# ---- psd_sdivide ----
**src/rtl/psd_sdivide.sv**
```systemverilog
// psd_sdivide: sequential signed divider, one restoring step per clock, DW+1 cycle latency.
// Ports: clock, reset (async low); start/dividend/divisor in; busy, done, quotient, rest, divzero, overflow out.
module psd_sdivide #(
  parameter int DW             = 32,
  parameter int VW             = 16,
  parameter int SIGNED_DIVISOR = 1
) (
  input  logic          clock,
  input  logic          reset,
  input  logic          start,
  input  logic [DW-1:0] dividend,
  input  logic [VW-1:0] divisor,
  output logic          busy,
  output logic          done,
  output logic [DW-1:0] quotient,
  output logic [VW:0]   rest,
  output logic          divzero,
  output logic          overflow
);

  localparam int CW = $clog2(DW + 1);

  typedef enum logic [1:0] {
    IDLE,
    RUN,
    FINISH
  } state_t;

  state_t        state_q;
  state_t        state_d;
  logic [CW-1:0] cnt_q;
  logic [DW-1:0] q_q;
  logic [VW-1:0] r_q;
  logic [VW-1:0] b_q;
  logic          a_neg_q;
  logic          b_neg_q;
  logic          dz_q;
  logic          ov_q;

  logic          a_neg;
  logic          b_neg;
  logic [DW-1:0] a_mag;
  logic [VW-1:0] b_mag;
  logic          b_zero;
  logic          ovf_in;

  logic [VW:0]   shifted;
  logic          ge;
  logic [VW-1:0] rem_sub;
  logic [DW-1:0] q_res;
  logic [VW:0]   r_res;

  // Operand magnitudes: unsigned widths DW/VW hold the
  // negated most-negative value exactly.
  always_comb begin
    a_neg  = dividend[DW-1];
    b_neg  = (SIGNED_DIVISOR != 0) && divisor[VW-1];
    a_mag  = a_neg ? ({DW{1'b0}} - dividend) : dividend;
    b_mag  = b_neg ? ({VW{1'b0}} - divisor) : divisor;
    b_zero = (divisor == '0);
    ovf_in = (SIGNED_DIVISOR != 0)
           && (dividend == {1'b1, {(DW-1){1'b0}}})
           && (divisor == '1);
  end

  // Restoring step: partial remainder < 2*b, so the
  // difference always fits back into VW bits.
  always_comb begin
    shifted = {r_q, q_q[DW-1]};
    ge      = (shifted >= {1'b0, b_q});
    rem_sub = shifted[VW-1:0] - b_q;
    q_res   = (a_neg_q ^ b_neg_q) ? ({DW{1'b0}} - q_q) : q_q;
    r_res   = a_neg_q ? ({(VW+1){1'b0}} - {1'b0, r_q})
                      : {1'b0, r_q};
  end

  always_comb begin
    state_d = state_q;
    unique case (state_q)
      IDLE:    if (start) state_d = RUN;
      RUN:     if (cnt_q == CW'(DW - 1)) state_d = FINISH;
      FINISH:  state_d = IDLE;
      default: state_d = IDLE;
    endcase
  end

  assign busy = (state_q == RUN);

  always_ff @(posedge clock or negedge reset) begin
    if (!reset) begin
      state_q  <= IDLE;
      cnt_q    <= '0;
      q_q      <= '0;
      r_q      <= '0;
      b_q      <= '0;
      a_neg_q  <= 1'b0;
      b_neg_q  <= 1'b0;
      dz_q     <= 1'b0;
      ov_q     <= 1'b0;
      done     <= 1'b0;
      quotient <= '0;
      rest     <= '0;
      divzero  <= 1'b0;
      overflow <= 1'b0;
    end else begin
      state_q <= state_d;
      done    <= 1'b0;
      unique case (state_q)
        IDLE: begin
          if (start) begin
            q_q     <= a_mag;
            r_q     <= '0;
            b_q     <= b_mag;
            a_neg_q <= a_neg;
            b_neg_q <= b_neg;
            dz_q    <= b_zero;
            ov_q    <= ovf_in;
            cnt_q   <= '0;
          end
        end
        RUN: begin
          q_q   <= {q_q[DW-2:0], ge};
          r_q   <= ge ? rem_sub : shifted[VW-1:0];
          cnt_q <= cnt_q + CW'(1);
        end
        FINISH: begin
          quotient <= dz_q ? '0 : q_res;
          rest     <= dz_q ? '0 : r_res;
          divzero  <= dz_q;
          overflow <= ov_q;
          done     <= 1'b1;
        end
        default: ;
      endcase
    end
  end

endmodule

```
**config.mk**
```make
export PLATFORM = sky130hd
export DESIGN_NAME = psd_sdivide
export DESIGN_NICKNAME = d
export VERILOG_FILES = /design/src/rtl/psd_sdivide.sv
export SDC_FILE = /design/constraint.sdc
export NUM_CORES = 1
export LEC_CHECK = 0
export CAP_MARGIN = 10
export CORE_MARGIN = 2
export CORE_UTILIZATION = 60
export CTS_BUF_LIST = sky130_fd_sc_hd__clkbuf_8 sky130_fd_sc_hd__clkbuf_16
export CTS_CLUSTER_SIZE = 16
export DETAILED_ROUTE_END_ITERATION = 10
export MAX_ROUTING_LAYER = met4
export PLACE_DENSITY = 0.86
export SETUP_SLACK_MARGIN = 0.02
export SLEW_MARGIN = 5
export SYNTH_ARGS = -nofsm -noshare
export SYNTH_HDL_FRONTEND = slang
export SYNTH_SLANG_ARGS = --single-unit
```
**constraint.sdc**
```tcl
create_clock -name clock -period 7.9 [get_ports clock]
set_input_delay 1.58 -clock clock [delete_from_list [all_inputs] [get_ports clock]]
set_output_delay 1.58 -clock clock [all_outputs]
set_load 0.005 [all_outputs]
```
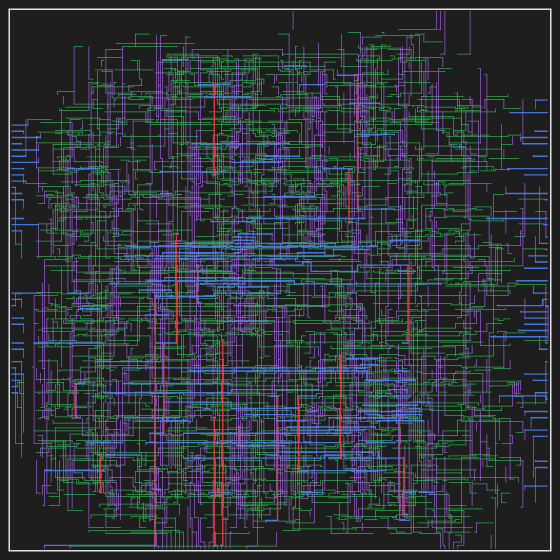
*Wiring by layer, psd_sdivide*
legend:
  purple:
    layer: M2
    wire_length: 9060 um
  blue:
    layer: M3
    wire_length: 1600 um
  green:
    layer: M1
    wire_length: 9110 um
  red:
    layer: M4
    wire_length: 378 um
gr usage total: 30.70%
Post-Route WL: 20.15 mm
Avg WL per Cell: 17.37 um

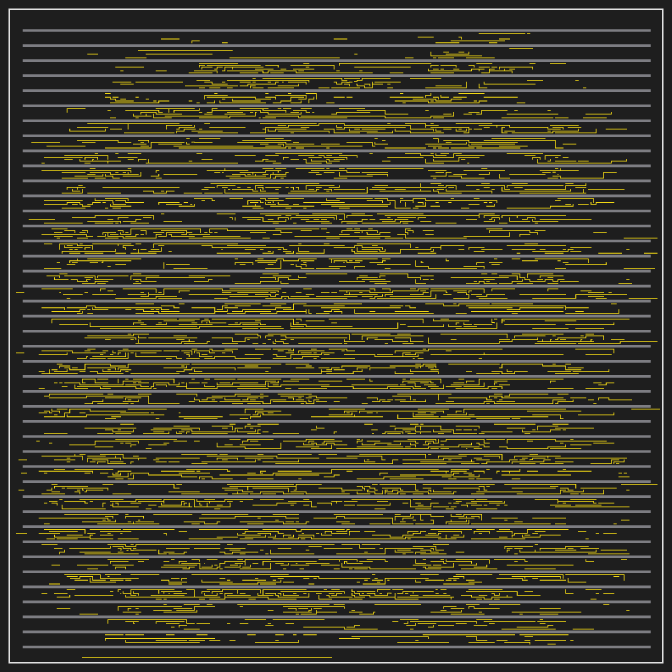
*M1 wires, psd_sdivide*
Supply wires on this layer in gray.
longest straight run: 45.1 um
main direction: horizontal
wire length on this layer: 9110 um
GR Util met1: 42.57%
via count: 7103

==> summary.txt <==
flow finished, numbers: worst hold path type register to register, Netlist Area Pre-Place between 0.007 and 0.008 mm^2, placed cell count roughly 1100, status complete, no violations, initial antenna violation count 0, hold path startpoint rest[9], Reg2Reg Setup Slack 4.63 ns, # fillers roughly 960, reg-to-reg critical path startpoint r_q[0], Nets approximately 1000, Comb pwr share around 43%, Setup Buffers After CTS 0, commonest non-fill, non-tap cells in the layout 130 x o21ai_0, 128 x dfrtp_1, 114 x nand2_1, 102 x clkdlybuf4s50_1, 56 x xor2_1, Chip Height around 120 um, Hold Path End rest[9], sequential power share between 30% and 40%, post_cts resized 0, Top Family by Delay on Critical Path simple AND/OR/NAND/NOR gates, Init Core Util slightly above 60%, Setup WS pre-CTS roughly 3.6 ns
-- layout make-up --
type	instances	area, um^2	area share (%)
multi-input combinational	685	4290	45.13
sequential	128	3203	33.69
timing repair buffer	111	1089	11.45
clock buffer	19	452.9	4.764
tap	172	215.2	2.264
clock inverter	13	136.4	1.435
inverter	32	120.1	1.263
-- per-layer routing --
| metal | GRT usage [%] | vias to the layer above | routed length, um |
|---|---|---|---|
| li1 | - | 3371 | - |
| met5 | - | - | 0 |
| met4 | 9.413 | 0 | 378 |
| met1 | 42.57 | 3391 | 9110 |
| met2 | 45.53 | 298 | 9056 |
| met3 | 6.589 | 43 | 1601 |

# ---- afifo_wr_arbiter ----
### Wiring by layer, afifo_wr_arbiter

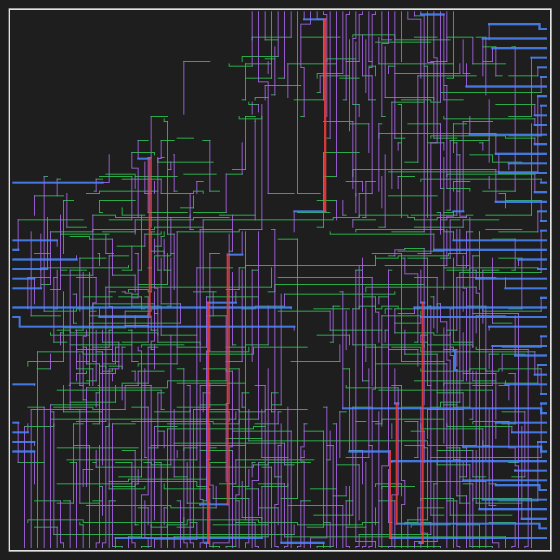
### Signal metal coverage by tile, afifo_wr_arbiter

15 x 15 tiles, from black (low) to pale yellow (high), scaled to the fullest tile. Values are wire area over tile area, all layers added.
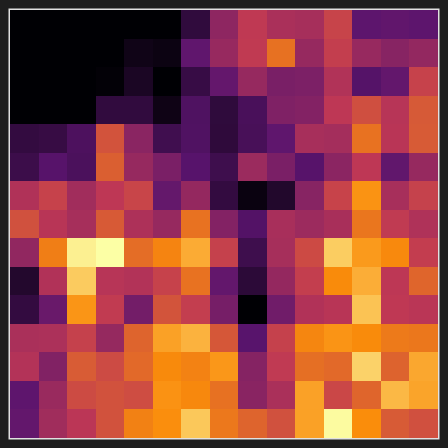
$ cat src/rtl/afifo_wr_arbiter_pkg.sv
// Shared types and helpers for the async-FIFO write arbiter.
// State encoding and a width helper used by the top and rr_pick.
package afifo_wr_arbiter_pkg;

  typedef enum logic {
    IDLE  = 1'b0,
    BURST = 1'b1
  } state_t;

  // Index width for n items, never below one bit.
  function automatic int clog2(input int n);
    int r;
    r = 0;
    for (int v = n - 1; v > 0; v = v >> 1) begin
      r++;
    end
    if (r == 0) begin
      r = 1;
    end
    return r;
  endfunction

endpackage

$ cat src/rtl/afifo_wr_arbiter_rr_pick.sv
// Round-robin priority search: first set req bit at or above rr_ptr,
// wrapping modulo N. Purely combinational.
module rr_pick
  import afifo_wr_arbiter_pkg::*;
#(
  parameter int N = 4,
  parameter int W = clog2(N)
) (
  input  logic [N-1:0] req,
  input  logic [W-1:0] rr_ptr,
  output logic         valid,
  output logic [W-1:0] index
);

  // Walk from farthest to nearest so the nearest hit wins.
  always_comb begin
    valid = 1'b0;
    index = '0;
    for (int k = N - 1; k >= 0; k--) begin
      if (req[(int'(rr_ptr) + k) % N]) begin
        valid = 1'b1;
        index = W'((int'(rr_ptr) + k) % N);
      end
    end
  end

endmodule

$ cat src/rtl/afifo_wr_arbiter.sv
// Round-robin burst arbiter feeding the write side of an async FIFO.
// One arbitration cycle per grant, then beats until last/limit/withdraw.
module afifo_wr_arbiter
  import afifo_wr_arbiter_pkg::*;
#(
  parameter int DATA_WIDTH = 32,
  parameter int NUM_REQ    = 4,
  parameter int MAX_BURST  = 8
) (
  input  logic                          CLK,
  input  logic                          RST,
  input  logic [NUM_REQ-1:0]            req,
  input  logic [NUM_REQ-1:0]            req_last,
  input  logic [NUM_REQ*DATA_WIDTH-1:0] req_data,
  output logic [NUM_REQ-1:0]            ack,
  output logic                          fifo_enq,
  output logic [DATA_WIDTH-1:0]         fifo_data,
  input  logic                          fifo_full,
  output logic [clog2(NUM_REQ)-1:0]     owner,
  output logic                          busy
);

  localparam int IW = clog2(NUM_REQ);
  localparam int CW = clog2(MAX_BURST);

  state_t          state;
  state_t          state_n;
  logic [IW-1:0]   owner_n;
  logic [IW-1:0]   rr_ptr;
  logic [IW-1:0]   rr_ptr_n;
  logic [IW-1:0]   owner_inc;
  logic [CW-1:0]   beat_cnt;
  logic [CW-1:0]   beat_n;
  logic            pick_valid;
  logic [IW-1:0]   pick_idx;
  logic            go;
  logic            last_beat;

  rr_pick #(
    .N (NUM_REQ),
    .W (IW)
  ) u_pick (
    .req    (req),
    .rr_ptr (rr_ptr),
    .valid  (pick_valid),
    .index  (pick_idx)
  );

  // Reset masks the outputs in the same cycle, not just at the edge.
  assign go = (state == BURST) & req[owner]
            & ~fifo_full & ~RST;

  assign last_beat = req_last[owner]
                   | (beat_cnt == CW'(MAX_BURST - 1));

  assign owner_inc = (owner == IW'(NUM_REQ - 1))
                   ? '0 : owner + 1'b1;

  assign fifo_enq  = go;
  assign ack       = go ? (NUM_REQ'(1) << owner) : '0;
  assign busy      = (state == BURST) & ~RST;
  assign fifo_data =
    req_data[int'(owner)*DATA_WIDTH +: DATA_WIDTH];

  always_comb begin
    state_n  = state;
    owner_n  = owner;
    rr_ptr_n = rr_ptr;
    beat_n   = beat_cnt;
    unique case (state)
      IDLE: begin
        if (pick_valid) begin
          state_n = BURST;
          owner_n = pick_idx;
          beat_n  = '0;
        end
      end
      BURST: begin
        if (!req[owner] || (go && last_beat)) begin
          state_n  = IDLE;
          rr_ptr_n = owner_inc;
        end else if (go) begin
          beat_n = beat_cnt + 1'b1;
        end
      end
    endcase
  end

  always_ff @(posedge CLK) begin
    if (RST) begin
      state    <= IDLE;
      owner    <= '0;
      rr_ptr   <= '0;
      beat_cnt <= '0;
    end else begin
      state    <= state_n;
      owner    <= owner_n;
      rr_ptr   <= rr_ptr_n;
      beat_cnt <= beat_n;
    end
  end

endmodule

$ cat config.mk
export PLATFORM = sky130hd
export DESIGN_NAME = afifo_wr_arbiter
export DESIGN_NICKNAME = d
export VERILOG_FILES = /design/src/rtl/afifo_wr_arbiter_pkg.sv /design/src/rtl/afifo_wr_arbiter_rr_pick.sv /design/src/rtl/afifo_wr_arbiter.sv
export SDC_FILE = /design/constraint.sdc
export NUM_CORES = 1
export LEC_CHECK = 0
export CORE_MARGIN = 2
export CORE_UTILIZATION = 26
export CTS_CLUSTER_DIAMETER = 100
export CTS_CLUSTER_SIZE = 10
export DETAILED_ROUTE_END_ITERATION = 7
export PLACE_DENSITY = 0.91
export SLEW_MARGIN = 10
export SYNTH_ARGS = -nofsm -noshare
export SYNTH_HDL_FRONTEND = slang
export SYNTH_HIERARCHICAL = 1
export SYNTH_SLANG_ARGS = --single-unit
$ cat constraint.sdc
create_clock -name CLK -period 2.2 [get_ports CLK]
set_clock_uncertainty 0.2 [all_clocks]
set_input_delay 0.44 -clock CLK [delete_from_list [all_inputs] [get_ports CLK]]
set_output_delay 0.44 -clock CLK [all_outputs]
set_load 0.005 [all_outputs]
==> summary.txt <==
flow finished, numbers: Critical Path Start owner[0], post_cts resized between 150 and 200, Clock buf/inv share 1.194%, mux share 61.14%, Worst R2R End rr_ptr[0], Nets ~460, comb. cell area around 0.0012 mm^2, clock power share between 10% and 20%, Buffers, non-clock 209, data required time of the worst path approximately 1.6 ns, adder share under 10%, failing checks negative setup slack, reg-to-reg critical path startpoint owner[0], Power, Total 0.001095 W, DR pass1 iterations 3, fin. max-slew vios 0, setup ws final -0.1363 ns, P_clk 0.000178 W, final setup vio count 19, status finished with violations, initial antenna violation count 0, sequential power share about 15%, Chip Area, Yosys approximately 0.0014 mm^2, and+or+nand+nor area frac between 10 and 15%, MI comb cells around 87
About 'Wiring by layer' of afifo_wr_arbiter:
legend:
  purple:
    layer: M2
    wire_length: 4230 um
  green:
    layer: M1
    wire_length: 2590 um
  red:
    layer: M4
    wire_length: 182 um
  blue:
    layer: M3
    wire_length: 572 um
gr usage total: 24.85%
Post-Route WL: 7.568 mm
Avg WL per Cell: 19.92 um

About 'Signal metal coverage by tile' of afifo_wr_arbiter:
densest ninth of the die: lower right
emptiest ninth of the die: upper left
fullest tile: 0.48
tiles over half the peak: 42%
nearly empty tiles: 8.4%
via count: 1843

routing by layer:
| layer | global-route usage (%) | part of all wire, % | vias up |
|---|---|---|---|
| li1 | - | - | 848 |
| met1 | 26.38 | 34 | 893 |
| met2 | 48.14 | 56 | 88 |
| met3 | 6.635 | 7.6 | 14 |
| met4 | 6.182 | 2.4 | 0 |
| met5 | 0 | 0 | - |
state kept, by name, summed over array words and instances, names as in the netlist:
register and flops:
beat_cnt 3, owner 2, rr_ptr 2, state 1

# ---- alu_sru_seq ----
### Placed standard cells, alu_sru_seq

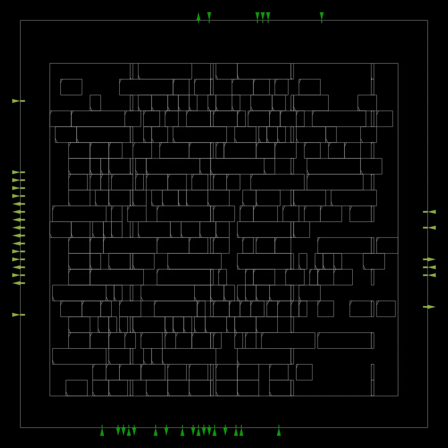
===== config.mk =====
export PLATFORM = sky130hd
export DESIGN_NAME = alu_sru_seq
export DESIGN_NICKNAME = d
export VERILOG_FILES = /design/src/rtl/alu_sru_pkg.sv /design/src/rtl/alu_sru_step.sv /design/src/rtl/alu_sru_seq.sv
export SDC_FILE = /design/constraint.sdc
export NUM_CORES = 1
export LEC_CHECK = 0
export ABC_CLOCK_PERIOD_IN_PS = 1440
export CAP_MARGIN = 5
export CORE_MARGIN = 5
export CORE_UTILIZATION = 42
export CTS_CLUSTER_DIAMETER = 100
export DETAILED_ROUTE_END_ITERATION = 10
export PLACE_DENSITY_LB_ADDON = 0.3
export SLEW_MARGIN = 5
export SYNTH_ARGS = -nofsm -noshare
export SYNTH_HDL_FRONTEND = slang
export SYNTH_SLANG_ARGS = --single-unit

===== constraint.sdc =====
create_clock -name clk -period 1.44 [get_ports clk]
set_input_delay 0.288 -clock clk [delete_from_list [all_inputs] [get_ports clk]]
set_output_delay 0.288 -clock clk [all_outputs]
set_load 0.02 [all_outputs]

===== src/rtl/alu_sru_pkg.sv =====
// Shared state and mode encodings for the sequential shift/rotate unit.
package alu_sru_pkg;

  typedef logic [1:0] sru_state_t;

  localparam sru_state_t StIdle = 2'd0;
  localparam sru_state_t StRun  = 2'd1;
  localparam sru_state_t StDone = 2'd2;

  typedef logic [1:0] sru_mode_t;

  // {op_rotate, op_arithmetic}
  localparam sru_mode_t LSH = 2'b00;
  localparam sru_mode_t ASH = 2'b01;
  localparam sru_mode_t RCL = 2'b10;
  localparam sru_mode_t ROT = 2'b11;

endpackage


===== src/rtl/alu_sru_step.sv =====
// Combinational step: shifts/rotates value by k (0..STEP) places; link ends as the last bit out.
module alu_sru_step
  import alu_sru_pkg::*;
#(
  parameter int unsigned WIDTH = 16,
  parameter int unsigned STEP  = 1,
  localparam int unsigned DW   = $clog2(WIDTH),
  localparam int unsigned KW   = DW + 1
) (
  input  logic [WIDTH-1:0] value_i,
  input  logic             link_i,
  input  sru_mode_t        mode_i,
  input  logic             right_i,
  input  logic [KW-1:0]    k_i,
  output logic [WIDTH-1:0] value_o,
  output logic             link_o
);

  logic [WIDTH-1:0] v;
  logic             l;
  logic             fill;

  always_comb begin
    v    = value_i;
    l    = link_i;
    fill = 1'b0;
    for (int i = 0; i < STEP; i++) begin
      if (KW'(i) < k_i) begin
        if (right_i) begin
          case (mode_i)
            ASH:     fill = v[WIDTH-1];
            RCL:     fill = l;
            ROT:     fill = v[0];
            default: fill = 1'b0;
          endcase
          l = v[0];
          v = {fill, v[WIDTH-1:1]};
        end else begin
          case (mode_i)
            RCL:     fill = l;
            ROT:     fill = v[WIDTH-1];
            default: fill = 1'b0;
          endcase
          l = v[WIDTH-1];
          v = {v[WIDTH-2:0], fill};
        end
      end
    end
    value_o = v;
    link_o  = l;
  end

endmodule


===== src/rtl/alu_sru_seq.sv =====
// Sequential shift/rotate unit: loads operand and link, then steps up to STEP bits per clock.
module alu_sru_seq
  import alu_sru_pkg::*;
#(
  parameter int unsigned WIDTH = 16,
  parameter int unsigned STEP  = 1,
  localparam int unsigned DW   = $clog2(WIDTH)
) (
  input  logic             clk,
  input  logic             nreset,
  input  logic             nstart,
  input  logic [WIDTH-1:0] b,
  input  logic             fl,
  input  logic             op_right,
  input  logic             op_rotate,
  input  logic             op_arithmetic,
  input  logic [DW-1:0]    op_dist,
  output logic [WIDTH-1:0] result,
  output logic             flout,
  output logic             nbusy,
  output logic             done
);

  localparam int unsigned KW = DW + 1;
  localparam logic [KW-1:0] StepK = KW'(STEP);

  sru_state_t       state_q, state_d;
  logic [DW-1:0]    cnt_q, cnt_d;
  logic [WIDTH-1:0] val_q, val_d;
  logic             link_q, link_d;
  sru_mode_t        mode_q, mode_d;
  logic             right_q, right_d;

  logic [KW-1:0]    k;
  logic [KW-1:0]    cnt_rem;
  logic [WIDTH-1:0] step_val;
  logic             step_link;

  assign k       = ({1'b0, cnt_q} < StepK) ? {1'b0, cnt_q} : StepK;
  assign cnt_rem = {1'b0, cnt_q} - k;

  alu_sru_step #(
    .WIDTH (WIDTH),
    .STEP  (STEP)
  ) u_step (
    .value_i (val_q),
    .link_i  (link_q),
    .mode_i  (mode_q),
    .right_i (right_q),
    .k_i     (k),
    .value_o (step_val),
    .link_o  (step_link)
  );

  always_comb begin
    state_d = state_q;
    cnt_d   = cnt_q;
    val_d   = val_q;
    link_d  = link_q;
    mode_d  = mode_q;
    right_d = right_q;
    if (state_q == StRun) begin
      val_d  = step_val;
      link_d = step_link;
      cnt_d  = cnt_rem[DW-1:0];
      if (cnt_rem == '0) begin
        state_d = StDone;
      end
    end else if (!nstart) begin
      val_d   = b;
      link_d  = fl;
      cnt_d   = op_dist;
      mode_d  = {op_rotate, op_arithmetic};
      right_d = op_right;
      state_d = (op_dist == '0) ? StDone : StRun;
    end else if (state_q == StDone) begin
      state_d = StIdle;
    end
  end

  always_ff @(posedge clk or negedge nreset) begin
    if (!nreset) begin
      state_q <= StIdle;
      cnt_q   <= '0;
      val_q   <= '0;
      link_q  <= 1'b0;
      mode_q  <= LSH;
      right_q <= 1'b0;
    end else begin
      state_q <= state_d;
      cnt_q   <= cnt_d;
      val_q   <= val_d;
      link_q  <= link_d;
      mode_q  <= mode_d;
      right_q <= right_d;
    end
  end

  assign result = val_q;
  assign flout  = link_q;
  assign nbusy  = (state_q != StRun);
  assign done   = (state_q == StDone);

endmodule

==> summary.txt <==
flow finished, numbers: period utilization 104.1%, final hold vios 0, register fraction of the total cell area between 20% and 30%, status finished with violations, Reg clk slew, reported paths about 0.14 ns, Top Family by Delay on Critical Path flip-flops, data required time of the worst path around 1.7 ns, final setup vio count 11, Avg WL per Cell between 15 and 20 um, Seq share, synth roughly 43%, first-pass GRT wire length between 7 and 8 mm, cell-internal power ~0.0031 W, Yosys top cell by instances dfrtp_1, Buffers, non-clock slightly above 70, adder share less than 1%, Power, Total 0.005836 W, sequential power share between 20 and 25%, setup ws final -0.05939 ns, root buf cell clkbuf_4, IO buf count around 45, Die Area 0.004892 mm^2, comb. cell area approximately 920 um^2, crit-path max cell delay around 0.46 ns, logic share of the area 39.16%, failing checks negative setup slack, Peak VDD IR 1.335 mV
Notes on 'Placed standard cells' of alu_sru_seq above:
# fillers: 275
TAP cells: 46

## registers in the layout (all words and copies together), names as in the netlist
name,count
cnt_q,4
flout,1
mode_q,2
result,16
right_q,1
state_q,2
## timing repair
item / in CTS / in global routing
pin swaps: 4 / 18
gates cloned: 2 / 2
setup endpoints to repair: 39 / 27
setup buffers: 1 / 1
resized: 34 / 49
## layer usage
| layer | up-vias | routed length [um] |
|---|---|---|
| met5 | - | 0 |
| met4 | 0 | 40 |
| met3 | 4 | 244 |
| met2 | 54 | 2422 |
| met1 | 744 | 2018 |
| li1 | 730 | - |

# ---- mem_stage_lsu ----
`src/rtl/mem_stage_lsu.sv`:
```
// mem_stage_lsu: RV32I memory stage issuing aligned load/store requests and producing one writeback beat per instruction
module mem_stage_lsu #(
  parameter int ADDR_W = 32
) (
  input  logic              clk,
  input  logic              rst_n,
  input  logic              ex_valid,
  output logic              ex_ready,
  input  logic [31:0]       ex_alu_out,
  input  logic [31:0]       ex_store_data,
  input  logic              ex_is_load,
  input  logic              ex_is_store,
  input  logic [2:0]        ex_funct3,
  input  logic [4:0]        ex_rd,
  output logic              dmem_req,
  output logic              dmem_we,
  output logic [ADDR_W-1:0] dmem_addr,
  output logic [3:0]        dmem_be,
  output logic [31:0]       dmem_wdata,
  input  logic              dmem_gnt,
  input  logic              dmem_rvalid,
  input  logic [31:0]       dmem_rdata,
  output logic              wb_valid,
  output logic              wb_we,
  output logic [4:0]        wb_rd,
  output logic [31:0]       wb_data,
  output logic              wb_misalign
);
  typedef enum logic [1:0] {IDLE, REQ, WAIT_RSP} state_t;
  state_t state, state_d;
  logic [2:0]  f3_q;
  logic [4:0]  rd_q;
  logic [1:0]  off_q;
  logic        is_mem, illegal, misalign, bad;
  logic [1:0]  a;
  logic [3:0]  be;
  logic [31:0] wdata, sh, load_data;
  assign a        = ex_alu_out[1:0];
  assign is_mem   = ex_is_load | ex_is_store;
  assign illegal  = ex_is_store ? (ex_funct3[2] | (ex_funct3[1:0] == 2'b11))
                                : (ex_funct3 == 3'b011 || ex_funct3[2:1] == 2'b11);
  assign misalign = (ex_funct3[1:0] == 2'b01 && a[0]) || (ex_funct3[1:0] == 2'b10 && a != 2'b00);
  assign bad      = illegal | misalign;
  assign be       = ex_funct3[1:0] == 2'b00 ? 4'b0001 << a :
                    ex_funct3[1:0] == 2'b01 ? 4'b0011 << {a[1], 1'b0} : 4'b1111;
  assign wdata    = ex_funct3[1:0] == 2'b00 ? {4{ex_store_data[7:0]}} :
                    ex_funct3[1:0] == 2'b01 ? {2{ex_store_data[15:0]}} : ex_store_data;
  // halves are aligned, so shifting by the byte offset lands the lane at bit 0
  assign sh        = dmem_rdata >> {off_q, 3'b000};
  assign load_data = f3_q == 3'b000 ? {{24{sh[7]}}, sh[7:0]} :
                     f3_q == 3'b001 ? {{16{sh[15]}}, sh[15:0]} :
                     f3_q == 3'b100 ? {24'h0, sh[7:0]} :
                     f3_q == 3'b101 ? {16'h0, sh[15:0]} : dmem_rdata;
  assign ex_ready  = state == IDLE;
  always_comb begin
    state_d = state;
    case (state)
      IDLE:     state_d = (ex_valid && is_mem && !bad) ? REQ : IDLE;
      REQ:      state_d = dmem_gnt ? (dmem_we ? IDLE : WAIT_RSP) : REQ;
      WAIT_RSP: state_d = dmem_rvalid ? IDLE : WAIT_RSP;
      default:  state_d = IDLE;
    endcase
  end
  always_ff @(posedge clk) begin
    if (!rst_n) begin
      state       <= IDLE;
      dmem_req    <= 1'b0;
      dmem_we     <= 1'b0;
      dmem_addr   <= '0;
      dmem_be     <= 4'h0;
      dmem_wdata  <= 32'h0;
      wb_valid    <= 1'b0;
      wb_we       <= 1'b0;
      wb_rd       <= 5'h0;
      wb_data     <= 32'h0;
      wb_misalign <= 1'b0;
      f3_q        <= 3'h0;
      rd_q        <= 5'h0;
      off_q       <= 2'h0;
    end else begin
      state       <= state_d;
      wb_valid    <= 1'b0;
      wb_we       <= 1'b0;
      wb_misalign <= 1'b0;
      case (state)
        IDLE: if (ex_valid) begin
          if (!is_mem) begin
            wb_valid <= 1'b1;
            wb_we    <= |ex_rd;
            wb_rd    <= ex_rd;
            wb_data  <= ex_alu_out;
          end else if (bad) begin
            wb_valid    <= 1'b1;
            wb_misalign <= 1'b1;
            wb_rd       <= ex_rd;
          end else begin
            dmem_req   <= 1'b1;
            dmem_we    <= ex_is_store;
            dmem_addr  <= {ex_alu_out[ADDR_W-1:2], 2'b00};
            dmem_be    <= be;
            dmem_wdata <= ex_is_store ? wdata : 32'h0;
            f3_q       <= ex_funct3;
            rd_q       <= ex_rd;
            off_q      <= a;
          end
        end
        REQ: if (dmem_gnt) begin
          dmem_req <= 1'b0;
          wb_valid <= dmem_we;
          wb_rd    <= rd_q;
        end
        WAIT_RSP: if (dmem_rvalid) begin
          wb_valid <= 1'b1;
          wb_we    <= |rd_q;
          wb_rd    <= rd_q;
          wb_data  <= load_data;
        end
        default: ;
      endcase
    end
  end
endmodule

```
`config.mk`:
```
export PLATFORM = sky130hd
export DESIGN_NAME = mem_stage_lsu
export DESIGN_NICKNAME = d
export VERILOG_FILES = /design/src/rtl/mem_stage_lsu.sv
export SDC_FILE = /design/constraint.sdc
export NUM_CORES = 1
export LEC_CHECK = 0
export CORE_ASPECT_RATIO = 1.75
export CORE_UTILIZATION = 45
export DETAILED_ROUTE_END_ITERATION = 8
export PLACE_DENSITY_LB_ADDON = 0.3
export REMOVE_ABC_BUFFERS = 1
export SETUP_SLACK_MARGIN = 0.15
export SLEW_MARGIN = 25
export SYNTH_ARGS = -nofsm -noshare
export SYNTH_HDL_FRONTEND = slang
export SYNTH_SLANG_ARGS = --single-unit
export TNS_END_PERCENT = 20
```
`constraint.sdc`:
```
create_clock -name clk -period 2.58 [get_ports clk]
set_clock_uncertainty 0.15 [all_clocks]
set_input_delay 0.387 -clock clk [delete_from_list [all_inputs] [get_ports clk]]
set_output_delay 0.387 -clock clk [all_outputs]
set_load 0.05 [all_outputs]
```
==> summary.txt <==
flow finished, numbers: largest net degree at the start of global routing around 170, Async S/R FF share, synth 0%, PwrDens roughly 630 mW/mm^2, Slew HR 36.06%, busiest grt layer met2, Yosys top cell by area dfxtp_1, and+or+nand+nor area frac between 10% and 20%, Chip Area, Yosys between 0.005 and 0.006 mm^2, Reg2Reg Setup Slack 0.36 ns, Max-cap violations 0, status complete, no violations, uppermost layer routed met4, die width ~90 um, Comb pwr share between 20% and 30%, fin. max-slew vios 0, critical path type input port to register, metal3 WL 1.395 mm, reg-to-reg critical path startpoint state[0], Max-area cell share about two fifths, drt initial violations about 330, Core Box Area ~0.013 mm^2
## area by class of cell
type / count / area [um^2]
Multi-Input combinational cell: 485 / 3182
Sequential cell: 120 / 2404
Inverter: 11 / 41.29
Timing Repair Buffer: 252 / 2461
Clock inverter: 14 / 173.9
Tap cell: 171 / 214.0
Fill cell: 1073 / 3964
Clock buffer: 18 / 429.2
## state kept, by name, summed over array words and instances (netlist names)
name,count
wb_rd,5
wb_we,1
dmem_be,4
off_q,2
wb_valid,1
dmem_addr,30
rd_q,5
state,2
wb_data,32
wb_misalign,1
f3_q,3
dmem_we,1
dmem_req,1
dmem_wdata,32
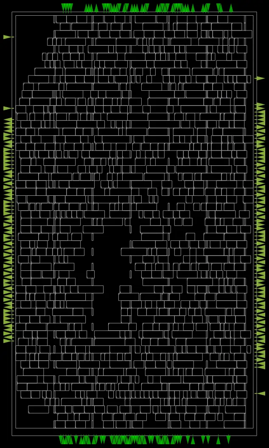
*Placed standard cells, mem_stage_lsu*
register fraction of the total cell area: 26.99%
# fillers: 1073
flip-flops: 120
Core Rows: 55

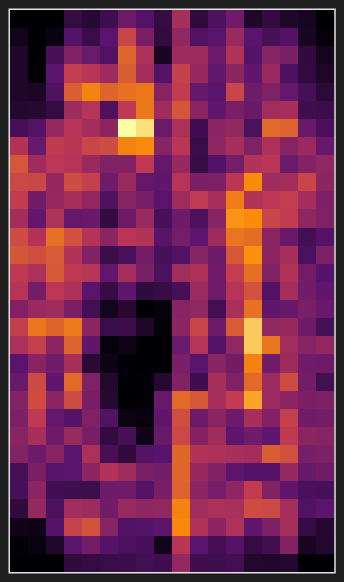
*Signal metal coverage by tile, mem_stage_lsu*
18 x 31 tiles, from black (low) to pale yellow (high), scaled to the fullest tile. Values are wire area over tile area, all layers added.
nearly empty tiles: 4.8%
mean over tiles: 0.24
fullest tile: 0.70
tiles over half the peak: 17%
densest ninth of the die: middle right
Avg WL per Cell: 18.16 um
gr usage total: 28.50%
Post-Route WL: 19.45 mm
via count: 6202


# ---- sum_of_three ----
### src/rtl/sum_of_three.sv
// sum_of_three: sums three unsigned samples into a registered DWIDTH result.
// Define SUM3_SLIDING_EN for a sliding window; the default is non-overlapping blocks of three.
module sum_of_three #(
  parameter int DWIDTH = 8,
  parameter int IWIDTH = DWIDTH - 2
) (
  input  logic              clk,
  input  logic              rst_n,
  input  logic [IWIDTH-1:0] i_n,
  input  logic              i_n_valid,
  input  logic              i_clear,
  output logic [DWIDTH-1:0] o_sum,
  output logic              o_sum_valid,
  output logic [1:0]        o_fill
);
  typedef enum logic [1:0] {FILL0 = 2'd0, FILL1 = 2'd1, FILL2 = 2'd2} fill_t;
  fill_t             state_q, state_d;
  logic [DWIDTH-1:0] sum_q, sum_d;
  logic              sum_valid_q, sum_valid_d;
  logic [DWIDTH-1:0] n_ext;
  assign n_ext = DWIDTH'(i_n);
`ifdef SUM3_SLIDING_EN
  // h1 is the newest held sample, h2 the one before it
  logic [IWIDTH-1:0] h1_q, h1_d, h2_q, h2_d;
  always_comb begin
    state_d     = state_q;
    sum_d       = sum_q;
    sum_valid_d = 1'b0;
    h1_d        = h1_q;
    h2_d        = h2_q;
    if (i_clear) begin
      state_d = FILL0;
      h1_d    = '0;
      h2_d    = '0;
    end else if (i_n_valid) begin
      h1_d    = i_n;
      h2_d    = h1_q;
      state_d = (state_q == FILL0) ? FILL1 : FILL2;
      if (state_q == FILL2) begin
        sum_d       = n_ext + DWIDTH'(h1_q) + DWIDTH'(h2_q);
        sum_valid_d = 1'b1;
      end
    end
  end
  always_ff @(posedge clk or negedge rst_n) begin
    if (!rst_n) begin
      h1_q <= '0;
      h2_q <= '0;
    end else begin
      h1_q <= h1_d;
      h2_q <= h2_d;
    end
  end
`else
  logic [DWIDTH-1:0] acc_q, acc_d;
  always_comb begin
    state_d     = state_q;
    sum_d       = sum_q;
    sum_valid_d = 1'b0;
    acc_d       = acc_q;
    if (i_clear) begin
      state_d = FILL0;
      acc_d   = '0;
    end else if (i_n_valid) begin
      if (state_q == FILL2) begin
        sum_d       = acc_q + n_ext;
        sum_valid_d = 1'b1;
        acc_d       = '0;
        state_d     = FILL0;
      end else begin
        acc_d   = (state_q == FILL0) ? n_ext : acc_q + n_ext;
        state_d = (state_q == FILL0) ? FILL1 : FILL2;
      end
    end
  end
  always_ff @(posedge clk or negedge rst_n) begin
    if (!rst_n) acc_q <= '0;
    else acc_q <= acc_d;
  end
`endif
  always_ff @(posedge clk or negedge rst_n) begin
    if (!rst_n) begin
      state_q     <= FILL0;
      sum_q       <= '0;
      sum_valid_q <= 1'b0;
    end else begin
      state_q     <= state_d;
      sum_q       <= sum_d;
      sum_valid_q <= sum_valid_d;
    end
  end
  assign o_sum       = sum_q;
  assign o_sum_valid = sum_valid_q;
  assign o_fill      = state_q;
endmodule

### config.mk
export PLATFORM = sky130hd
export DESIGN_NAME = sum_of_three
export DESIGN_NICKNAME = d
export VERILOG_FILES = /design/src/rtl/sum_of_three.sv
export SDC_FILE = /design/constraint.sdc
export NUM_CORES = 1
export LEC_CHECK = 0
export ABC_AREA = 1
export CORE_MARGIN = 4
export CORE_UTILIZATION = 45
export CTS_CLUSTER_SIZE = 10
export DETAILED_ROUTE_END_ITERATION = 7
export PLACE_DENSITY = 0.76
export SLEW_MARGIN = 10
export SYNTH_ARGS = -nofsm -noshare
export SYNTH_HDL_FRONTEND = slang
export SYNTH_SLANG_ARGS = --single-unit
export TNS_END_PERCENT = 100
### constraint.sdc
create_clock -name clk -period 2.1 [get_ports clk]
set_clock_uncertainty 0.05 [all_clocks]
set_input_delay 0.42 -clock clk [delete_from_list [all_inputs] [get_ports clk]]
set_output_delay 0.42 -clock clk [all_outputs]
set_load 0.01 [all_outputs]
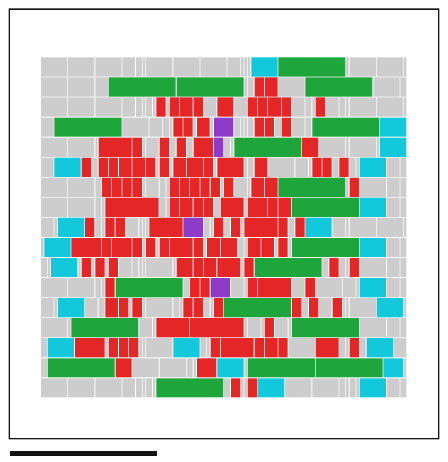
*Placement by cell class, sum_of_three*
The bar under the picture is 20 um long. Fill, decap, tap and diode cells in gray.
legend:
  green:
    class: registers
    cells: 19
    share_of_their_area: 35%
  purple:
    class: clock drivers and dummy loads
    cells: 4
    share_of_their_area: 1.9%
  cyan:
    class: remaining buffers and delay cells
    cells: 21
    share_of_their_area: 15%
  red:
    class: remaining logic cells
    cells: 126
    share_of_their_area: 48%
Final Util: 60.78%
register fraction of the total cell area: 34.05%
final instance area: 0.001396 mm^2
Core Box Area: 0.002297 mm^2

==> summary.txt <==
flow finished, numbers: status complete, no violations, final std cells w/o fill around 200, adder share ~8.4%, TritonCTS Sinks 19, setup ws final 0.2325 ns, Seq share, synth approximately 42%, PwrDens between 700 and 800 mW/mm^2, WP depth 7, GRT met3 Usage under 10%, Avg WL per Cell approximately 12 um, Netlist Area Pre-Place between 0.001 and 0.0015 mm^2, fin crit period about 1.9 ns, H-tree depth reported by CTS 1, Net Sw Frac about 32%, first-pass GRT wire length 4.360 mm, Power, Total 0.0009800 W, post-route antenna net violation count 0, Top Ports 21, Top cells by area dfrtp_1 42%, nand2_1 19%, ha_1 6.7%, nand3_1 6.7%, inv_1 5.0%, TritonCTS Buffers 3, Reg2Reg Setup Slack ~0.4 ns, root buf cell clkbuf_4, drt initial violations 24, Peak VDD IR approximately 0.38 mV
-- area by class of cell --
class	instances	area (um^2)
clock buffer	4	26.28
multi-input combinational	105	570.5
inverter	21	81.33
tap	28	35.03
timing repair buffer	21	207.7
fill	209	900.9
sequential	19	475.5
-- power by group through the flow --
stage | Combinational [W] | Clock (W) | Sequential (W)
2_1_floorplan | 0.000152 | 0 | 0.000486
5_1_grt | 0.000369 | 0.000212 | 0.000467
4_1_cts | 0.000340 | 0.000193 | 0.000458
3_3_place_gp | 0.000326 | 0 | 0.000463
3_5_place_dp | 0.000337 | 0 | 0.000465
6_report | 0.000336 | 0.000186 | 0.000457

# ---- sram_port_arbiter ----
## src/rtl/sram_port_arbiter.sv

```systemverilog
// Two-requester round-robin arbiter and burst sequencer for a 32x32 single-port SRAM.
// Grants at burst boundaries; read words return to their owner RD_LAT+1 cycles after issue.
module sram_port_arbiter #(
    parameter int RD_LAT = 1
) (
    input  logic        clk,
    input  logic        rst,
    input  logic        rq0_valid,
    output logic        rq0_ready,
    input  logic        rq0_we,
    input  logic [4:0]  rq0_addr,
    input  logic [1:0]  rq0_len,
    input  logic [31:0] rq0_wdata,
    output logic        rq0_wack,
    output logic [31:0] rq0_rdata,
    output logic        rq0_rvalid,
    input  logic        rq1_valid,
    output logic        rq1_ready,
    input  logic        rq1_we,
    input  logic [4:0]  rq1_addr,
    input  logic [1:0]  rq1_len,
    input  logic [31:0] rq1_wdata,
    output logic        rq1_wack,
    output logic [31:0] rq1_rdata,
    output logic        rq1_rvalid,
    output logic        busy,
    output logic        csb_n,
    output logic        we_n,
    output logic [4:0]  addr,
    output logic [31:0] sram_data_in,
    input  logic [31:0] sram_data_out
);

    typedef enum logic [1:0] {
        S_IDLE  = 2'd0,
        S_BURST = 2'd1,
        S_DRAIN = 2'd2
    } state_t;

    genvar gi;

    logic [1:0]  valid_w;
    logic [1:0]  we_w;
    logic [4:0]  addr_w  [2];
    logic [1:0]  len_w   [2];
    logic [31:0] wdata_w [2];

    assign valid_w    = {rq1_valid, rq0_valid};
    assign we_w       = {rq1_we, rq0_we};
    assign addr_w[0]  = rq0_addr;
    assign addr_w[1]  = rq1_addr;
    assign len_w[0]   = rq0_len;
    assign len_w[1]   = rq1_len;
    assign wdata_w[0] = rq0_wdata;
    assign wdata_w[1] = rq1_wdata;

    state_t      state_q;
    logic        owner_q;
    logic        we_q;
    logic        last_grant_q;
    logic [4:0]  addr_q;
    logic [1:0]  cnt_q;
    logic [31:0] wd_hold_q;

    // Return pipeline: one {valid, owner} stage per cycle of SRAM read latency.
    logic [RD_LAT-1:0] pv_q;
    logic [RD_LAT-1:0] pv_d;
    logic [RD_LAT-1:0] po_q;
    logic [RD_LAT-1:0] po_d;

    logic [1:0]  rvalid_q;
    logic [31:0] rdata_q [2];
    logic [1:0]  ret_hit;
    logic [1:0]  ready_w;
    logic [1:0]  wack_w;

    logic        grant_any;
    logic        grant_id;
    logic        beat;
    logic        wr_beat;
    logic        rd_beat;
    logic [31:0] wdata_sel;

    // On a tie the port that did not win last time gets the grant.
    assign grant_id  = (valid_w == 2'b11) ? ~last_grant_q : valid_w[1];
    assign grant_any = (state_q == S_IDLE) && !rst && (valid_w != 2'b00);

    assign beat      = (state_q == S_BURST);
    assign wr_beat   = beat && we_q;
    assign rd_beat   = beat && !we_q;
    assign wdata_sel = wdata_w[owner_q];

    generate
        for (gi = 0; gi < 2; gi++) begin : g_port
            assign ready_w[gi] = grant_any && (grant_id == 1'(gi));
            assign wack_w[gi]  = wr_beat && (owner_q == 1'(gi));
            assign ret_hit[gi] = pv_q[RD_LAT-1] && (po_q[RD_LAT-1] == 1'(gi));
        end
    endgenerate

    generate
        for (gi = 0; gi < RD_LAT; gi++) begin : g_pipe
            if (gi == 0) begin : g_head
                assign pv_d[gi] = rd_beat;
                assign po_d[gi] = owner_q;
            end else begin : g_tail
                assign pv_d[gi] = pv_q[gi-1];
                assign po_d[gi] = po_q[gi-1];
            end
        end
    endgenerate

    always_ff @(posedge clk) begin
        if (rst) begin
            state_q      <= S_IDLE;
            owner_q      <= 1'b0;
            we_q         <= 1'b0;
            last_grant_q <= 1'b1;
            addr_q       <= 5'd0;
            cnt_q        <= 2'd0;
            wd_hold_q    <= 32'd0;
            pv_q         <= '0;
            po_q         <= '0;
        end else begin
            pv_q <= pv_d;
            po_q <= po_d;
            case (state_q)
                S_IDLE: begin
                    if (grant_any) begin
                        owner_q      <= grant_id;
                        we_q         <= we_w[grant_id];
                        addr_q       <= addr_w[grant_id];
                        cnt_q        <= len_w[grant_id];
                        last_grant_q <= grant_id;
                        state_q      <= S_BURST;
                    end
                end
                S_BURST: begin
                    addr_q <= addr_q + 5'd1;
                    cnt_q  <= cnt_q - 2'd1;
                    if (wr_beat) begin
                        wd_hold_q <= wdata_sel;
                    end
                    if (cnt_q == 2'd0) begin
                        state_q <= we_q ? S_IDLE : S_DRAIN;
                    end
                end
                S_DRAIN: begin
                    // Leave once the final read return has shifted out.
                    if (pv_d == '0) begin
                        state_q <= S_IDLE;
                    end
                end
                default: state_q <= S_IDLE;
            endcase
        end
    end

    always_ff @(posedge clk) begin
        if (rst) begin
            rvalid_q   <= 2'b00;
            rdata_q[0] <= 32'd0;
            rdata_q[1] <= 32'd0;
        end else begin
            for (int i = 0; i < 2; i++) begin
                rvalid_q[i] <= ret_hit[i];
                if (ret_hit[i]) begin
                    rdata_q[i] <= sram_data_out;
                end
            end
        end
    end

    assign rq0_ready    = ready_w[0];
    assign rq1_ready    = ready_w[1];
    assign rq0_wack     = wack_w[0];
    assign rq1_wack     = wack_w[1];
    assign rq0_rvalid   = rvalid_q[0];
    assign rq1_rvalid   = rvalid_q[1];
    assign rq0_rdata    = rdata_q[0];
    assign rq1_rdata    = rdata_q[1];

    assign csb_n        = ~beat;
    assign we_n         = ~wr_beat;
    assign addr         = addr_q;
    assign sram_data_in = wr_beat ? wdata_sel : wd_hold_q;
    assign busy         = (state_q != S_IDLE) || (pv_q != '0);

endmodule

```

## config.mk

```make
export PLATFORM = sky130hd
export DESIGN_NAME = sram_port_arbiter
export DESIGN_NICKNAME = d
export VERILOG_FILES = /design/src/rtl/sram_port_arbiter.sv
export SDC_FILE = /design/constraint.sdc
export NUM_CORES = 1
export LEC_CHECK = 0
export CAP_MARGIN = 15
export CORE_MARGIN = 2
export CORE_UTILIZATION = 36
export CTS_CLUSTER_DIAMETER = 150
export CTS_CLUSTER_SIZE = 10
export DETAILED_ROUTE_END_ITERATION = 10
export PLACE_DENSITY_LB_ADDON = 0.25
export SYNTH_ARGS = -nofsm -noshare
export SYNTH_HDL_FRONTEND = slang
export SYNTH_SLANG_ARGS = --single-unit
```

## constraint.sdc

```tcl
create_clock -name clk -period 2 [get_ports clk]
set_input_delay 0.3 -clock clk [delete_from_list [all_inputs] [get_ports clk]]
set_output_delay 0.3 -clock clk [all_outputs]
set_load 0.03 [all_outputs]
```

==> summary.txt <==
flow finished, numbers: mux share 8.408%, Syn Inst Count roughly 370, Max clock buf depth 2, comb. cell area between 0.001 and 0.0015 mm^2, unrepaired setup endpoints after global routing yes, Peak VDD IR approximately 0.4 mV, Async S/R FF share, synth 0%, Hold Path End wd_hold_q[5], clock power share a little under a third, Worst-Skew Late Latency around 0.34 ns, Setup crit end rq1_ready, Clock buf/inv share around 4.2%, worst-path fanout max 7, comb area leader simple AND/OR/NAND/NOR gates, die width about 120 um, Reg clk slew, reported paths 0.07 ns, status complete, no violations, Max-cap violations 0, buffer-and-inverter tally for the worst setup path 3, diode count 0, busiest grt layer met2, Net Sw Frac about 28%, invs w/o clock 9, vias in the first global route about 3600, synth warn 0, Yosys top cell by instances edfxtp_1, syn_nets 484
-- through the flow --
step | utilization, % | std cells | total power, W
after CTS | 59.73 | 769 | 0.005944
after global routing | 59.77 | 770 | 0.006134
after global placement | 56.82 | 750 | 0.004089
after detailed placement | 56.82 | 750 | 0.004111
after floorplan | - | 366 | 0.003448
final | 59.77 | 770 | 0.005888
-- worst register-to-register path: stages (launching register included) --
cell and delay [ns]:
dfxtp_1 0.37, ha_1 0.25, and3_1 0.21, and3_1 0.18
o32a_1 0.32, a211oi_1 0.20
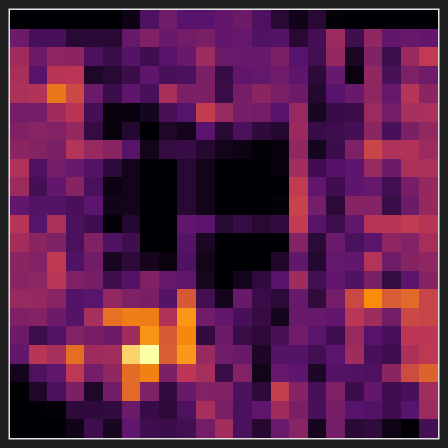
*Signal metal coverage by tile, sram_port_arbiter*
23 x 23 tiles, from black (low) to pale yellow (high), scaled to the fullest tile. Values are wire area over tile area, all layers added.
tiles over half the peak: 7.2%
emptiest ninth of the die: center
mean over tiles: 0.14
nearly empty tiles: 10%
fullest tile: 0.54
via count: 3558
Post-Route WL: 11.45 mm
gr usage total: 16.88%
Avg WL per Cell: 14.87 um


# ---- out_port_fifo ----
==> src/rtl/out_port_fifo_pkg.sv <==
// Shared I/O constants for the CPU output path.
// CPU_WrapperV3 imports these as well, so both sides agree on the port width and the FIFO depth.
package out_port_fifo_pkg;

    localparam int IO_DATA_W      = 8;
    localparam int OUT_FIFO_DEPTH = 4;

endpackage

==> src/rtl/out_port_fifo_mem.sv <==
// Storage array for the output-port FIFO.
// It has one synchronous write port, one combinational read port, and no reset.
module out_port_fifo_mem
    import out_port_fifo_pkg::*;
#(
    parameter int DATA_W = IO_DATA_W,
    parameter int DEPTH  = OUT_FIFO_DEPTH,
    parameter int PTR_W  = $clog2(DEPTH)
) (
    input  logic              clk,
    input  logic              we,
    input  logic [PTR_W-1:0]  waddr,
    input  logic [DATA_W-1:0] wdata,
    input  logic [PTR_W-1:0]  raddr,
    output logic [DATA_W-1:0] rdata
);

    logic [DATA_W-1:0] mem [DEPTH];

    always_ff @(posedge clk) begin
        if (we) begin
            mem[waddr] <= wdata;
        end
    end

    assign rdata = mem[raddr];

endmodule

==> src/rtl/out_port_fifo.sv <==
// OUT-instruction port stage: a first-word fall-through FIFO with a valid/ready sink side.
// When the FIFO is empty, O_Port keeps showing the last byte that was sent.
module out_port_fifo
    import out_port_fifo_pkg::*;
#(
    parameter  int DATA_W = IO_DATA_W,
    parameter  int DEPTH  = OUT_FIFO_DEPTH,
    localparam int PTR_W  = $clog2(DEPTH)
) (
    input  logic              clk,
    input  logic              rst,
    input  logic              wr_en,
    input  logic [DATA_W-1:0] wr_data,
    output logic              full,
    output logic [DATA_W-1:0] O_Port,
    output logic              o_valid,
    input  logic              o_ready,
    output logic [PTR_W:0]    level,
    output logic              overflow,
    input  logic              ovf_clr
);

    localparam logic [PTR_W:0] LEVEL_FULL = (PTR_W + 1)'(DEPTH);

    logic [PTR_W-1:0]  wr_ptr;
    logic [PTR_W-1:0]  rd_ptr;
    logic [PTR_W:0]    level_q;
    logic [DATA_W-1:0] last_q;
    logic              overflow_q;
    logic [DATA_W-1:0] head_data;
    logic              push;
    logic              pop;

    assign o_valid = (level_q != '0);
    assign full    = (level_q == LEVEL_FULL);
    assign pop     = o_valid && o_ready;
    // A pop on the same edge frees a slot, so a write into a full FIFO is still accepted.
    assign push    = wr_en && (!full || pop);

    assign level    = level_q;
    assign overflow = overflow_q;
    assign O_Port   = o_valid ? head_data : last_q;

    out_port_fifo_mem #(
        .DATA_W (DATA_W),
        .DEPTH  (DEPTH),
        .PTR_W  (PTR_W)
    ) u_mem (
        .clk   (clk),
        .we    (push),
        .waddr (wr_ptr),
        .wdata (wr_data),
        .raddr (rd_ptr),
        .rdata (head_data)
    );

    always_ff @(posedge clk or posedge rst) begin
        if (rst) begin
            wr_ptr     <= '0;
            rd_ptr     <= '0;
            level_q    <= '0;
            last_q     <= '0;
            overflow_q <= 1'b0;
        end else begin
            if (push) begin
                wr_ptr <= wr_ptr + 1'b1;
            end
            if (pop) begin
                rd_ptr <= rd_ptr + 1'b1;
                last_q <= head_data;
            end
            if (push && !pop) begin
                level_q <= level_q + 1'b1;
            end else if (pop && !push) begin
                level_q <= level_q - 1'b1;
            end
            // If a new overflow and a clear happen on the same edge, the new overflow is kept.
            if (wr_en && full && !pop) begin
                overflow_q <= 1'b1;
            end else if (ovf_clr) begin
                overflow_q <= 1'b0;
            end
        end
    end

endmodule

==> config.mk <==
export PLATFORM = sky130hd
export DESIGN_NAME = out_port_fifo
export DESIGN_NICKNAME = d
export VERILOG_FILES = /design/src/rtl/out_port_fifo_pkg.sv /design/src/rtl/out_port_fifo_mem.sv /design/src/rtl/out_port_fifo.sv
export SDC_FILE = /design/constraint.sdc
export NUM_CORES = 1
export LEC_CHECK = 0
export ABC_AREA = 1
export CORE_MARGIN = 4
export CORE_UTILIZATION = 40
export CTS_BUF_LIST = sky130_fd_sc_hd__clkbuf_4
export DETAILED_ROUTE_END_ITERATION = 10
export PLACE_DENSITY = 0.58
export SYNTH_ARGS = -nofsm -noshare
export SYNTH_HDL_FRONTEND = slang
export SYNTH_HIERARCHICAL = 1
export SYNTH_SLANG_ARGS = --single-unit
export TNS_END_PERCENT = 10
==> constraint.sdc <==
create_clock -name clk -period 2.28 [get_ports clk]
set_input_delay 0.456 -clock clk [delete_from_list [all_inputs] [get_ports clk]]
set_output_delay 0.456 -clock clk [all_outputs]
set_load 0.02 [all_outputs]
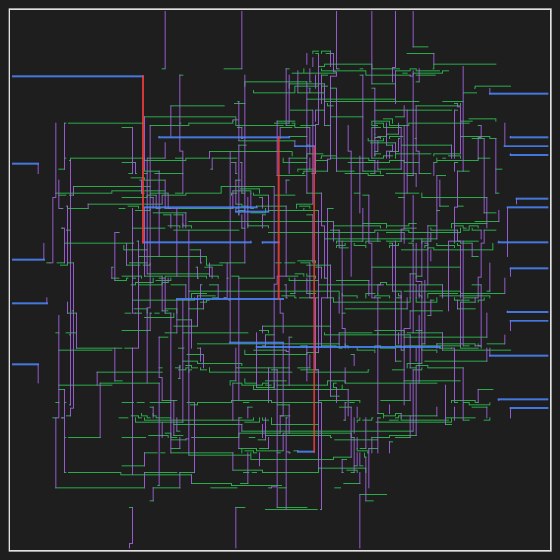
*Wiring by layer, out_port_fifo*
legend:
  blue:
    layer: M3
    wire_length: 244 um
  purple:
    layer: M2
    wire_length: 2000 um
  green:
    layer: M1
    wire_length: 2030 um
  red:
    layer: M4
    wire_length: 98.6 um
gr usage total: 12.87%
Post-Route WL: 4.372 mm
via count: 1598
Avg WL per Cell: 12.21 um

per-stage QoR:
step	cell area [um^2]	setup WS, ns
finish	2761	0.1290
global route	2761	-0.01049
CTS	2765	0.03042
detailed placement	2716	0.02216
global placement	2716	0.05482
floorplan	2317	0.2361
power by group through the flow:
stage               clock network (W)  registers (W)  logic [W]
detailed placement                  0        0.00134    0.00195
global placement                    0        0.00134    0.00194
finish                       0.000387        0.00132    0.00183
floorplan                           0        0.00136    0.00125
CTS                          0.000405        0.00133    0.00186
global route                 0.000442        0.00135    0.00203
==> summary.txt <==
flow finished, numbers: fin crit period roughly 2.2 ns, FF+latch area ~0.0014 mm^2, flip-flops 48, Max-cap violations 0, Chip Height approximately 84 um, post-DP HPWL 3.019 mm, syn_nets around 260, Init Core Util a little over 40%, status complete, no violations, data required time of the worst path about 1.8 ns, tool warnings 27, share of layout cells above drive strength 1 17.13%, NetSw 0.001550 W, diode count 0, PwrDens 1282 mW/mm^2, DR pass1 iterations 4, Top cells by area edfxtp_1 41%, dfrtp_1 17%, nand2_1 12%, inv_1 7.8%, nand3_1 6.9%, Worst Setup Start Kind register, Worst R2R End level[2], Flops after synth 48

# ---- pwm_kanal ----
### Placement by cell class, pwm_kanal

The bar under the picture is 50 um long. Fill, decap, tap and diode cells in gray.
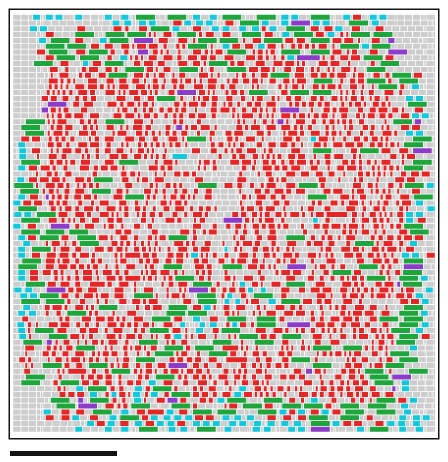
### Signal metal coverage by tile, pwm_kanal

20 x 20 tiles, from black (low) to pale yellow (high), scaled to the fullest tile. Values are wire area over tile area, all layers added.
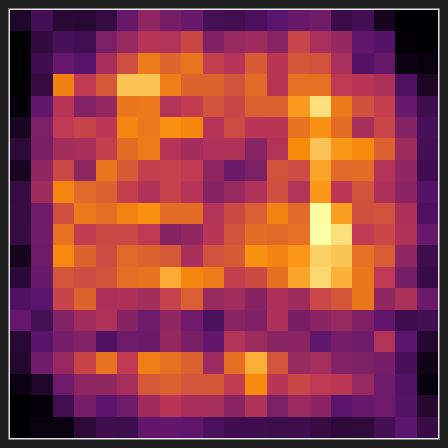
### Wiring by layer, pwm_kanal

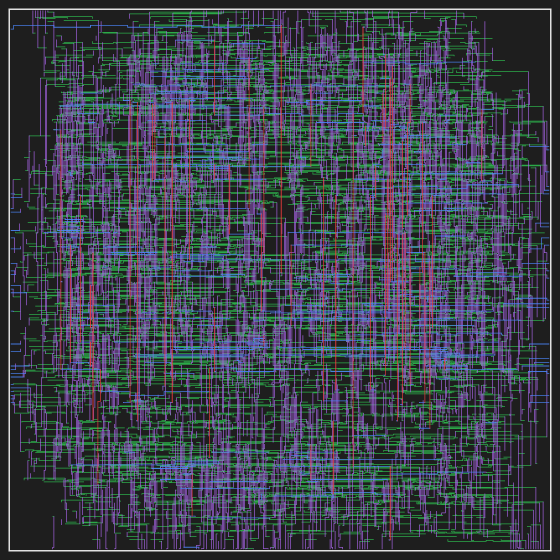
`src/rtl/pwm_kanal.sv`:
```
// Single-channel PWM generator with fixed-duty and breathing modes.
// Configuration is shadowed and applied at period boundaries.
module pwm_kanal #(
  parameter int VERI_BIT = 32
) (
  input  logic                clk_i,
  input  logic                rst_i,
  input  logic [1:0]          ctrl_i,
  input  logic [VERI_BIT-1:0] period_i,
  input  logic [VERI_BIT-1:0] threshold_1_i,
  input  logic [VERI_BIT-1:0] threshold_2_i,
  input  logic [VERI_BIT-1:0] step_i,
  output logic                pwm_o,
  output logic                periyot_bitti_o,
  output logic [VERI_BIT-1:0] sayac_o
);

  typedef enum logic {
    KAPALI    = 1'b0,
    CALISIYOR = 1'b1
  } durum_t;

  localparam logic [VERI_BIT-1:0] ONE = {{(VERI_BIT-1){1'b0}}, 1'b1};
  localparam logic [VERI_BIT-1:0] ZERO = '0;
  localparam logic [1:0] M_NEFES = 2'b10;

  durum_t              r_durum;
  durum_t              w_durum_n;
  logic [1:0]          r_mode;
  logic [VERI_BIT-1:0] r_period;
  logic [VERI_BIT-1:0] r_th1;
  logic [VERI_BIT-1:0] r_th2;
  logic [VERI_BIT-1:0] r_step;
  logic [VERI_BIT-1:0] r_sayac;
  logic [VERI_BIT-1:0] r_duty;
  logic                r_yon_up;
  logic                r_pwm;
  logic                r_pulse;

  logic                w_en;
  logic                w_son;
  logic                w_sinir;
  logic [VERI_BIT-1:0] w_cmp;
  logic                w_pwm_n;
  logic [VERI_BIT:0]   w_sum;
  logic [VERI_BIT:0]   w_lim;
  logic [VERI_BIT-1:0] w_duty_n;
  logic                w_yon_n;
  logic                w_nefese_gecis;

  assign w_en    = (ctrl_i == 2'b01) || (ctrl_i == 2'b10);
  assign w_son   = (r_period != ZERO) && (r_sayac == r_period - ONE);
  assign w_sinir = (r_period == ZERO) || w_son;
  assign w_cmp   = (r_mode == M_NEFES) ? r_duty : r_th1;
  assign w_pwm_n = (r_period != ZERO) && (r_sayac < w_cmp);
  assign w_sum   = {1'b0, r_duty} + {1'b0, r_step};
  assign w_lim   = {1'b0, r_th1} + {1'b0, r_step};
  assign w_nefese_gecis = (ctrl_i == M_NEFES) && (r_mode != M_NEFES);

  // State register
  always_ff @(posedge clk_i or posedge rst_i) begin
    if (rst_i) r_durum <= KAPALI;
    else       r_durum <= w_durum_n;
  end

  // Next state: enable starts counting, disable stops immediately
  always_comb begin
    w_durum_n = r_durum;
    unique case (r_durum)
      KAPALI:    if (w_en)  w_durum_n = CALISIYOR;
      CALISIYOR: if (!w_en) w_durum_n = KAPALI;
      default:   w_durum_n = KAPALI;
    endcase
  end

  // Breathing duty update, evaluated in one extra bit so it never wraps
  always_comb begin
    w_duty_n = r_duty;
    w_yon_n  = r_yon_up;
    if (r_th1 >= r_th2) begin
      w_duty_n = r_th1;
    end else if (r_step == ZERO) begin
      w_duty_n = r_duty;
    end else if (r_yon_up) begin
      if (w_sum >= {1'b0, r_th2}) begin
        w_duty_n = r_th2;
        w_yon_n  = 1'b0;
      end else begin
        w_duty_n = w_sum[VERI_BIT-1:0];
      end
    end else begin
      if ({1'b0, r_duty} <= w_lim) begin
        w_duty_n = r_th1;
        w_yon_n  = 1'b1;
      end else begin
        w_duty_n = r_duty - r_step;
      end
    end
  end

  // Counter, shadows, duty and registered outputs
  always_ff @(posedge clk_i or posedge rst_i) begin
    if (rst_i) begin
      r_mode   <= 2'b00;
      r_period <= '0;
      r_th1    <= '0;
      r_th2    <= '0;
      r_step   <= '0;
      r_sayac  <= '0;
      r_duty   <= '0;
      r_yon_up <= 1'b1;
      r_pwm    <= 1'b0;
      r_pulse  <= 1'b0;
    end else if (r_durum == KAPALI) begin
      r_sayac <= '0;
      r_pwm   <= 1'b0;
      r_pulse <= 1'b0;
      if (w_en) begin
        r_mode   <= ctrl_i;
        r_period <= period_i;
        r_th1    <= threshold_1_i;
        r_th2    <= threshold_2_i;
        r_step   <= step_i;
        r_duty   <= threshold_1_i;
        r_yon_up <= 1'b1;
      end
    end else if (!w_en) begin
      r_sayac <= '0;
      r_pwm   <= 1'b0;
      r_pulse <= 1'b0;
    end else begin
      r_pwm   <= w_pwm_n;
      r_pulse <= w_son;
      if (w_sinir) begin
        r_sayac  <= '0;
        r_mode   <= ctrl_i;
        r_period <= period_i;
        r_th1    <= threshold_1_i;
        r_th2    <= threshold_2_i;
        r_step   <= step_i;
        if (w_nefese_gecis) begin
          r_duty   <= threshold_1_i;
          r_yon_up <= 1'b1;
        end else if (r_mode == M_NEFES) begin
          r_duty   <= w_duty_n;
          r_yon_up <= w_yon_n;
        end
      end else begin
        r_sayac <= r_sayac + ONE;
      end
    end
  end

  assign pwm_o           = r_pwm;
  assign periyot_bitti_o = r_pulse;
  assign sayac_o         = r_sayac;

endmodule

```
`config.mk`:
```
export PLATFORM = sky130hd
export DESIGN_NAME = pwm_kanal
export DESIGN_NICKNAME = d
export VERILOG_FILES = /design/src/rtl/pwm_kanal.sv
export SDC_FILE = /design/constraint.sdc
export NUM_CORES = 1
export LEC_CHECK = 0
export CAP_MARGIN = 20
export CELL_PAD_IN_SITES_DETAIL_PLACEMENT = 1
export CELL_PAD_IN_SITES_GLOBAL_PLACEMENT = 1
export CORE_UTILIZATION = 46
export DETAILED_ROUTE_END_ITERATION = 10
export PLACE_DENSITY = 0.81
export SYNTH_ARGS = -nofsm -noshare
export SYNTH_HDL_FRONTEND = slang
export SYNTH_SLANG_ARGS = --single-unit
```
`constraint.sdc`:
```
create_clock -name clk_i -period 8.26 [get_ports clk_i]
set_input_delay 1.239 -clock clk_i [delete_from_list [all_inputs] [get_ports clk_i]]
set_output_delay 1.239 -clock clk_i [all_outputs]
set_load 0.03 [all_outputs]
```
==> summary.txt <==
flow finished, numbers: synthesized area per cell about 9 um^2, Max-cap violations 0, synth warn 0, flip-flops between 150 and 200, Netlist cell types around 84, fin crit period 7.304 ns, status complete, no violations, Async S/R FF share, synth 100.0%, global-route met2 utilization a little over half, met2 WL between 30 and 40 mm, share of layout cells above drive strength 1 between 10% and 20%, largest net degree at the start of global routing ~96, critical path type register to register, Biggest Area Class logic gates, GR Util met1 46.16%, clock buffers 19, WHS Path Cells 1, Top Family by Delay on Critical Path AND-OR/OR-AND gates, Reg2Reg Setup Slack approximately 0.96 ns, post-DP HPWL between 50 and 60 mm, vias in the first global route about 17000, comb. cell area around 0.012 mm^2, WL met1 between 20 and 30 mm, uppermost layer routed met4, IO buf count around 170, Worst-Skew Late Latency about 0.53 ns, Post-synth top cells 226 x ha_1, 197 x dfrtp_1, 176 x nor2_1, 137 x mux2_2, 126 x a21oi_1
## Picture notes: 'Placement by cell class' of pwm_kanal
legend:
  cyan:
    class: remaining buffers and delay cells
    cells: 180
    share_of_their_area: 8.8%
  purple:
    class: clock drivers and dummy loads
    cells: 32
    share_of_their_area: 2.9%
  red:
    class: remaining logic cells
    cells: 1740
    share_of_their_area: 64%
  green:
    class: registers
    cells: 198
    share_of_their_area: 24%
Final Util: 53.92%
Core Rows: 72
register fraction of the total cell area: 23.73%
Core Box Area: 0.03874 mm^2
final instance area: 0.02089 mm^2

## Picture notes: 'Signal metal coverage by tile' of pwm_kanal
nearly empty tiles: 3.0%
tiles over half the peak: 39%
fullest tile: 0.63
mean over tiles: 0.27
Post-Route WL: 67.56 mm
Avg WL per Cell: 25.29 um
via count: 16790
gr usage total: 34.02%

## Picture notes: 'Wiring by layer' of pwm_kanal
legend:
  green:
    layer: M1
    wire_length: 29.9 mm
  red:
    layer: M4
    wire_length: 2670 um
  purple:
    layer: M2
    wire_length: 30.8 mm
  blue:
    layer: M3
    wire_length: 4120 um

==> cells by family after synthesis <==
family          count (synthesis)  share of synthesized area (%)
simple gates                  583                          16.47
compound gates                476                          17.65
fa+ha+maj                     229                          15.92
flops                         198                          27.33
buf+inv                       192                          4.112
mux                           188                          11.32
xor+xnor                      149                          7.196
==> power by group <==
| part | switching, W | internal, W | total [W] |
|---|---|---|---|
| registers | 0.000477 | 0.00121 | 0.00168 |
| clock network | 0.000440 | 0.000464 | 0.000904 |
| logic | 0.00337 | 0.00236 | 0.00573 |

# ---- queue_cmd_seq ----
### Placed standard cells, queue_cmd_seq

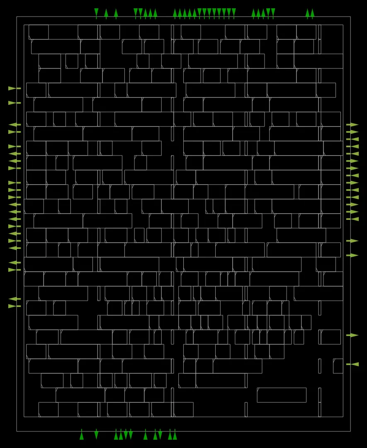
### Wiring by layer, queue_cmd_seq

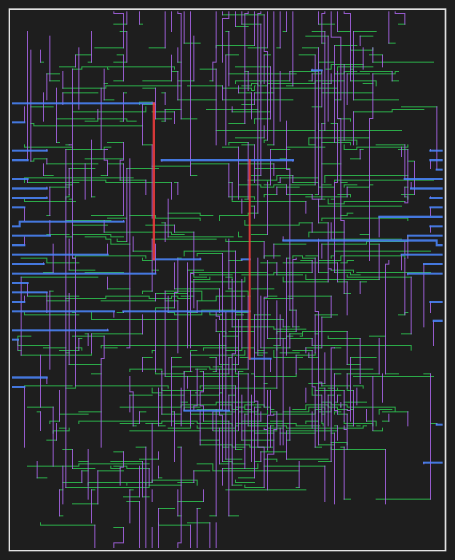
### M1 wires, queue_cmd_seq

Supply wires on this layer in gray.
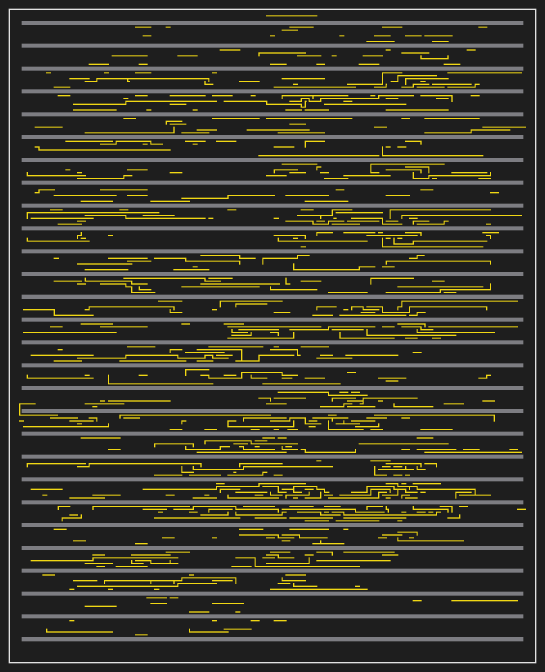
<file path="config.mk">
export PLATFORM = sky130hd
export DESIGN_NAME = queue_cmd_seq
export DESIGN_NICKNAME = d
export VERILOG_FILES = /design/src/rtl/qseq_pkg.sv /design/src/rtl/queue_cmd_seq.sv
export SDC_FILE = /design/constraint.sdc
export NUM_CORES = 1
export LEC_CHECK = 0
export CAP_MARGIN = 30
export CORE_ASPECT_RATIO = 1.25
export CORE_UTILIZATION = 48
export CTS_CLUSTER_SIZE = 14
export DETAILED_ROUTE_END_ITERATION = 8
export PLACE_DENSITY = 0.88
export SLEW_MARGIN = 20
export SYNTH_ARGS = -nofsm -noshare
export SYNTH_HDL_FRONTEND = slang
export SYNTH_SLANG_ARGS = --single-unit
</file>
<file path="constraint.sdc">
create_clock -name clk -period 2.6 [get_ports clk]
set_input_delay 0.52 -clock clk [delete_from_list [all_inputs] [get_ports clk]]
set_output_delay 0.52 -clock clk [all_outputs]
set_load 0.01 [all_outputs]
</file>
<file path="src/rtl/qseq_pkg.sv">
// Shared definitions for the queue command sequencer: the queue's 2-bit op
// encoding (cmd[17:16]), FSM state encoding, default timeout and a small
// saturating-increment helper used by the optional statistics counters.
package qseq_pkg;

  // Op encoding, identical to the downstream queue controller's cmd[17:16].
  localparam logic [1:0] OP_PUSH     = 2'b00;
  localparam logic [1:0] OP_POP      = 2'b01;
  localparam logic [1:0] OP_PUSHPREV = 2'b10;
  localparam logic [1:0] OP_NOP      = 2'b11;

  // Cycles allowed in S_ACK + S_DONE before a command is aborted.
  localparam int DEFAULT_TIMEOUT = 64;

  localparam int STAT_W = 16;

  typedef enum logic [2:0] {
    S_IDLE  = 3'd0,
    S_ISSUE = 3'd1,
    S_ACK   = 3'd2,
    S_DONE  = 3'd3,
    S_RESP  = 3'd4
  } state_t;

  // Increment that sticks at all-ones instead of wrapping.
  function automatic logic [STAT_W-1:0] sat_inc(input logic [STAT_W-1:0] v);
    return (v == {STAT_W{1'b1}}) ? v : v + 1'b1;
  endfunction

endpackage

</file>
<file path="src/rtl/queue_cmd_seq.sv">
// Command sequencer in front of the 32-entry queue controller. Accepts one
// host command at a time, issues it to the queue with a go strobe, waits for
// the queue to drop and re-raise ready, and returns one response per command
// (pop data, error, timeout). A command stuck in the queue for TIMEOUT cycles
// is abandoned with a timeout response.
//
// Optional build macro QSEQ_STATS_EN adds saturating 16-bit counters
// stat_cmds / stat_errors / stat_timeouts.
module queue_cmd_seq
  import qseq_pkg::*;
#(
  parameter int DATA_W  = 16,
  parameter int TIMEOUT = DEFAULT_TIMEOUT,
  parameter int TO_W    = 7                 // 2**TO_W must exceed TIMEOUT
) (
  input  logic                clk,
  input  logic                reset,        // asynchronous, active low
  input  logic                cmd_valid,
  output logic                cmd_ready,
  input  logic [1:0]          cmd_op,
  input  logic [DATA_W-1:0]   cmd_data,
  output logic                q_go,
  output logic [DATA_W+1:0]   q_cmd,
  input  logic                q_ready,
  input  logic                q_error,
  input  logic [DATA_W-1:0]   mem_rdata,
  output logic                rsp_valid,
  input  logic                rsp_ready,
  output logic [DATA_W-1:0]   rsp_data,
  output logic                rsp_error,
  output logic                rsp_timeout
`ifdef QSEQ_STATS_EN
  ,
  output logic [STAT_W-1:0]   stat_cmds,
  output logic [STAT_W-1:0]   stat_errors,
  output logic [STAT_W-1:0]   stat_timeouts
`endif
);

  state_t            state;
  logic [1:0]        op_q;
  logic [DATA_W-1:0] data_q;
  logic [TO_W-1:0]   to_cnt;

  // The last wait cycle before the counter would reach TIMEOUT.
  logic to_expire;
  assign to_expire = (to_cnt == TO_W'(TIMEOUT - 1));

  assign cmd_ready = (state == S_IDLE);

  // Queue-side strobe and command exist only while issuing.
  always_comb begin
    // NOTE: defaulting every output first keeps this block free of latches.
    q_go  = 1'b0;
    q_cmd = '0;
    if (state == S_ISSUE) begin
      q_go  = q_ready;
      q_cmd = {op_q, data_q};
    end
  end

  // Sequencer FSM with registered response fields and inline timeout counter.
  always_ff @(posedge clk or negedge reset) begin
    if (!reset) begin
      state       <= S_IDLE;
      op_q        <= '0;
      data_q      <= '0;
      to_cnt      <= '0;
      rsp_valid   <= 1'b0;
      rsp_data    <= '0;
      rsp_error   <= 1'b0;
      rsp_timeout <= 1'b0;
    end else begin
      // NOTE: non-blocking assignments so every register samples pre-edge values.
      case (state)
        S_IDLE: begin
          if (cmd_valid) begin
            op_q   <= cmd_op;
            data_q <= cmd_data;
            if (cmd_op == OP_NOP) begin
              state       <= S_RESP;
              rsp_valid   <= 1'b1;
              rsp_data    <= '0;
              rsp_error   <= 1'b0;
              rsp_timeout <= 1'b0;
            end else begin
              state <= S_ISSUE;
            end
          end
        end

        S_ISSUE: begin
          // Waiting for the queue to become ready is not timed.
          if (q_ready) begin
            state  <= S_ACK;
            to_cnt <= '0;
          end
        end

        S_ACK, S_DONE: begin
          if (state == S_DONE && q_ready) begin
            state       <= S_RESP;
            rsp_valid   <= 1'b1;
            rsp_error   <= q_error;
            rsp_timeout <= 1'b0;
            rsp_data    <= (op_q == OP_POP && !q_error) ? mem_rdata : '0;
          end else if (to_expire) begin
            to_cnt      <= to_cnt + 1'b1;
            state       <= S_RESP;
            rsp_valid   <= 1'b1;
            rsp_error   <= 1'b1;
            rsp_timeout <= 1'b1;
            rsp_data    <= '0;
          end else begin
            to_cnt <= to_cnt + 1'b1;
            if (state == S_ACK && !q_ready) state <= S_DONE;
          end
        end

        S_RESP: begin
          if (rsp_ready) begin
            state     <= S_IDLE;
            rsp_valid <= 1'b0;
          end
        end

        default: state <= S_IDLE;
      endcase
    end
  end

`ifdef QSEQ_STATS_EN
  // Every entry to S_RESP is preceded by at least one cycle with rsp_valid
  // low, so a rising edge of rsp_valid marks exactly one response.
  logic rsp_valid_d;
  logic rsp_new;
  assign rsp_new = rsp_valid && !rsp_valid_d;

  // Saturating response statistics, updated the cycle after S_RESP entry.
  always_ff @(posedge clk or negedge reset) begin
    if (!reset) begin
      rsp_valid_d   <= 1'b0;
      stat_cmds     <= '0;
      stat_errors   <= '0;
      stat_timeouts <= '0;
    end else begin
      rsp_valid_d <= rsp_valid;
      if (rsp_new) begin
        if (!rsp_timeout) stat_cmds     <= sat_inc(stat_cmds);
        if (rsp_error)    stat_errors   <= sat_inc(stat_errors);
        if (rsp_timeout)  stat_timeouts <= sat_inc(stat_timeouts);
      end
    end
  end
`endif

endmodule

</file>
==> summary.txt <==
flow finished, numbers: Flops after synth roughly 47, final instance area roughly 0.0032 mm^2, Yosys top cell by area dfrtp_1, reg-to-reg critical path startpoint state[1], critical path type register to primary output, Post-route DRC 0, status complete, no violations, Placed Area about 0.0030 mm^2, biggest regs data_q x16, rsp_data x16, to_cnt x7, Setup crit end q_go, Reg clk slew, reported paths about 0.09 ns, WL met1 about 2.1 mm, invs w/o clock 5, XOR Share, Synth less than 1%, dominant power group combinational logic
About 'Placed standard cells' of queue_cmd_seq:
flip-flops: 47
register fraction of the total cell area: 37.12%
Core Rows: 27
TAP cells: 58

About 'Wiring by layer' of queue_cmd_seq:
legend:
  blue:
    layer: M3
    wire_length: 278 um
  green:
    layer: M1
    wire_length: 2140 um
  purple:
    layer: M2
    wire_length: 2210 um
  red:
    layer: M4
    wire_length: 51.0 um
gr usage total: 21.22%
Post-Route WL: 4.670 mm
via count: 1682

About 'M1 wires' of queue_cmd_seq:
longest straight run: 17.9 um
wire length on this layer: 2140 um
GR Util met1: 28.65%

layout by cell type (no fill, tap or decap), drive strengths merged, types with 3 or more instances in the layout:
cell           netlist  final
clkdlybuf4s50        0     77
dfrtp               47     47
mux2                20     20
and2                19     19
a22o                17     17
buf                 10     11
nor2                 7      7
nand2                6      6
inv                  5      5
clkbuf               2      5
o211ai               4      4
nand3                3      3
o21ai                3      3
what timing repair did:
action,CTS,global route
endpoints found under the setup margin,0,10
gates resized,0,1
endpoints found under the hold margin,0,0

# ---- irq_sequencer_flat ----
### Wiring by layer, irq_sequencer_flat

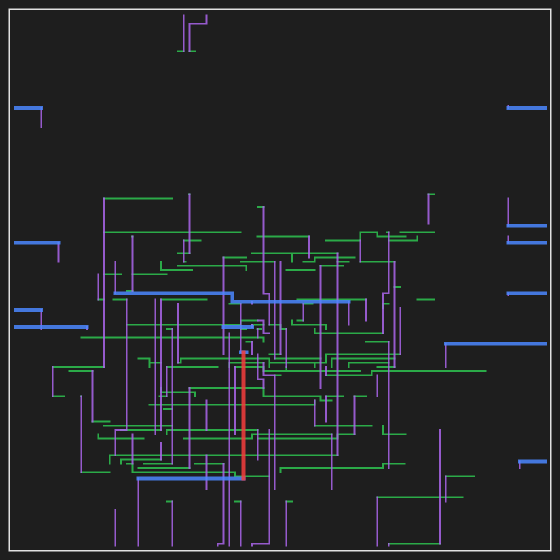
### Placement by cell class, irq_sequencer_flat

The bar under the picture is 10 um long. Fill, decap, tap and diode cells in gray.
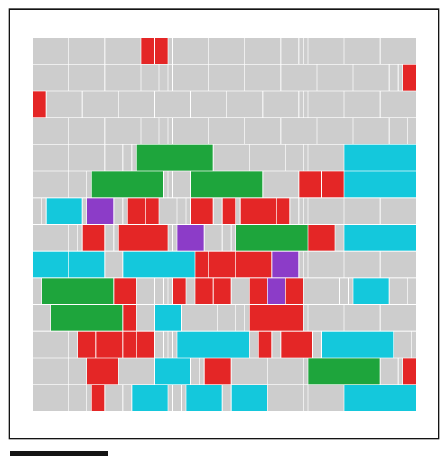
### Signal metal coverage by tile, irq_sequencer_flat

9 x 9 tiles, from black (low) to pale yellow (high), scaled to the fullest tile. Values are wire area over tile area, all layers added.
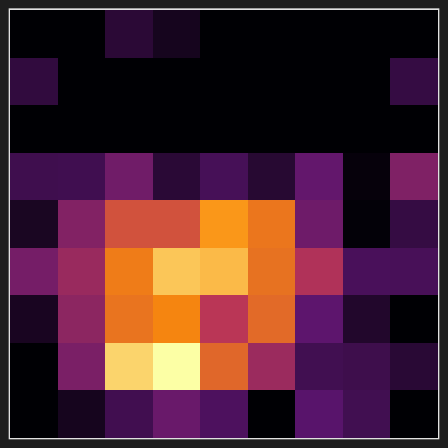
===== src/rtl/irq_sequencer_if.sv =====
// Signal bundle between the control FSM (master) and the interrupt sequencer (slave).
interface irq_sequencer_if;
  logic       nmi_n;
  logic       irq_n;
  logic       p_i;
  logic       last_cycle;
  logic       brk_op;
  logic       vec_lo_rd;
  logic       seq_done;
  logic       force_brk;
  logic [7:0] vector_lo;
  logic       b_flag;
  logic       set_i;
  logic       int_active;
  logic       nmi_pending;

  modport master (
    output nmi_n, irq_n, p_i, last_cycle, brk_op, vec_lo_rd, seq_done,
    input  force_brk, vector_lo, b_flag, set_i, int_active, nmi_pending
  );

  modport slave (
    input  nmi_n, irq_n, p_i, last_cycle, brk_op, vec_lo_rd, seq_done,
    output force_brk, vector_lo, b_flag, set_i, int_active, nmi_pending
  );
endinterface


===== src/rtl/irq_sequencer.sv =====
// Interrupt front-end for the 6502 control FSM: NMI/IRQ/BRK/reset sequencing,
// opcode forcing at instruction boundaries and vector low-byte selection.
module irq_sequencer #(
  parameter logic [7:0] NMI_VEC = 8'hFA,
  parameter logic [7:0] RST_VEC = 8'hFC,
  parameter logic [7:0] IRQ_VEC = 8'hFE
) (
  input  logic            ph1,
  input  logic            reset,
  irq_sequencer_if.slave  bus
);

  typedef enum logic [1:0] {S_IDLE, S_FORCE, S_SERVICE, S_RST} state_t;
  typedef enum logic [1:0] {K_RST, K_NMI, K_IRQ, K_BRK} kind_t;

  state_t r_state, w_state_nxt;
  kind_t  r_kind,  w_kind_nxt;
  logic   r_nmi_pend, r_nmi_prev, r_set_i;
  logic   w_irq_req, w_nmi_edge, w_nmi_clr, w_done;

  assign w_irq_req  = ~bus.irq_n & ~bus.p_i;
  assign w_nmi_edge = r_nmi_prev & ~bus.nmi_n;

  always_ff @(posedge ph1) begin
    if (!reset) begin
      r_state    <= S_RST;
      r_kind     <= K_RST;
      r_nmi_pend <= 1'b0;
      r_nmi_prev <= 1'b1;
      r_set_i    <= 1'b0;
    end else begin
      r_state    <= w_state_nxt;
      r_kind     <= w_kind_nxt;
      r_nmi_prev <= bus.nmi_n;
      // a fresh edge wins over a same-cycle acceptance
      r_nmi_pend <= w_nmi_edge | (r_nmi_pend & ~w_nmi_clr);
      r_set_i    <= w_done;
    end
  end

  always_comb begin
    w_state_nxt = r_state;
    w_kind_nxt  = r_kind;
    w_nmi_clr   = 1'b0;
    w_done      = 1'b0;
    case (r_state)
      S_IDLE: begin
        if (bus.last_cycle && r_nmi_pend) begin
          w_state_nxt = S_FORCE;
          w_kind_nxt  = K_NMI;
          w_nmi_clr   = 1'b1;
        end else if (bus.last_cycle && w_irq_req) begin
          w_state_nxt = S_FORCE;
          w_kind_nxt  = K_IRQ;
        end else if (bus.brk_op) begin
          w_state_nxt = S_SERVICE;
          w_kind_nxt  = K_BRK;
        end
      end
      S_FORCE: w_state_nxt = S_SERVICE;
      S_SERVICE: begin
        // pending NMI steals an IRQ/BRK sequence before the vector is consumed
        if (bus.vec_lo_rd && r_nmi_pend && (r_kind == K_IRQ || r_kind == K_BRK)) begin
          w_kind_nxt = K_NMI;
          w_nmi_clr  = 1'b1;
        end
        if (bus.seq_done) begin
          w_state_nxt = S_IDLE;
          w_done      = 1'b1;
        end
      end
      S_RST: begin
        if (bus.seq_done) begin
          w_state_nxt = S_IDLE;
          w_done      = 1'b1;
        end
      end
      default: w_state_nxt = S_RST;
    endcase
  end

  always_comb begin
    bus.force_brk   = (r_state == S_FORCE);
    bus.b_flag      = (r_state == S_SERVICE) && (r_kind == K_BRK);
    bus.set_i       = r_set_i;
    bus.int_active  = (r_state != S_IDLE);
    bus.nmi_pending = r_nmi_pend;
    case (r_kind)
      K_RST:   bus.vector_lo = RST_VEC;
      K_NMI:   bus.vector_lo = NMI_VEC;
      default: bus.vector_lo = IRQ_VEC;
    endcase
  end

endmodule


===== src/flat_wrapper.sv =====
// flat-port wrapper written by rule: the top's interface ports become plain ports
module irq_sequencer_flat 
#(
  parameter logic [7:0] NMI_VEC = 8'hFA,
  parameter logic [7:0] RST_VEC = 8'hFC,
  parameter logic [7:0] IRQ_VEC = 8'hFE
)
  (ph1, reset, bus_nmi_n, bus_irq_n, bus_p_i, bus_last_cycle, bus_brk_op, bus_vec_lo_rd, bus_seq_done, bus_force_brk, bus_vector_lo, bus_b_flag, bus_set_i, bus_int_active, bus_nmi_pending);
  irq_sequencer_if bus_i ();
  input  logic ph1;
  input  logic reset;
  input wire logic [$bits(bus_i.nmi_n)-1:0] bus_nmi_n;
  input wire logic [$bits(bus_i.irq_n)-1:0] bus_irq_n;
  input wire logic [$bits(bus_i.p_i)-1:0] bus_p_i;
  input wire logic [$bits(bus_i.last_cycle)-1:0] bus_last_cycle;
  input wire logic [$bits(bus_i.brk_op)-1:0] bus_brk_op;
  input wire logic [$bits(bus_i.vec_lo_rd)-1:0] bus_vec_lo_rd;
  input wire logic [$bits(bus_i.seq_done)-1:0] bus_seq_done;
  output wire logic [$bits(bus_i.force_brk)-1:0] bus_force_brk;
  output wire logic [$bits(bus_i.vector_lo)-1:0] bus_vector_lo;
  output wire logic [$bits(bus_i.b_flag)-1:0] bus_b_flag;
  output wire logic [$bits(bus_i.set_i)-1:0] bus_set_i;
  output wire logic [$bits(bus_i.int_active)-1:0] bus_int_active;
  output wire logic [$bits(bus_i.nmi_pending)-1:0] bus_nmi_pending;
  assign bus_i.nmi_n = bus_nmi_n;
  assign bus_i.irq_n = bus_irq_n;
  assign bus_i.p_i = bus_p_i;
  assign bus_i.last_cycle = bus_last_cycle;
  assign bus_i.brk_op = bus_brk_op;
  assign bus_i.vec_lo_rd = bus_vec_lo_rd;
  assign bus_i.seq_done = bus_seq_done;
  assign bus_force_brk = bus_i.force_brk;
  assign bus_vector_lo = bus_i.vector_lo;
  assign bus_b_flag = bus_i.b_flag;
  assign bus_set_i = bus_i.set_i;
  assign bus_int_active = bus_i.int_active;
  assign bus_nmi_pending = bus_i.nmi_pending;
  irq_sequencer #(.NMI_VEC(NMI_VEC), .RST_VEC(RST_VEC), .IRQ_VEC(IRQ_VEC)) u_core (.ph1(ph1), .reset(reset), .bus(bus_i));
endmodule

===== config.mk =====
export PLATFORM = sky130hd
export DESIGN_NAME = irq_sequencer_flat
export DESIGN_NICKNAME = d
export VERILOG_FILES = /design/src/rtl/irq_sequencer_if.sv /design/src/rtl/irq_sequencer.sv /design/src/flat_wrapper.sv
export SDC_FILE = /design/constraint.sdc
export NUM_CORES = 1
export LEC_CHECK = 0
export CAP_MARGIN = 20
export CELL_PAD_IN_SITES_DETAIL_PLACEMENT = 0
export CELL_PAD_IN_SITES_GLOBAL_PLACEMENT = 1
export CORE_MARGIN = 2
export CORE_UTILIZATION = 24
export CTS_CLUSTER_DIAMETER = 100
export CTS_CLUSTER_SIZE = 14
export DETAILED_ROUTE_END_ITERATION = 8
export PLACE_DENSITY = 0.76
export SLEW_MARGIN = 20
export SYNTH_ARGS = -nofsm -noshare
export SYNTH_HDL_FRONTEND = slang
export SYNTH_SLANG_ARGS = --single-unit

===== constraint.sdc =====
create_clock -name ph1 -period 1.52 [get_ports ph1]
set_input_delay 0.228 -clock ph1 [delete_from_list [all_inputs] [get_ports ph1]]
set_output_delay 0.228 -clock ph1 [all_outputs]
set_load 0.1 [all_outputs]

==> summary.txt <==
flow finished, numbers: status complete, no violations, worst-path fanout max 4, Die Area ~0.0019 mm^2, H-tree depth reported by CTS 1, Hold Path End u_core.bus.nmi_pending, IO buf count 15, Post-route DRC 0, data required time of the worst path roughly 1.3 ns, Worst R2R End u_core.r_kind[0], dominant register cell dfxtp_1, clock buffers 3, commonest non-fill, non-tap cells in the layout 8 x clkdlybuf4s50_1, 7 x buf_12, 6 x conb_1, 6 x dfxtp_1, 4 x nand2_1, drt via density ~4.4, clock power share between 20% and 30%, setup ws final roughly 0.081 ns, Setup crit end bus_b_flag, Worst-Skew Late Latency ~0.25 ns, final setup vio count 0, drt initial violations 7, Async S/R FF share, synth 0%, final std cells w/o fill 79
## Picture notes: 'Wiring by layer' of irq_sequencer_flat
legend:
  red:
    layer: M4
    wire_length: 10.2 um
  blue:
    layer: M3
    wire_length: 65.8 um
  purple:
    layer: M2
    wire_length: 345 um
  green:
    layer: M1
    wire_length: 364 um
via count: 344
Post-Route WL: 784 um
Avg WL per Cell: 9.924 um
gr usage total: 9.573%

## Picture notes: 'Placement by cell class' of irq_sequencer_flat
legend:
  cyan:
    class: remaining buffers and delay cells
    cells: 16
    share_of_their_area: 37%
  purple:
    class: clock drivers and dummy loads
    cells: 4
    share_of_their_area: 4.5%
  red:
    class: remaining logic cells
    cells: 36
    share_of_their_area: 35%
  green:
    class: registers
    cells: 7
    share_of_their_area: 23%
Core Box Area: 0.001489 mm^2
final instance area: 631.9 um^2
register fraction of the total cell area: 22.38%

## Picture notes: 'Signal metal coverage by tile' of irq_sequencer_flat
mean over tiles: 0.068
nearly empty tiles: 37%
emptiest ninth of the die: top center
tiles over half the peak: 17%
fullest tile: 0.30
densest ninth of the die: center

-- per-stage QoR --
step / utilization, % / hold slack, ns / total power [W]
2_1_floorplan: - / 0.3066 / 0.0003984
3_3_place_gp: 40.08 / 0.4137 / 0.0004720
3_5_place_dp: 40.08 / 0.4246 / 0.0004730
4_1_cts: 41.93 / 0.4343 / 0.0006467
5_1_grt: 42.44 / 0.4775 / 0.0006735
6_report: 42.44 / 0.4310 / 0.0006411
-- critical path, stage by stage (launching register included) --
cell and delay (ns):
dfxtp_1 0.38, nor2b_4 0.19, and3_2 0.21, buf_12 0.17

# ---- axi_lite_master_arb ----
### Signal metal coverage by tile, axi_lite_master_arb

25 x 25 tiles, from black (low) to pale yellow (high), scaled to the fullest tile. Values are wire area over tile area, all layers added.
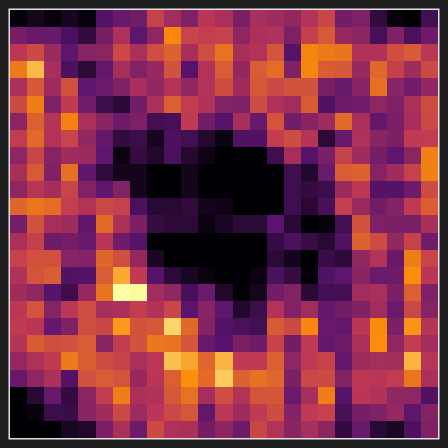
### Placement by cell class, axi_lite_master_arb

The bar under the picture is 50 um long. Fill, decap, tap and diode cells in gray.
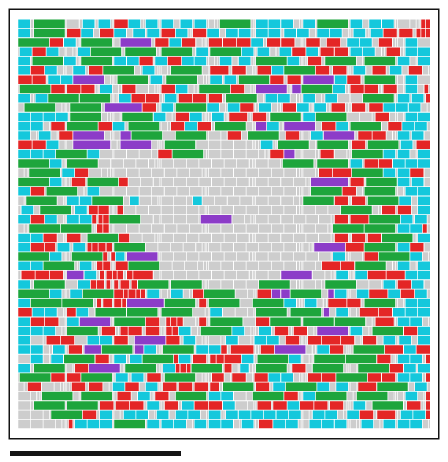
### M1 wires, axi_lite_master_arb

Supply wires on this layer in gray.
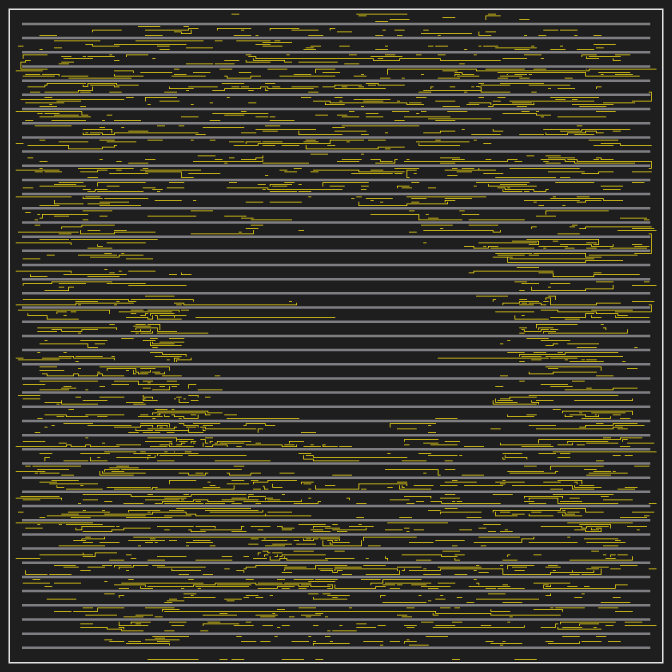
===== src/rtl/axi_lite_master_arb.sv =====
// ---------------------------------------------------------------------------
// axi_lite_master_arb
// Shares one AXI-Lite master port between NUM_REQ single-beat requesters.
// Requests are granted round-robin; exactly one AXI transaction is in flight
// at a time, and the result is returned with a one-cycle req_ack pulse.
//
// Ports
//   ACLK, ARESET              clock, asynchronous active-high reset
//   req/req_we                per-requester command strobe and write select
//   req_addr/req_wdata        packed per-requester address / write data
//   req_ack                   one-cycle completion pulse to the granted requester
//   rsp_rdata/rsp_resp        read data / response, valid with req_ack, held after
//   AW*/W*/B*/AR*/R*          AXI-Lite master channels
// ---------------------------------------------------------------------------
module axi_lite_master_arb #(
    parameter int unsigned NUM_REQ   = 2,
    parameter logic [3:0]  AXI_CACHE = 4'b0000,
    parameter logic [2:0]  AXI_PROT  = 3'b000
) (
    input  logic                    ACLK,
    input  logic                    ARESET,

    input  logic [NUM_REQ-1:0]      req,
    input  logic [NUM_REQ-1:0]      req_we,
    input  logic [NUM_REQ*32-1:0]   req_addr,
    input  logic [NUM_REQ*32-1:0]   req_wdata,
    output logic [NUM_REQ-1:0]      req_ack,
    output logic [31:0]             rsp_rdata,
    output logic [1:0]              rsp_resp,

    output logic [31:0]             AWADDR,
    output logic                    AWVALID,
    input  logic                    AWREADY,
    output logic [3:0]              AWCACHE,
    output logic [2:0]              AWPROT,

    output logic [31:0]             WDATA,
    output logic                    WVALID,
    input  logic                    WREADY,

    input  logic [1:0]              BRESP,
    input  logic                    BVALID,
    output logic                    BREADY,

    output logic [31:0]             ARADDR,
    output logic                    ARVALID,
    input  logic                    ARREADY,
    output logic [3:0]              ARCACHE,
    output logic [2:0]              ARPROT,

    input  logic [31:0]             RDATA,
    input  logic                    RVALID,
    output logic                    RREADY
);

    localparam int unsigned ADDR_W = 32;
    localparam int unsigned DATA_W = 32;
    localparam int unsigned IDX_W  = (NUM_REQ > 1) ? $clog2(NUM_REQ) : 1;

    localparam logic [2:0] S_IDLE  = 3'd0;
    localparam logic [2:0] S_WR    = 3'd1;
    localparam logic [2:0] S_WR_B  = 3'd2;
    localparam logic [2:0] S_RD_AR = 3'd3;
    localparam logic [2:0] S_RD_R  = 3'd4;
    localparam logic [2:0] S_ACK   = 3'd5;

    // Sideband attributes are fixed for every transaction, reset included.
    assign AWCACHE = AXI_CACHE;
    assign ARCACHE = AXI_CACHE;
    assign AWPROT  = AXI_PROT;
    assign ARPROT  = AXI_PROT;

    // Unpacked views of the packed per-requester buses.
    logic [ADDR_W-1:0] addr_arr  [NUM_REQ];
    logic [DATA_W-1:0] wdata_arr [NUM_REQ];

    for (genvar g = 0; g < NUM_REQ; g++) begin : g_unpack
        assign addr_arr[g]  = req_addr[ADDR_W*g +: ADDR_W];
        assign wdata_arr[g] = req_wdata[DATA_W*g +: DATA_W];
    end

    // State and captured transaction context.
    logic [2:0]        state,     state_nxt;
    logic [IDX_W-1:0]  idx_q,     idx_nxt;
    logic [IDX_W-1:0]  rr_ptr,    rr_nxt;
    logic              aw_done,   aw_done_nxt;
    logic              w_done,    w_done_nxt;

    // Next values of the registered outputs.
    logic [ADDR_W-1:0]  awaddr_nxt;
    logic               awvalid_nxt;
    logic [DATA_W-1:0]  wdata_nxt;
    logic               wvalid_nxt;
    logic               bready_nxt;
    logic [ADDR_W-1:0]  araddr_nxt;
    logic               arvalid_nxt;
    logic               rready_nxt;
    logic [NUM_REQ-1:0] req_ack_nxt;
    logic [DATA_W-1:0]  rdata_nxt;
    logic [1:0]         resp_nxt;

    // Round-robin pick: first requester above rr_ptr, else first at/below it.
    logic              hi_found, lo_found, gnt_found;
    logic [IDX_W-1:0]  hi_idx, lo_idx, gnt_idx;

    always_comb begin
        hi_found = 1'b0;
        lo_found = 1'b0;
        hi_idx   = '0;
        lo_idx   = '0;
        for (int unsigned i = 0; i < NUM_REQ; i++) begin
            if (req[i] && !hi_found && (IDX_W'(i) > rr_ptr)) begin
                hi_found = 1'b1;
                hi_idx   = IDX_W'(i);
            end
            if (req[i] && !lo_found && (IDX_W'(i) <= rr_ptr)) begin
                lo_found = 1'b1;
                lo_idx   = IDX_W'(i);
            end
        end
        gnt_found = hi_found | lo_found;
        gnt_idx   = hi_found ? hi_idx : lo_idx;
    end

    // Handshake completion this cycle, or already done earlier in WR.
    logic aw_hs, w_hs, aw_fin, w_fin;

    assign aw_hs  = AWVALID & AWREADY;
    assign w_hs   = WVALID & WREADY;
    assign aw_fin = aw_done | aw_hs;
    assign w_fin  = w_done | w_hs;

    // Next-state and next-output logic.
    always_comb begin
        state_nxt   = state;
        idx_nxt     = idx_q;
        rr_nxt      = rr_ptr;
        aw_done_nxt = aw_done;
        w_done_nxt  = w_done;
        awaddr_nxt  = AWADDR;
        awvalid_nxt = AWVALID;
        wdata_nxt   = WDATA;
        wvalid_nxt  = WVALID;
        bready_nxt  = BREADY;
        araddr_nxt  = ARADDR;
        arvalid_nxt = ARVALID;
        rready_nxt  = RREADY;
        req_ack_nxt = '0;
        rdata_nxt   = rsp_rdata;
        resp_nxt    = rsp_resp;

        case (state)
            S_IDLE: begin
                if (gnt_found) begin
                    idx_nxt = gnt_idx;
                    rr_nxt  = gnt_idx;
                    if (req_we[gnt_idx]) begin
                        state_nxt   = S_WR;
                        awaddr_nxt  = addr_arr[gnt_idx];
                        wdata_nxt   = wdata_arr[gnt_idx];
                        awvalid_nxt = 1'b1;
                        wvalid_nxt  = 1'b1;
                        aw_done_nxt = 1'b0;
                        w_done_nxt  = 1'b0;
                    end else begin
                        state_nxt   = S_RD_AR;
                        araddr_nxt  = addr_arr[gnt_idx];
                        arvalid_nxt = 1'b1;
                    end
                end
            end

            // AW and W complete independently; each VALID drops after its own handshake.
            S_WR: begin
                if (aw_hs) begin
                    awvalid_nxt = 1'b0;
                    aw_done_nxt = 1'b1;
                end
                if (w_hs) begin
                    wvalid_nxt = 1'b0;
                    w_done_nxt = 1'b1;
                end
                if (aw_fin && w_fin) begin
                    state_nxt  = S_WR_B;
                    bready_nxt = 1'b1;
                end
            end

            S_WR_B: begin
                if (BVALID) begin
                    state_nxt   = S_ACK;
                    bready_nxt  = 1'b0;
                    resp_nxt    = BRESP;
                    req_ack_nxt = NUM_REQ'(1) << idx_q;
                end
            end

            S_RD_AR: begin
                if (ARREADY) begin
                    state_nxt   = S_RD_R;
                    arvalid_nxt = 1'b0;
                    rready_nxt  = 1'b1;
                end
            end

            S_RD_R: begin
                if (RVALID) begin
                    state_nxt   = S_ACK;
                    rready_nxt  = 1'b0;
                    rdata_nxt   = RDATA;
                    resp_nxt    = 2'b00;
                    req_ack_nxt = NUM_REQ'(1) << idx_q;
                end
            end

            // req_ack is high during this state; requester drops req here.
            S_ACK: begin
                state_nxt = S_IDLE;
            end

            default: begin
                state_nxt = S_IDLE;
            end
        endcase
    end

    // State and output registers.
    always_ff @(posedge ACLK or posedge ARESET) begin
        if (ARESET) begin
            state     <= S_IDLE;
            idx_q     <= '0;
            rr_ptr    <= IDX_W'(NUM_REQ - 1);
            aw_done   <= 1'b0;
            w_done    <= 1'b0;
            AWADDR    <= '0;
            AWVALID   <= 1'b0;
            WDATA     <= '0;
            WVALID    <= 1'b0;
            BREADY    <= 1'b0;
            ARADDR    <= '0;
            ARVALID   <= 1'b0;
            RREADY    <= 1'b0;
            req_ack   <= '0;
            rsp_rdata <= '0;
            rsp_resp  <= 2'b00;
        end else begin
            state     <= state_nxt;
            idx_q     <= idx_nxt;
            rr_ptr    <= rr_nxt;
            aw_done   <= aw_done_nxt;
            w_done    <= w_done_nxt;
            AWADDR    <= awaddr_nxt;
            AWVALID   <= awvalid_nxt;
            WDATA     <= wdata_nxt;
            WVALID    <= wvalid_nxt;
            BREADY    <= bready_nxt;
            ARADDR    <= araddr_nxt;
            ARVALID   <= arvalid_nxt;
            RREADY    <= rready_nxt;
            req_ack   <= req_ack_nxt;
            rsp_rdata <= rdata_nxt;
            rsp_resp  <= resp_nxt;
        end
    end

endmodule


===== config.mk =====
export PLATFORM = sky130hd
export DESIGN_NAME = axi_lite_master_arb
export DESIGN_NICKNAME = d
export VERILOG_FILES = /design/src/rtl/axi_lite_master_arb.sv
export SDC_FILE = /design/constraint.sdc
export NUM_CORES = 1
export LEC_CHECK = 0
export CAP_MARGIN = 20
export CORE_MARGIN = 2
export CORE_UTILIZATION = 44
export DETAILED_ROUTE_END_ITERATION = 16
export HOLD_SLACK_MARGIN = 0.08
export PLACE_DENSITY = 0.94
export SLEW_MARGIN = 10
export SYNTH_ARGS = -nofsm -noshare
export SYNTH_HDL_FRONTEND = slang
export SYNTH_SLANG_ARGS = --single-unit

===== constraint.sdc =====
create_clock -name ACLK -period 13.6 [get_ports ACLK]
set_input_delay 3.4 -clock ACLK [delete_from_list [all_inputs] [get_ports ACLK]]
set_output_delay 3.4 -clock ACLK [all_outputs]
set_load 0.02 [all_outputs]

==> summary.txt <==
flow finished, numbers: status complete, no violations, uppermost layer routed met4, most frequently placed logic cell in the final layout clkdlybuf4s50_1, IO buf count between 300 and 400, Async S/R FF share, synth 100.0%, dominant power group combinational logic, tool warnings 27, CTS tree done, final hold slack roughly 0.46 ns, buffer-and-inverter tally for the worst setup path 2, worst hold path type register to register, ao+oa area frac 2.580%, root buf cell clkbuf_16, commonest non-fill, non-tap cells in the layout 309 x clkdlybuf4s50_1, 175 x mux2_2, 143 x dfrtp_1, 17 x clkbuf_16, 16 x mux2_4, Slew HR a little under a third, setup ws final 7.631 ns, Reg2Reg Setup Slack 10.41 ns, Setup crit end AWADDR[22], first-pass GRT wire length 29.12 mm, Post-route DRC 0, arrival time at the worst endpoint approximately 6.3 ns, synthesized area per cell about 15 um^2, Peak VDD IR approximately 0.15 mV, Chip Height between 100 and 150 um
Notes on 'Signal metal coverage by tile' of axi_lite_master_arb above:
densest ninth of the die: bottom center
fullest tile: 0.50
tiles over half the peak: 29%
mean over tiles: 0.19
emptiest ninth of the die: center
nearly empty tiles: 7.8%
Avg WL per Cell: 19.31 um
via count: 4811
Post-Route WL: 18.19 mm
gr usage total: 23.84%

Notes on 'Placement by cell class' of axi_lite_master_arb above:
legend:
  purple:
    class: clock drivers and dummy loads
    cells: 32
    share_of_their_area: 6.4%
  red:
    class: remaining logic cells
    cells: 269
    share_of_their_area: 27%
  cyan:
    class: remaining buffers and delay cells
    cells: 313
    share_of_their_area: 31%
  green:
    class: registers
    cells: 144
    share_of_their_area: 36%
Core Box Area: 0.01442 mm^2
register fraction of the total cell area: 35.16%
final instance area: 0.01025 mm^2
Core Rows: 44

Notes on 'M1 wires' of axi_lite_master_arb above:
wire length on this layer: 6660 um
nets with wire on the layer: 781
GR Util met1: 25.69%

synthesized netlist by cell type, drive strengths merged, types with 2 or more instances:
cell      n  area, um^2
a21o      2       15.01
a21oi     9       45.04
a31oi     3       18.77
a41oi     2       17.52
buf      36       249.0
clkbuf    3       11.26
dfrtp   143        3578
inv       5       18.77
mux2    192        2222
nand2     7       26.28
nand3     4       20.02
nand3b    2       15.01
nor2      8       30.03
nor2b     4       25.02
nor3      2       21.27
o21ai     5       25.02
kinds of logic after synthesis:
| group | after synthesis |
|---|---|
| compound gates | 26 |
| buf+inv | 44 |
| flops | 144 |
| mux | 193 |
| other cells | 1 |
| simple gates | 31 |

# ---- sram_rw_scheduler ----
File: config.mk
export PLATFORM = sky130hd
export DESIGN_NAME = sram_rw_scheduler
export DESIGN_NICKNAME = d
export VERILOG_FILES = /design/src/rtl/sram_sched_pkg.sv /design/src/rtl/sram_rr_arb2.sv /design/src/rtl/sram_rw_scheduler.sv
export SDC_FILE = /design/constraint.sdc
export NUM_CORES = 1
export LEC_CHECK = 0
export ABC_CLOCK_PERIOD_IN_PS = 3300
export CAP_MARGIN = 20
export CORE_ASPECT_RATIO = 2
export CORE_UTILIZATION = 50
export CTS_CLUSTER_SIZE = 8
export DETAILED_ROUTE_END_ITERATION = 12
export DONT_BUFFER_PORTS = 1
export GPL_TIMING_DRIVEN = 0
export HOLD_SLACK_MARGIN = 0.03
export REMOVE_ABC_BUFFERS = 1
export SLEW_MARGIN = 40
export SYNTH_ARGS = -nofsm -noshare
export SYNTH_HDL_FRONTEND = slang
export SYNTH_SLANG_ARGS = --single-unit
File: constraint.sdc
create_clock -name clk0 -period 3.3 [get_ports clk0]
set_input_delay 0.495 -clock clk0 [delete_from_list [all_inputs] [get_ports clk0]]
set_output_delay 0.495 -clock clk0 [all_outputs]
set_load 0.05 [all_outputs]
File: src/rtl/sram_sched_pkg.sv
// Shared types and default widths for the SRAM read/write scheduler.
package sram_sched_pkg;

    localparam int DEFAULT_DATA_WIDTH = 32;
    localparam int DEFAULT_ADDR_WIDTH = 9;

    typedef enum logic {
        INIT = 1'b0,
        RUN  = 1'b1
    } sched_state_t;

endpackage

File: src/rtl/sram_rr_arb2.sv
// Two-way round-robin arbiter. The candidate is always visible so the
// parent can check it for conflicts and hold the grant back with 'block'.
module sram_rr_arb2 (
    input  logic       clk0,
    input  logic       rst_n,
    input  logic [1:0] req,
    input  logic       block,
    output logic       cand_idx,
    output logic [1:0] gnt
);

    logic prio_q;
    logic grant_en;

    // Candidate is the priority requester if it asks, otherwise the other one
    always_comb begin
        cand_idx = req[prio_q] ? prio_q : ~prio_q;
        grant_en = (|req) && !block;
        gnt      = grant_en ? {cand_idx, ~cand_idx} : 2'b00;
    end

    // After a grant the other requester gets priority; blocked cycles leave it alone
    always_ff @(posedge clk0) begin
        if (!rst_n) begin
            prio_q <= 1'b0;
        end else if (grant_en) begin
            prio_q <= ~cand_idx;
        end
    end

endmodule

File: src/rtl/sram_rw_scheduler.sv
// Scheduler for a 1W/1R SRAM macro: clears the array after reset, then
// passes writes straight through and round-robins two read requesters.
// Optional feature: define SRAM_SCHED_FWD_EN to forward write data to a
// same-address read instead of stalling that read for a cycle.
module sram_rw_scheduler
    import sram_sched_pkg::*;
#(
    parameter int DATA_WIDTH = DEFAULT_DATA_WIDTH,
    parameter int ADDR_WIDTH = DEFAULT_ADDR_WIDTH
) (
    input  logic                    clk0,
    input  logic                    rst_n,
    input  logic                    wr_valid,
    input  logic [ADDR_WIDTH-1:0]   wr_addr,
    input  logic [DATA_WIDTH-1:0]   wr_data,
    output logic                    wr_ready,
    input  logic [1:0]              rd_valid,
    input  logic [2*ADDR_WIDTH-1:0] rd_addr,
    output logic [1:0]              rd_ready,
    output logic [1:0]              rsp_valid,
    output logic [DATA_WIDTH-1:0]   rsp_data,
    output logic                    init_done,
    output logic                    csb0,
    output logic [ADDR_WIDTH-1:0]   addr0,
    output logic [DATA_WIDTH-1:0]   din0,
    output logic                    csb1,
    output logic [ADDR_WIDTH-1:0]   addr1,
    input  logic [DATA_WIDTH-1:0]   dout1
);

    localparam logic [ADDR_WIDTH-1:0] ADDR_MAX = '1;

    sched_state_t            state_q, state_d;
    logic [ADDR_WIDTH-1:0]   init_cnt_q, init_cnt_d;
    logic                    run, in_init, wr_acc;
    logic                    cand_idx, rd_block, rd_grant, addr_match;
    logic [ADDR_WIDTH-1:0]   cand_addr;
    logic [1:0]              s1_valid_q;

    // State and clear-address registers
    always_ff @(posedge clk0) begin
        if (!rst_n) begin
            state_q    <= INIT;
            init_cnt_q <= '0;
        end else begin
            state_q    <= state_d;
            init_cnt_q <= init_cnt_d;
        end
    end

    // Walk the clear address up to the top of the array, then stay in RUN
    always_comb begin
        state_d    = state_q;
        init_cnt_d = init_cnt_q;
        case (state_q)
            INIT: begin
                if (init_cnt_q == ADDR_MAX) begin
                    state_d = RUN;
                end else begin
                    init_cnt_d = init_cnt_q + ADDR_WIDTH'(1);
                end
            end
            RUN:     state_d = RUN;
            default: state_d = INIT;
        endcase
    end

    // Reset is folded in so the SRAM port stays idle while rst_n is low
    assign run     = rst_n && (state_q == RUN);
    assign in_init = rst_n && (state_q == INIT);
    assign wr_ready = run;
    assign wr_acc   = run && wr_valid;

    // Write port: zero-fill during INIT, otherwise pass accepted writes through
    always_comb begin
        csb0  = 1'b1;
        addr0 = '0;
        din0  = '0;
        if (in_init) begin
            csb0  = 1'b0;
            addr0 = init_cnt_q;
        end else if (wr_acc) begin
            csb0  = 1'b0;
            addr0 = wr_addr;
            din0  = wr_data;
        end
    end

    assign cand_addr  = cand_idx ? rd_addr[2*ADDR_WIDTH-1:ADDR_WIDTH] : rd_addr[ADDR_WIDTH-1:0];
    assign addr_match = wr_acc && (cand_addr == wr_addr);

`ifdef SRAM_SCHED_FWD_EN
    assign rd_block = !run;
`else
    assign rd_block = !run || addr_match;
`endif

    sram_rr_arb2 u_arb (
        .clk0     (clk0),
        .rst_n    (rst_n),
        .req      (rd_valid),
        .block    (rd_block),
        .cand_idx (cand_idx),
        .gnt      (rd_ready)
    );

    assign rd_grant = |rd_ready;
    assign csb1     = !rd_grant;
    assign addr1    = rd_grant ? cand_addr : '0;

`ifdef SRAM_SCHED_FWD_EN
    logic                  s1_fwd_q;
    logic [DATA_WIDTH-1:0] s1_fwd_data_q;

    // Remember whether the granted read collided and which write data it should return
    always_ff @(posedge clk0) begin
        if (!rst_n) begin
            s1_fwd_q      <= 1'b0;
            s1_fwd_data_q <= '0;
        end else begin
            s1_fwd_q      <= rd_grant && addr_match;
            s1_fwd_data_q <= wr_data;
        end
    end
`endif

    // Two-stage response pipeline: SRAM reads on the negedge, data lands here next posedge
    always_ff @(posedge clk0) begin
        if (!rst_n) begin
            s1_valid_q <= 2'b00;
            rsp_valid  <= 2'b00;
            rsp_data   <= '0;
        end else begin
            s1_valid_q <= rd_ready;
            rsp_valid  <= s1_valid_q;
            if (|s1_valid_q) begin
`ifdef SRAM_SCHED_FWD_EN
                rsp_data <= s1_fwd_q ? s1_fwd_data_q : dout1;
`else
                rsp_data <= dout1;
`endif
            end
        end
    end

    // Completion flag rises once RUN has been reached and sticks until reset
    always_ff @(posedge clk0) begin
        if (!rst_n) begin
            init_done <= 1'b0;
        end else if (state_q == RUN) begin
            init_done <= 1'b1;
        end
    end

endmodule

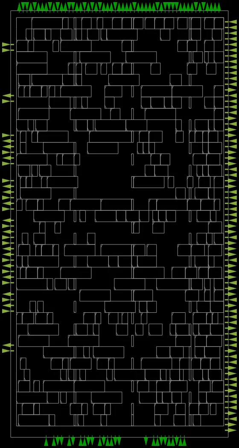
*Placed standard cells, sram_rw_scheduler*
flip-flops: 48
register fraction of the total cell area: 35.26%

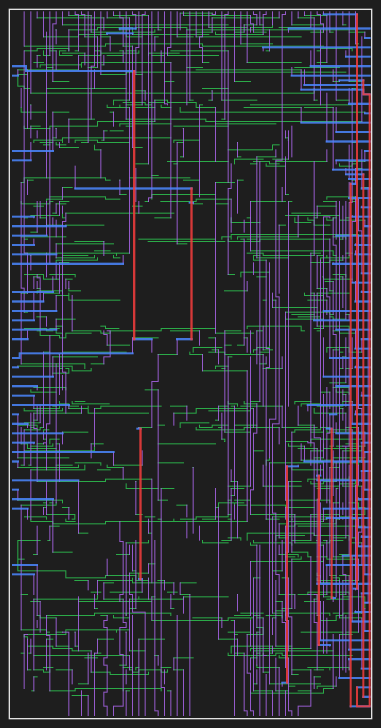
*Wiring by layer, sram_rw_scheduler*
legend:
  red:
    layer: M4
    wire_length: 492 um
  green:
    layer: M1
    wire_length: 2530 um
  purple:
    layer: M2
    wire_length: 3310 um
  blue:
    layer: M3
    wire_length: 522 um
Avg WL per Cell: 18.22 um
Post-Route WL: 6.852 mm
gr usage total: 24.81%
via count: 2192

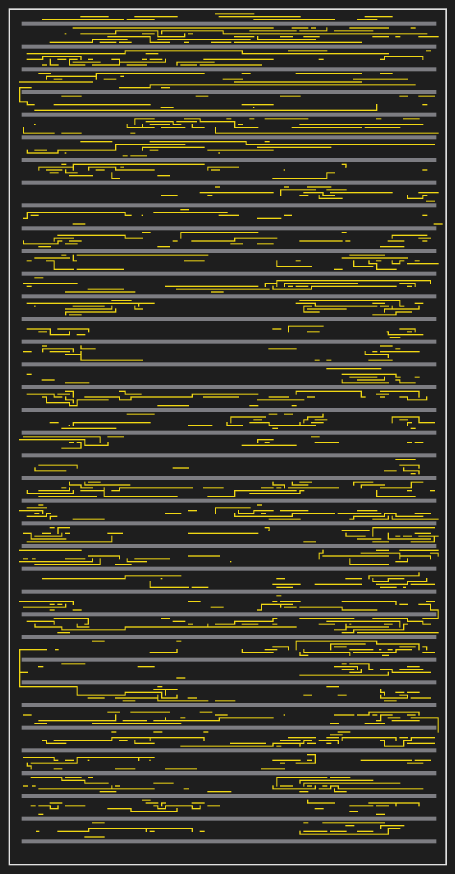
*M1 wires, sram_rw_scheduler*
Supply wires on this layer in gray.
nets with wire on the layer: 343
wire length on this layer: 2530 um
GR Util met1: 26.91%

==> summary.txt <==
flow finished, numbers: die width around 52 um, XOR Share, Synth under 10%, WP depth 9, mux share under 10%, Flops after synth ~48, adder share less than 1%, sequential power share roughly three fifths, arrival time at the worst endpoint between 2 and 3 ns, final std cells w/o fill approximately 380, nature of the critical path endpoint primary output, GP Congestion about 0.73, reg-to-reg critical path startpoint u_arb.prio_q, share of layout cells above drive strength 1 under 10%, and+or+nand+nor area frac a little under a third, status complete, no violations, NetSw roughly 0.00022 W, data required time of the worst path ~2.8 ns, Async S/R FF share, synth 0%, setup ws final between 0.2 and 0.25 ns, P_clk roughly 0.00032 W, H-tree depth reported by CTS 2, CTS tree done, metal3 WL between 500 and 600 um, drt initial violations 20, Top cells by area dfxtp_1 38%, nand2_1 13%, a21boi_1 11%, and2_1 10%, a22o_1 3.1%, Slew HR 40.70%, unrepaired setup endpoints after global routing no, Final Util about 56%, TritonCTS Sinks 48
[sequential cells by signal (all words and copies together) (netlist names)]
register and flops:
s1_valid_q 2, init_done 1, rsp_data 32, u_arb.prio_q 1, state_q 1, rsp_valid 2, init_cnt_q 9
[cell type report]
type	instances	area, um^2
Clock buffer	6	72.57
Multi-Input combinational cell	251	1515
Tap cell	57	71.32
Timing Repair Buffer	8	83.83
Fill cell	473	2140
Clock inverter	1	5.005
Antenna cell	2	5.005
Inverter	3	11.26
Sequential cell	48	960.9

# ---- exception_controller ----
### Placed standard cells, exception_controller

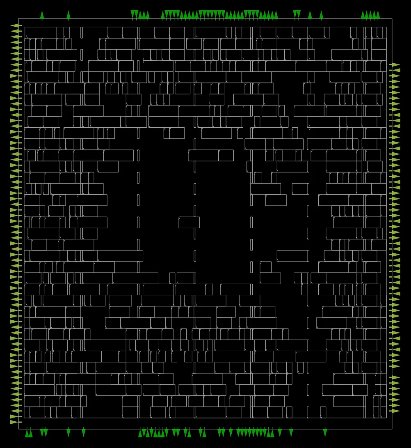
### M1 wires, exception_controller

Supply wires on this layer in gray.
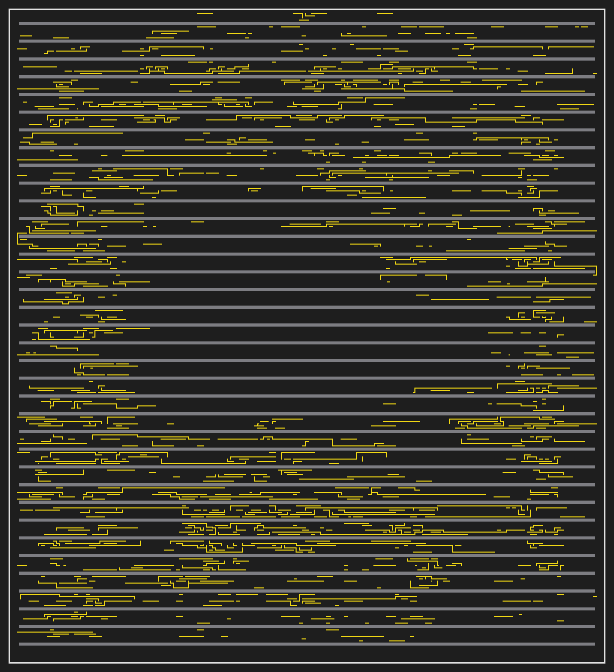
**config.mk**
```make
export PLATFORM = sky130hd
export DESIGN_NAME = exception_controller
export DESIGN_NICKNAME = d
export VERILOG_FILES = /design/src/rtl/exception_controller.sv
export SDC_FILE = /design/constraint.sdc
export NUM_CORES = 1
export LEC_CHECK = 0
export CAP_MARGIN = 15
export CORE_ASPECT_RATIO = 1.1
export CORE_UTILIZATION = 39
export DETAILED_ROUTE_END_ITERATION = 8
export GPL_TIMING_DRIVEN = 0
export PLACE_DENSITY = 0.85
export RECOVER_POWER = 50
export REMOVE_ABC_BUFFERS = 1
export SLEW_MARGIN = 20
export SYNTH_ARGS = -nofsm -noshare
export SYNTH_HDL_FRONTEND = slang
export SYNTH_SLANG_ARGS = --single-unit
```
**constraint.sdc**
```tcl
create_clock -name clock -period 2.75 [get_ports clock]
set_input_delay 0.6875 -clock clock [delete_from_list [all_inputs] [get_ports clock]]
set_output_delay 0.6875 -clock clock [all_outputs]
set_load 0.02 [all_outputs]
```
**src/rtl/exception_controller.sv**
```systemverilog
// Prioritised exception/interrupt controller: accepts one of NUM_CAUSES sources,
// captures EPC/Cause, fetches the handler address from a vector table, supports ERET.
module exception_controller #(
    parameter int                     DATA_W      = 32,
    parameter int                     NUM_CAUSES  = 4,
    parameter logic [NUM_CAUSES-1:0]  SYNC_MASK   = 4'b0011,
    parameter logic [DATA_W-1:0]      VECTOR_BASE = 32'd240
) (
    input  logic                  clock,
    input  logic                  reset,
    input  logic [NUM_CAUSES-1:0] exc_req,
    input  logic [NUM_CAUSES-1:0] irq_mask,
    input  logic                  instr_boundary,
    input  logic [DATA_W-1:0]     fault_pc,
    input  logic                  eret,
    output logic                  mem_req,
    output logic [DATA_W-1:0]     mem_addr,
    input  logic [DATA_W-1:0]     mem_rdata,
    input  logic                  mem_ready,
    output logic                  busy,
    output logic                  take_exc,
    output logic [DATA_W-1:0]     handler_addr,
    output logic                  ret_valid,
    output logic [DATA_W-1:0]     epc,
    output logic [DATA_W-1:0]     cause,
    output logic [NUM_CAUSES-1:0] pending,
    output logic                  in_handler,
    output logic                  double_fault,
    output logic [1:0]            state_dbg
);

    localparam int IDX_W = (NUM_CAUSES > 1) ? $clog2(NUM_CAUSES) : 1;

    typedef enum logic [1:0] {IDLE, FETCH, DISPATCH, HANDLER} state_t;

    state_t                  state;
    logic [IDX_W-1:0]        cause_idx;
    logic [NUM_CAUSES-1:0]   req_all;
    logic [NUM_CAUSES-1:0]   elig;
    logic [NUM_CAUSES-1:0]   clr;
    logic [NUM_CAUSES-1:0]   pending_next;
    logic [IDX_W-1:0]        win_idx;
    logic                    any_elig;

    assign req_all = pending | exc_req;
    assign elig    = req_all & (SYNC_MASK | (irq_mask & {NUM_CAUSES{instr_boundary}}));

    // Lowest eligible index wins; scan downwards so the last hit is the lowest.
    always_comb begin
        win_idx  = '0;
        any_elig = 1'b0;
        for (int i = NUM_CAUSES - 1; i >= 0; i--) begin
            if (elig[i]) begin
                win_idx  = IDX_W'(i);
                any_elig = 1'b1;
            end
        end
    end

    always_comb begin
        clr = '0;
        if (state == IDLE && any_elig) begin
            clr[win_idx] = 1'b1;
        end
    end

    // An arrival is consumed by its own acceptance only when nothing was already
    // pending on that bit; an older pending event being cleared keeps the new one.
    assign pending_next = (pending & ~clr) | (exc_req & ~(clr & ~pending));

    always_ff @(posedge clock) begin
        if (reset) begin
            state        <= IDLE;
            cause_idx    <= '0;
            epc          <= '0;
            handler_addr <= '0;
            pending      <= '0;
            mem_req      <= 1'b0;
            mem_addr     <= '0;
            busy         <= 1'b0;
            take_exc     <= 1'b0;
            ret_valid    <= 1'b0;
            in_handler   <= 1'b0;
            double_fault <= 1'b0;
        end else begin
            pending   <= pending_next;
            take_exc  <= 1'b0;
            ret_valid <= 1'b0;
            case (state)
                IDLE: begin
                    if (any_elig) begin
                        epc       <= fault_pc;
                        cause_idx <= win_idx;
                        mem_req   <= 1'b1;
                        busy      <= 1'b1;
                        mem_addr  <= VECTOR_BASE + (DATA_W'(win_idx) << 2);
                        state     <= FETCH;
                    end
                end
                FETCH: begin
                    if (mem_ready) begin
                        handler_addr <= mem_rdata;
                        mem_req      <= 1'b0;
                        busy         <= 1'b0;
                        mem_addr     <= '0;
                        take_exc     <= 1'b1;
                        state        <= DISPATCH;
                    end
                end
                DISPATCH: begin
                    in_handler <= 1'b1;
                    state      <= HANDLER;
                end
                HANDLER: begin
                    if (|(exc_req & SYNC_MASK)) begin
                        double_fault <= 1'b1;
                    end
                    if (eret) begin
                        ret_valid  <= 1'b1;
                        in_handler <= 1'b0;
                        state      <= IDLE;
                    end
                end
                default: state <= IDLE;
            endcase
        end
    end

    assign cause     = DATA_W'(cause_idx);
    assign state_dbg = state;

endmodule

```
==> summary.txt <==
flow finished, numbers: status complete, no violations, worst path cell trace clkdlybuf4s50_1 -> or4_4 -> o31ai_4 -> buf_8 -> nand2_1 -> a21oi_1, TritonCTS Sinks about 79, clock power share 22.1%, cell-internal power about 0.0026 W, WL met1 about 3.2 mm, Reg2Reg Setup Slack between 0.6 and 0.7 ns, Chip Height 99.99 um, Final Util about three fifths, uppermost layer routed met4, die width 91.09 um, data required time of the worst path 3.02 ns, EDFF count, synth 0, vias in the first global route 2929, H-tree depth reported by CTS 3, XOR Share, Synth 0%
## Picture notes: 'Placed standard cells' of exception_controller
final std cells w/o fill: 684
Core Box Area: 0.008408 mm^2
# fillers: 705

## Picture notes: 'M1 wires' of exception_controller
main direction: horizontal
longest straight run: 22.1 um
share of all routed wire: 40%
wire length on this layer: 3240 um
GR Util met1: 19.26%
via count: 3103
Post-Route WL: 8.170 mm

==> sequential cells by signal, summed over array words and instances (netlist names), 2 cells and up <==
| name | flops |
|---|---|
| epc | 32 |
| handler_addr | 32 |
| pending | 4 |
| mem_addr | 3 |
| cause_idx | 2 |
| state_dbg | 2 |
==> worst min-delay path, delay by kind of cell, from the launching register on <==
family           cells  cell delay (ns)
AND/OR/NAND/NOR      1             0.05
flip-flops           1             0.31
AND-OR/OR-AND        1             0.05
==> routing by layer <==
layer,vias up,GRT usage (%)
li1,1556,-
met3,10,5.682
met4,0,7.082
met2,163,31.99
met1,1374,19.26
met5,-,0


## Gallery

Placement by cell class.
The bar under the picture is 20 um long. Fill, decap, tap and diode cells in gray.
image #1
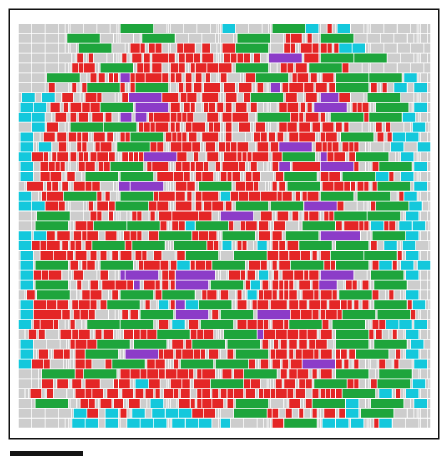
image #2
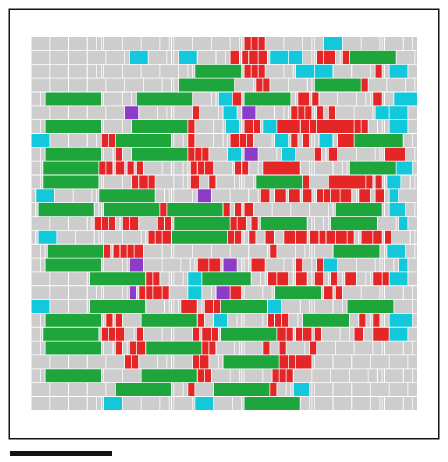
image #3
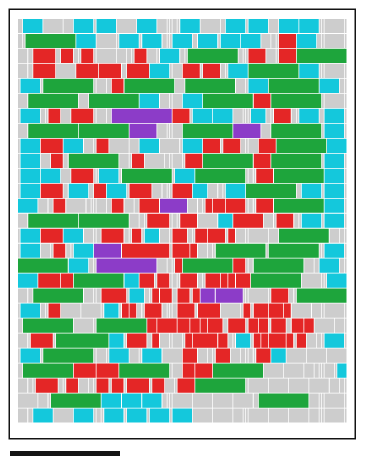
image #4
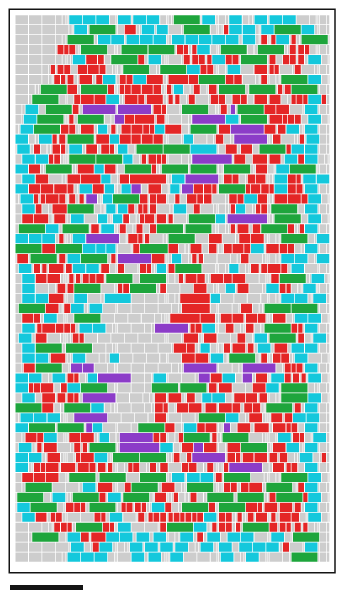
image #5
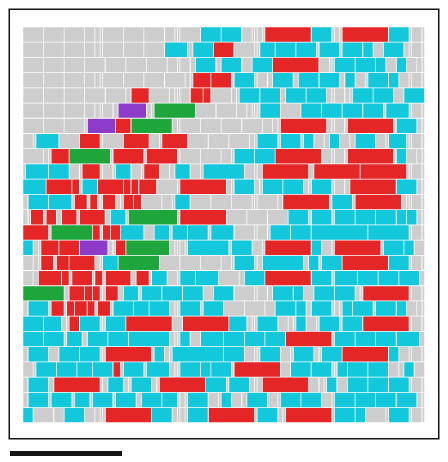
image #6
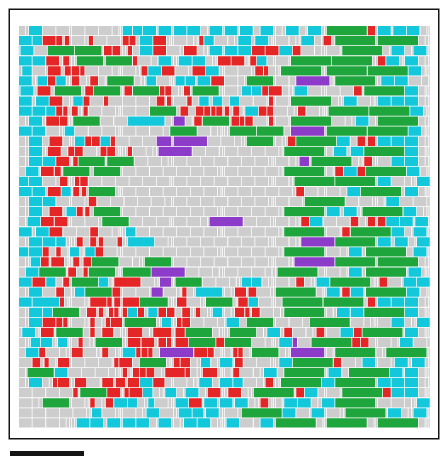
Image #4 is mem_stage_lsu.
Image #1 is psd_sdivide.
Image #5 is afifo_wr_arbiter.
Image #3 is queue_cmd_seq.
Image #2 is out_port_fifo.
Image #6 is sram_port_arbiter.


==> screenshots <==
Placed standard cells.
Plate I
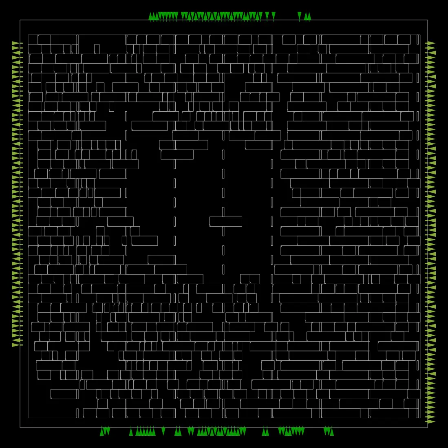
Plate II
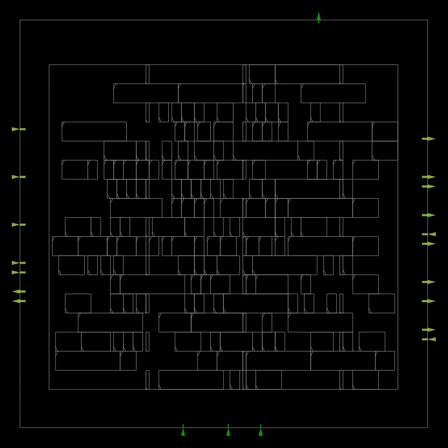
Plate III
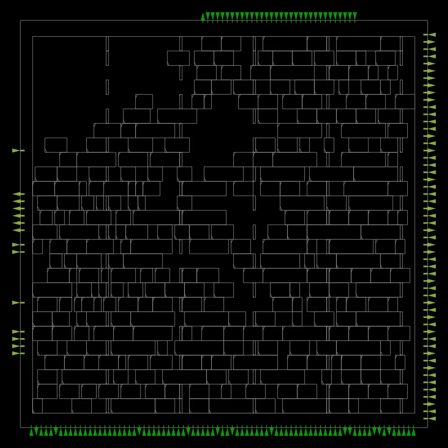
Plate IV
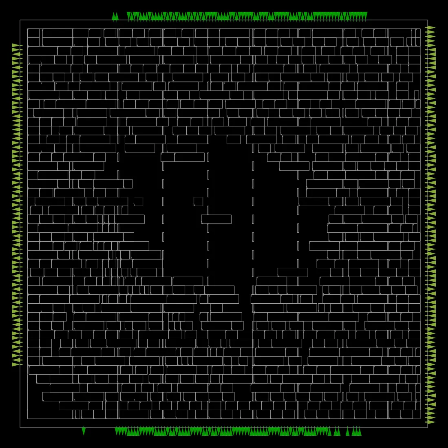
Plate V
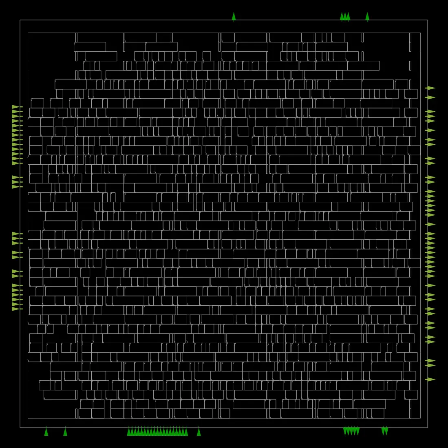
Plate VI
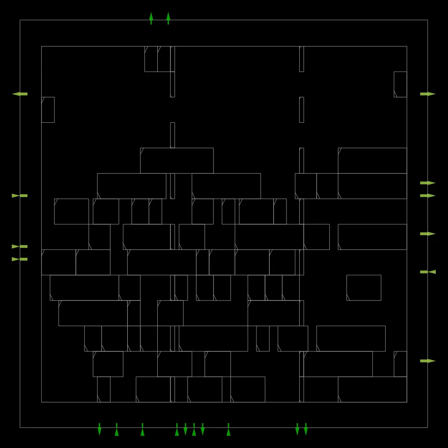
Plate IV comes from axi_lite_master_arb.
Plate V comes from psd_sdivide.
Plate III comes from afifo_wr_arbiter.
Plate VI comes from irq_sequencer_flat.
Plate I comes from sram_port_arbiter.
Plate II comes from sum_of_three.
Of these, lowest utilization: Plate VI
Of these, most cells: Plate V

Power and IR drop assume default switching activity.
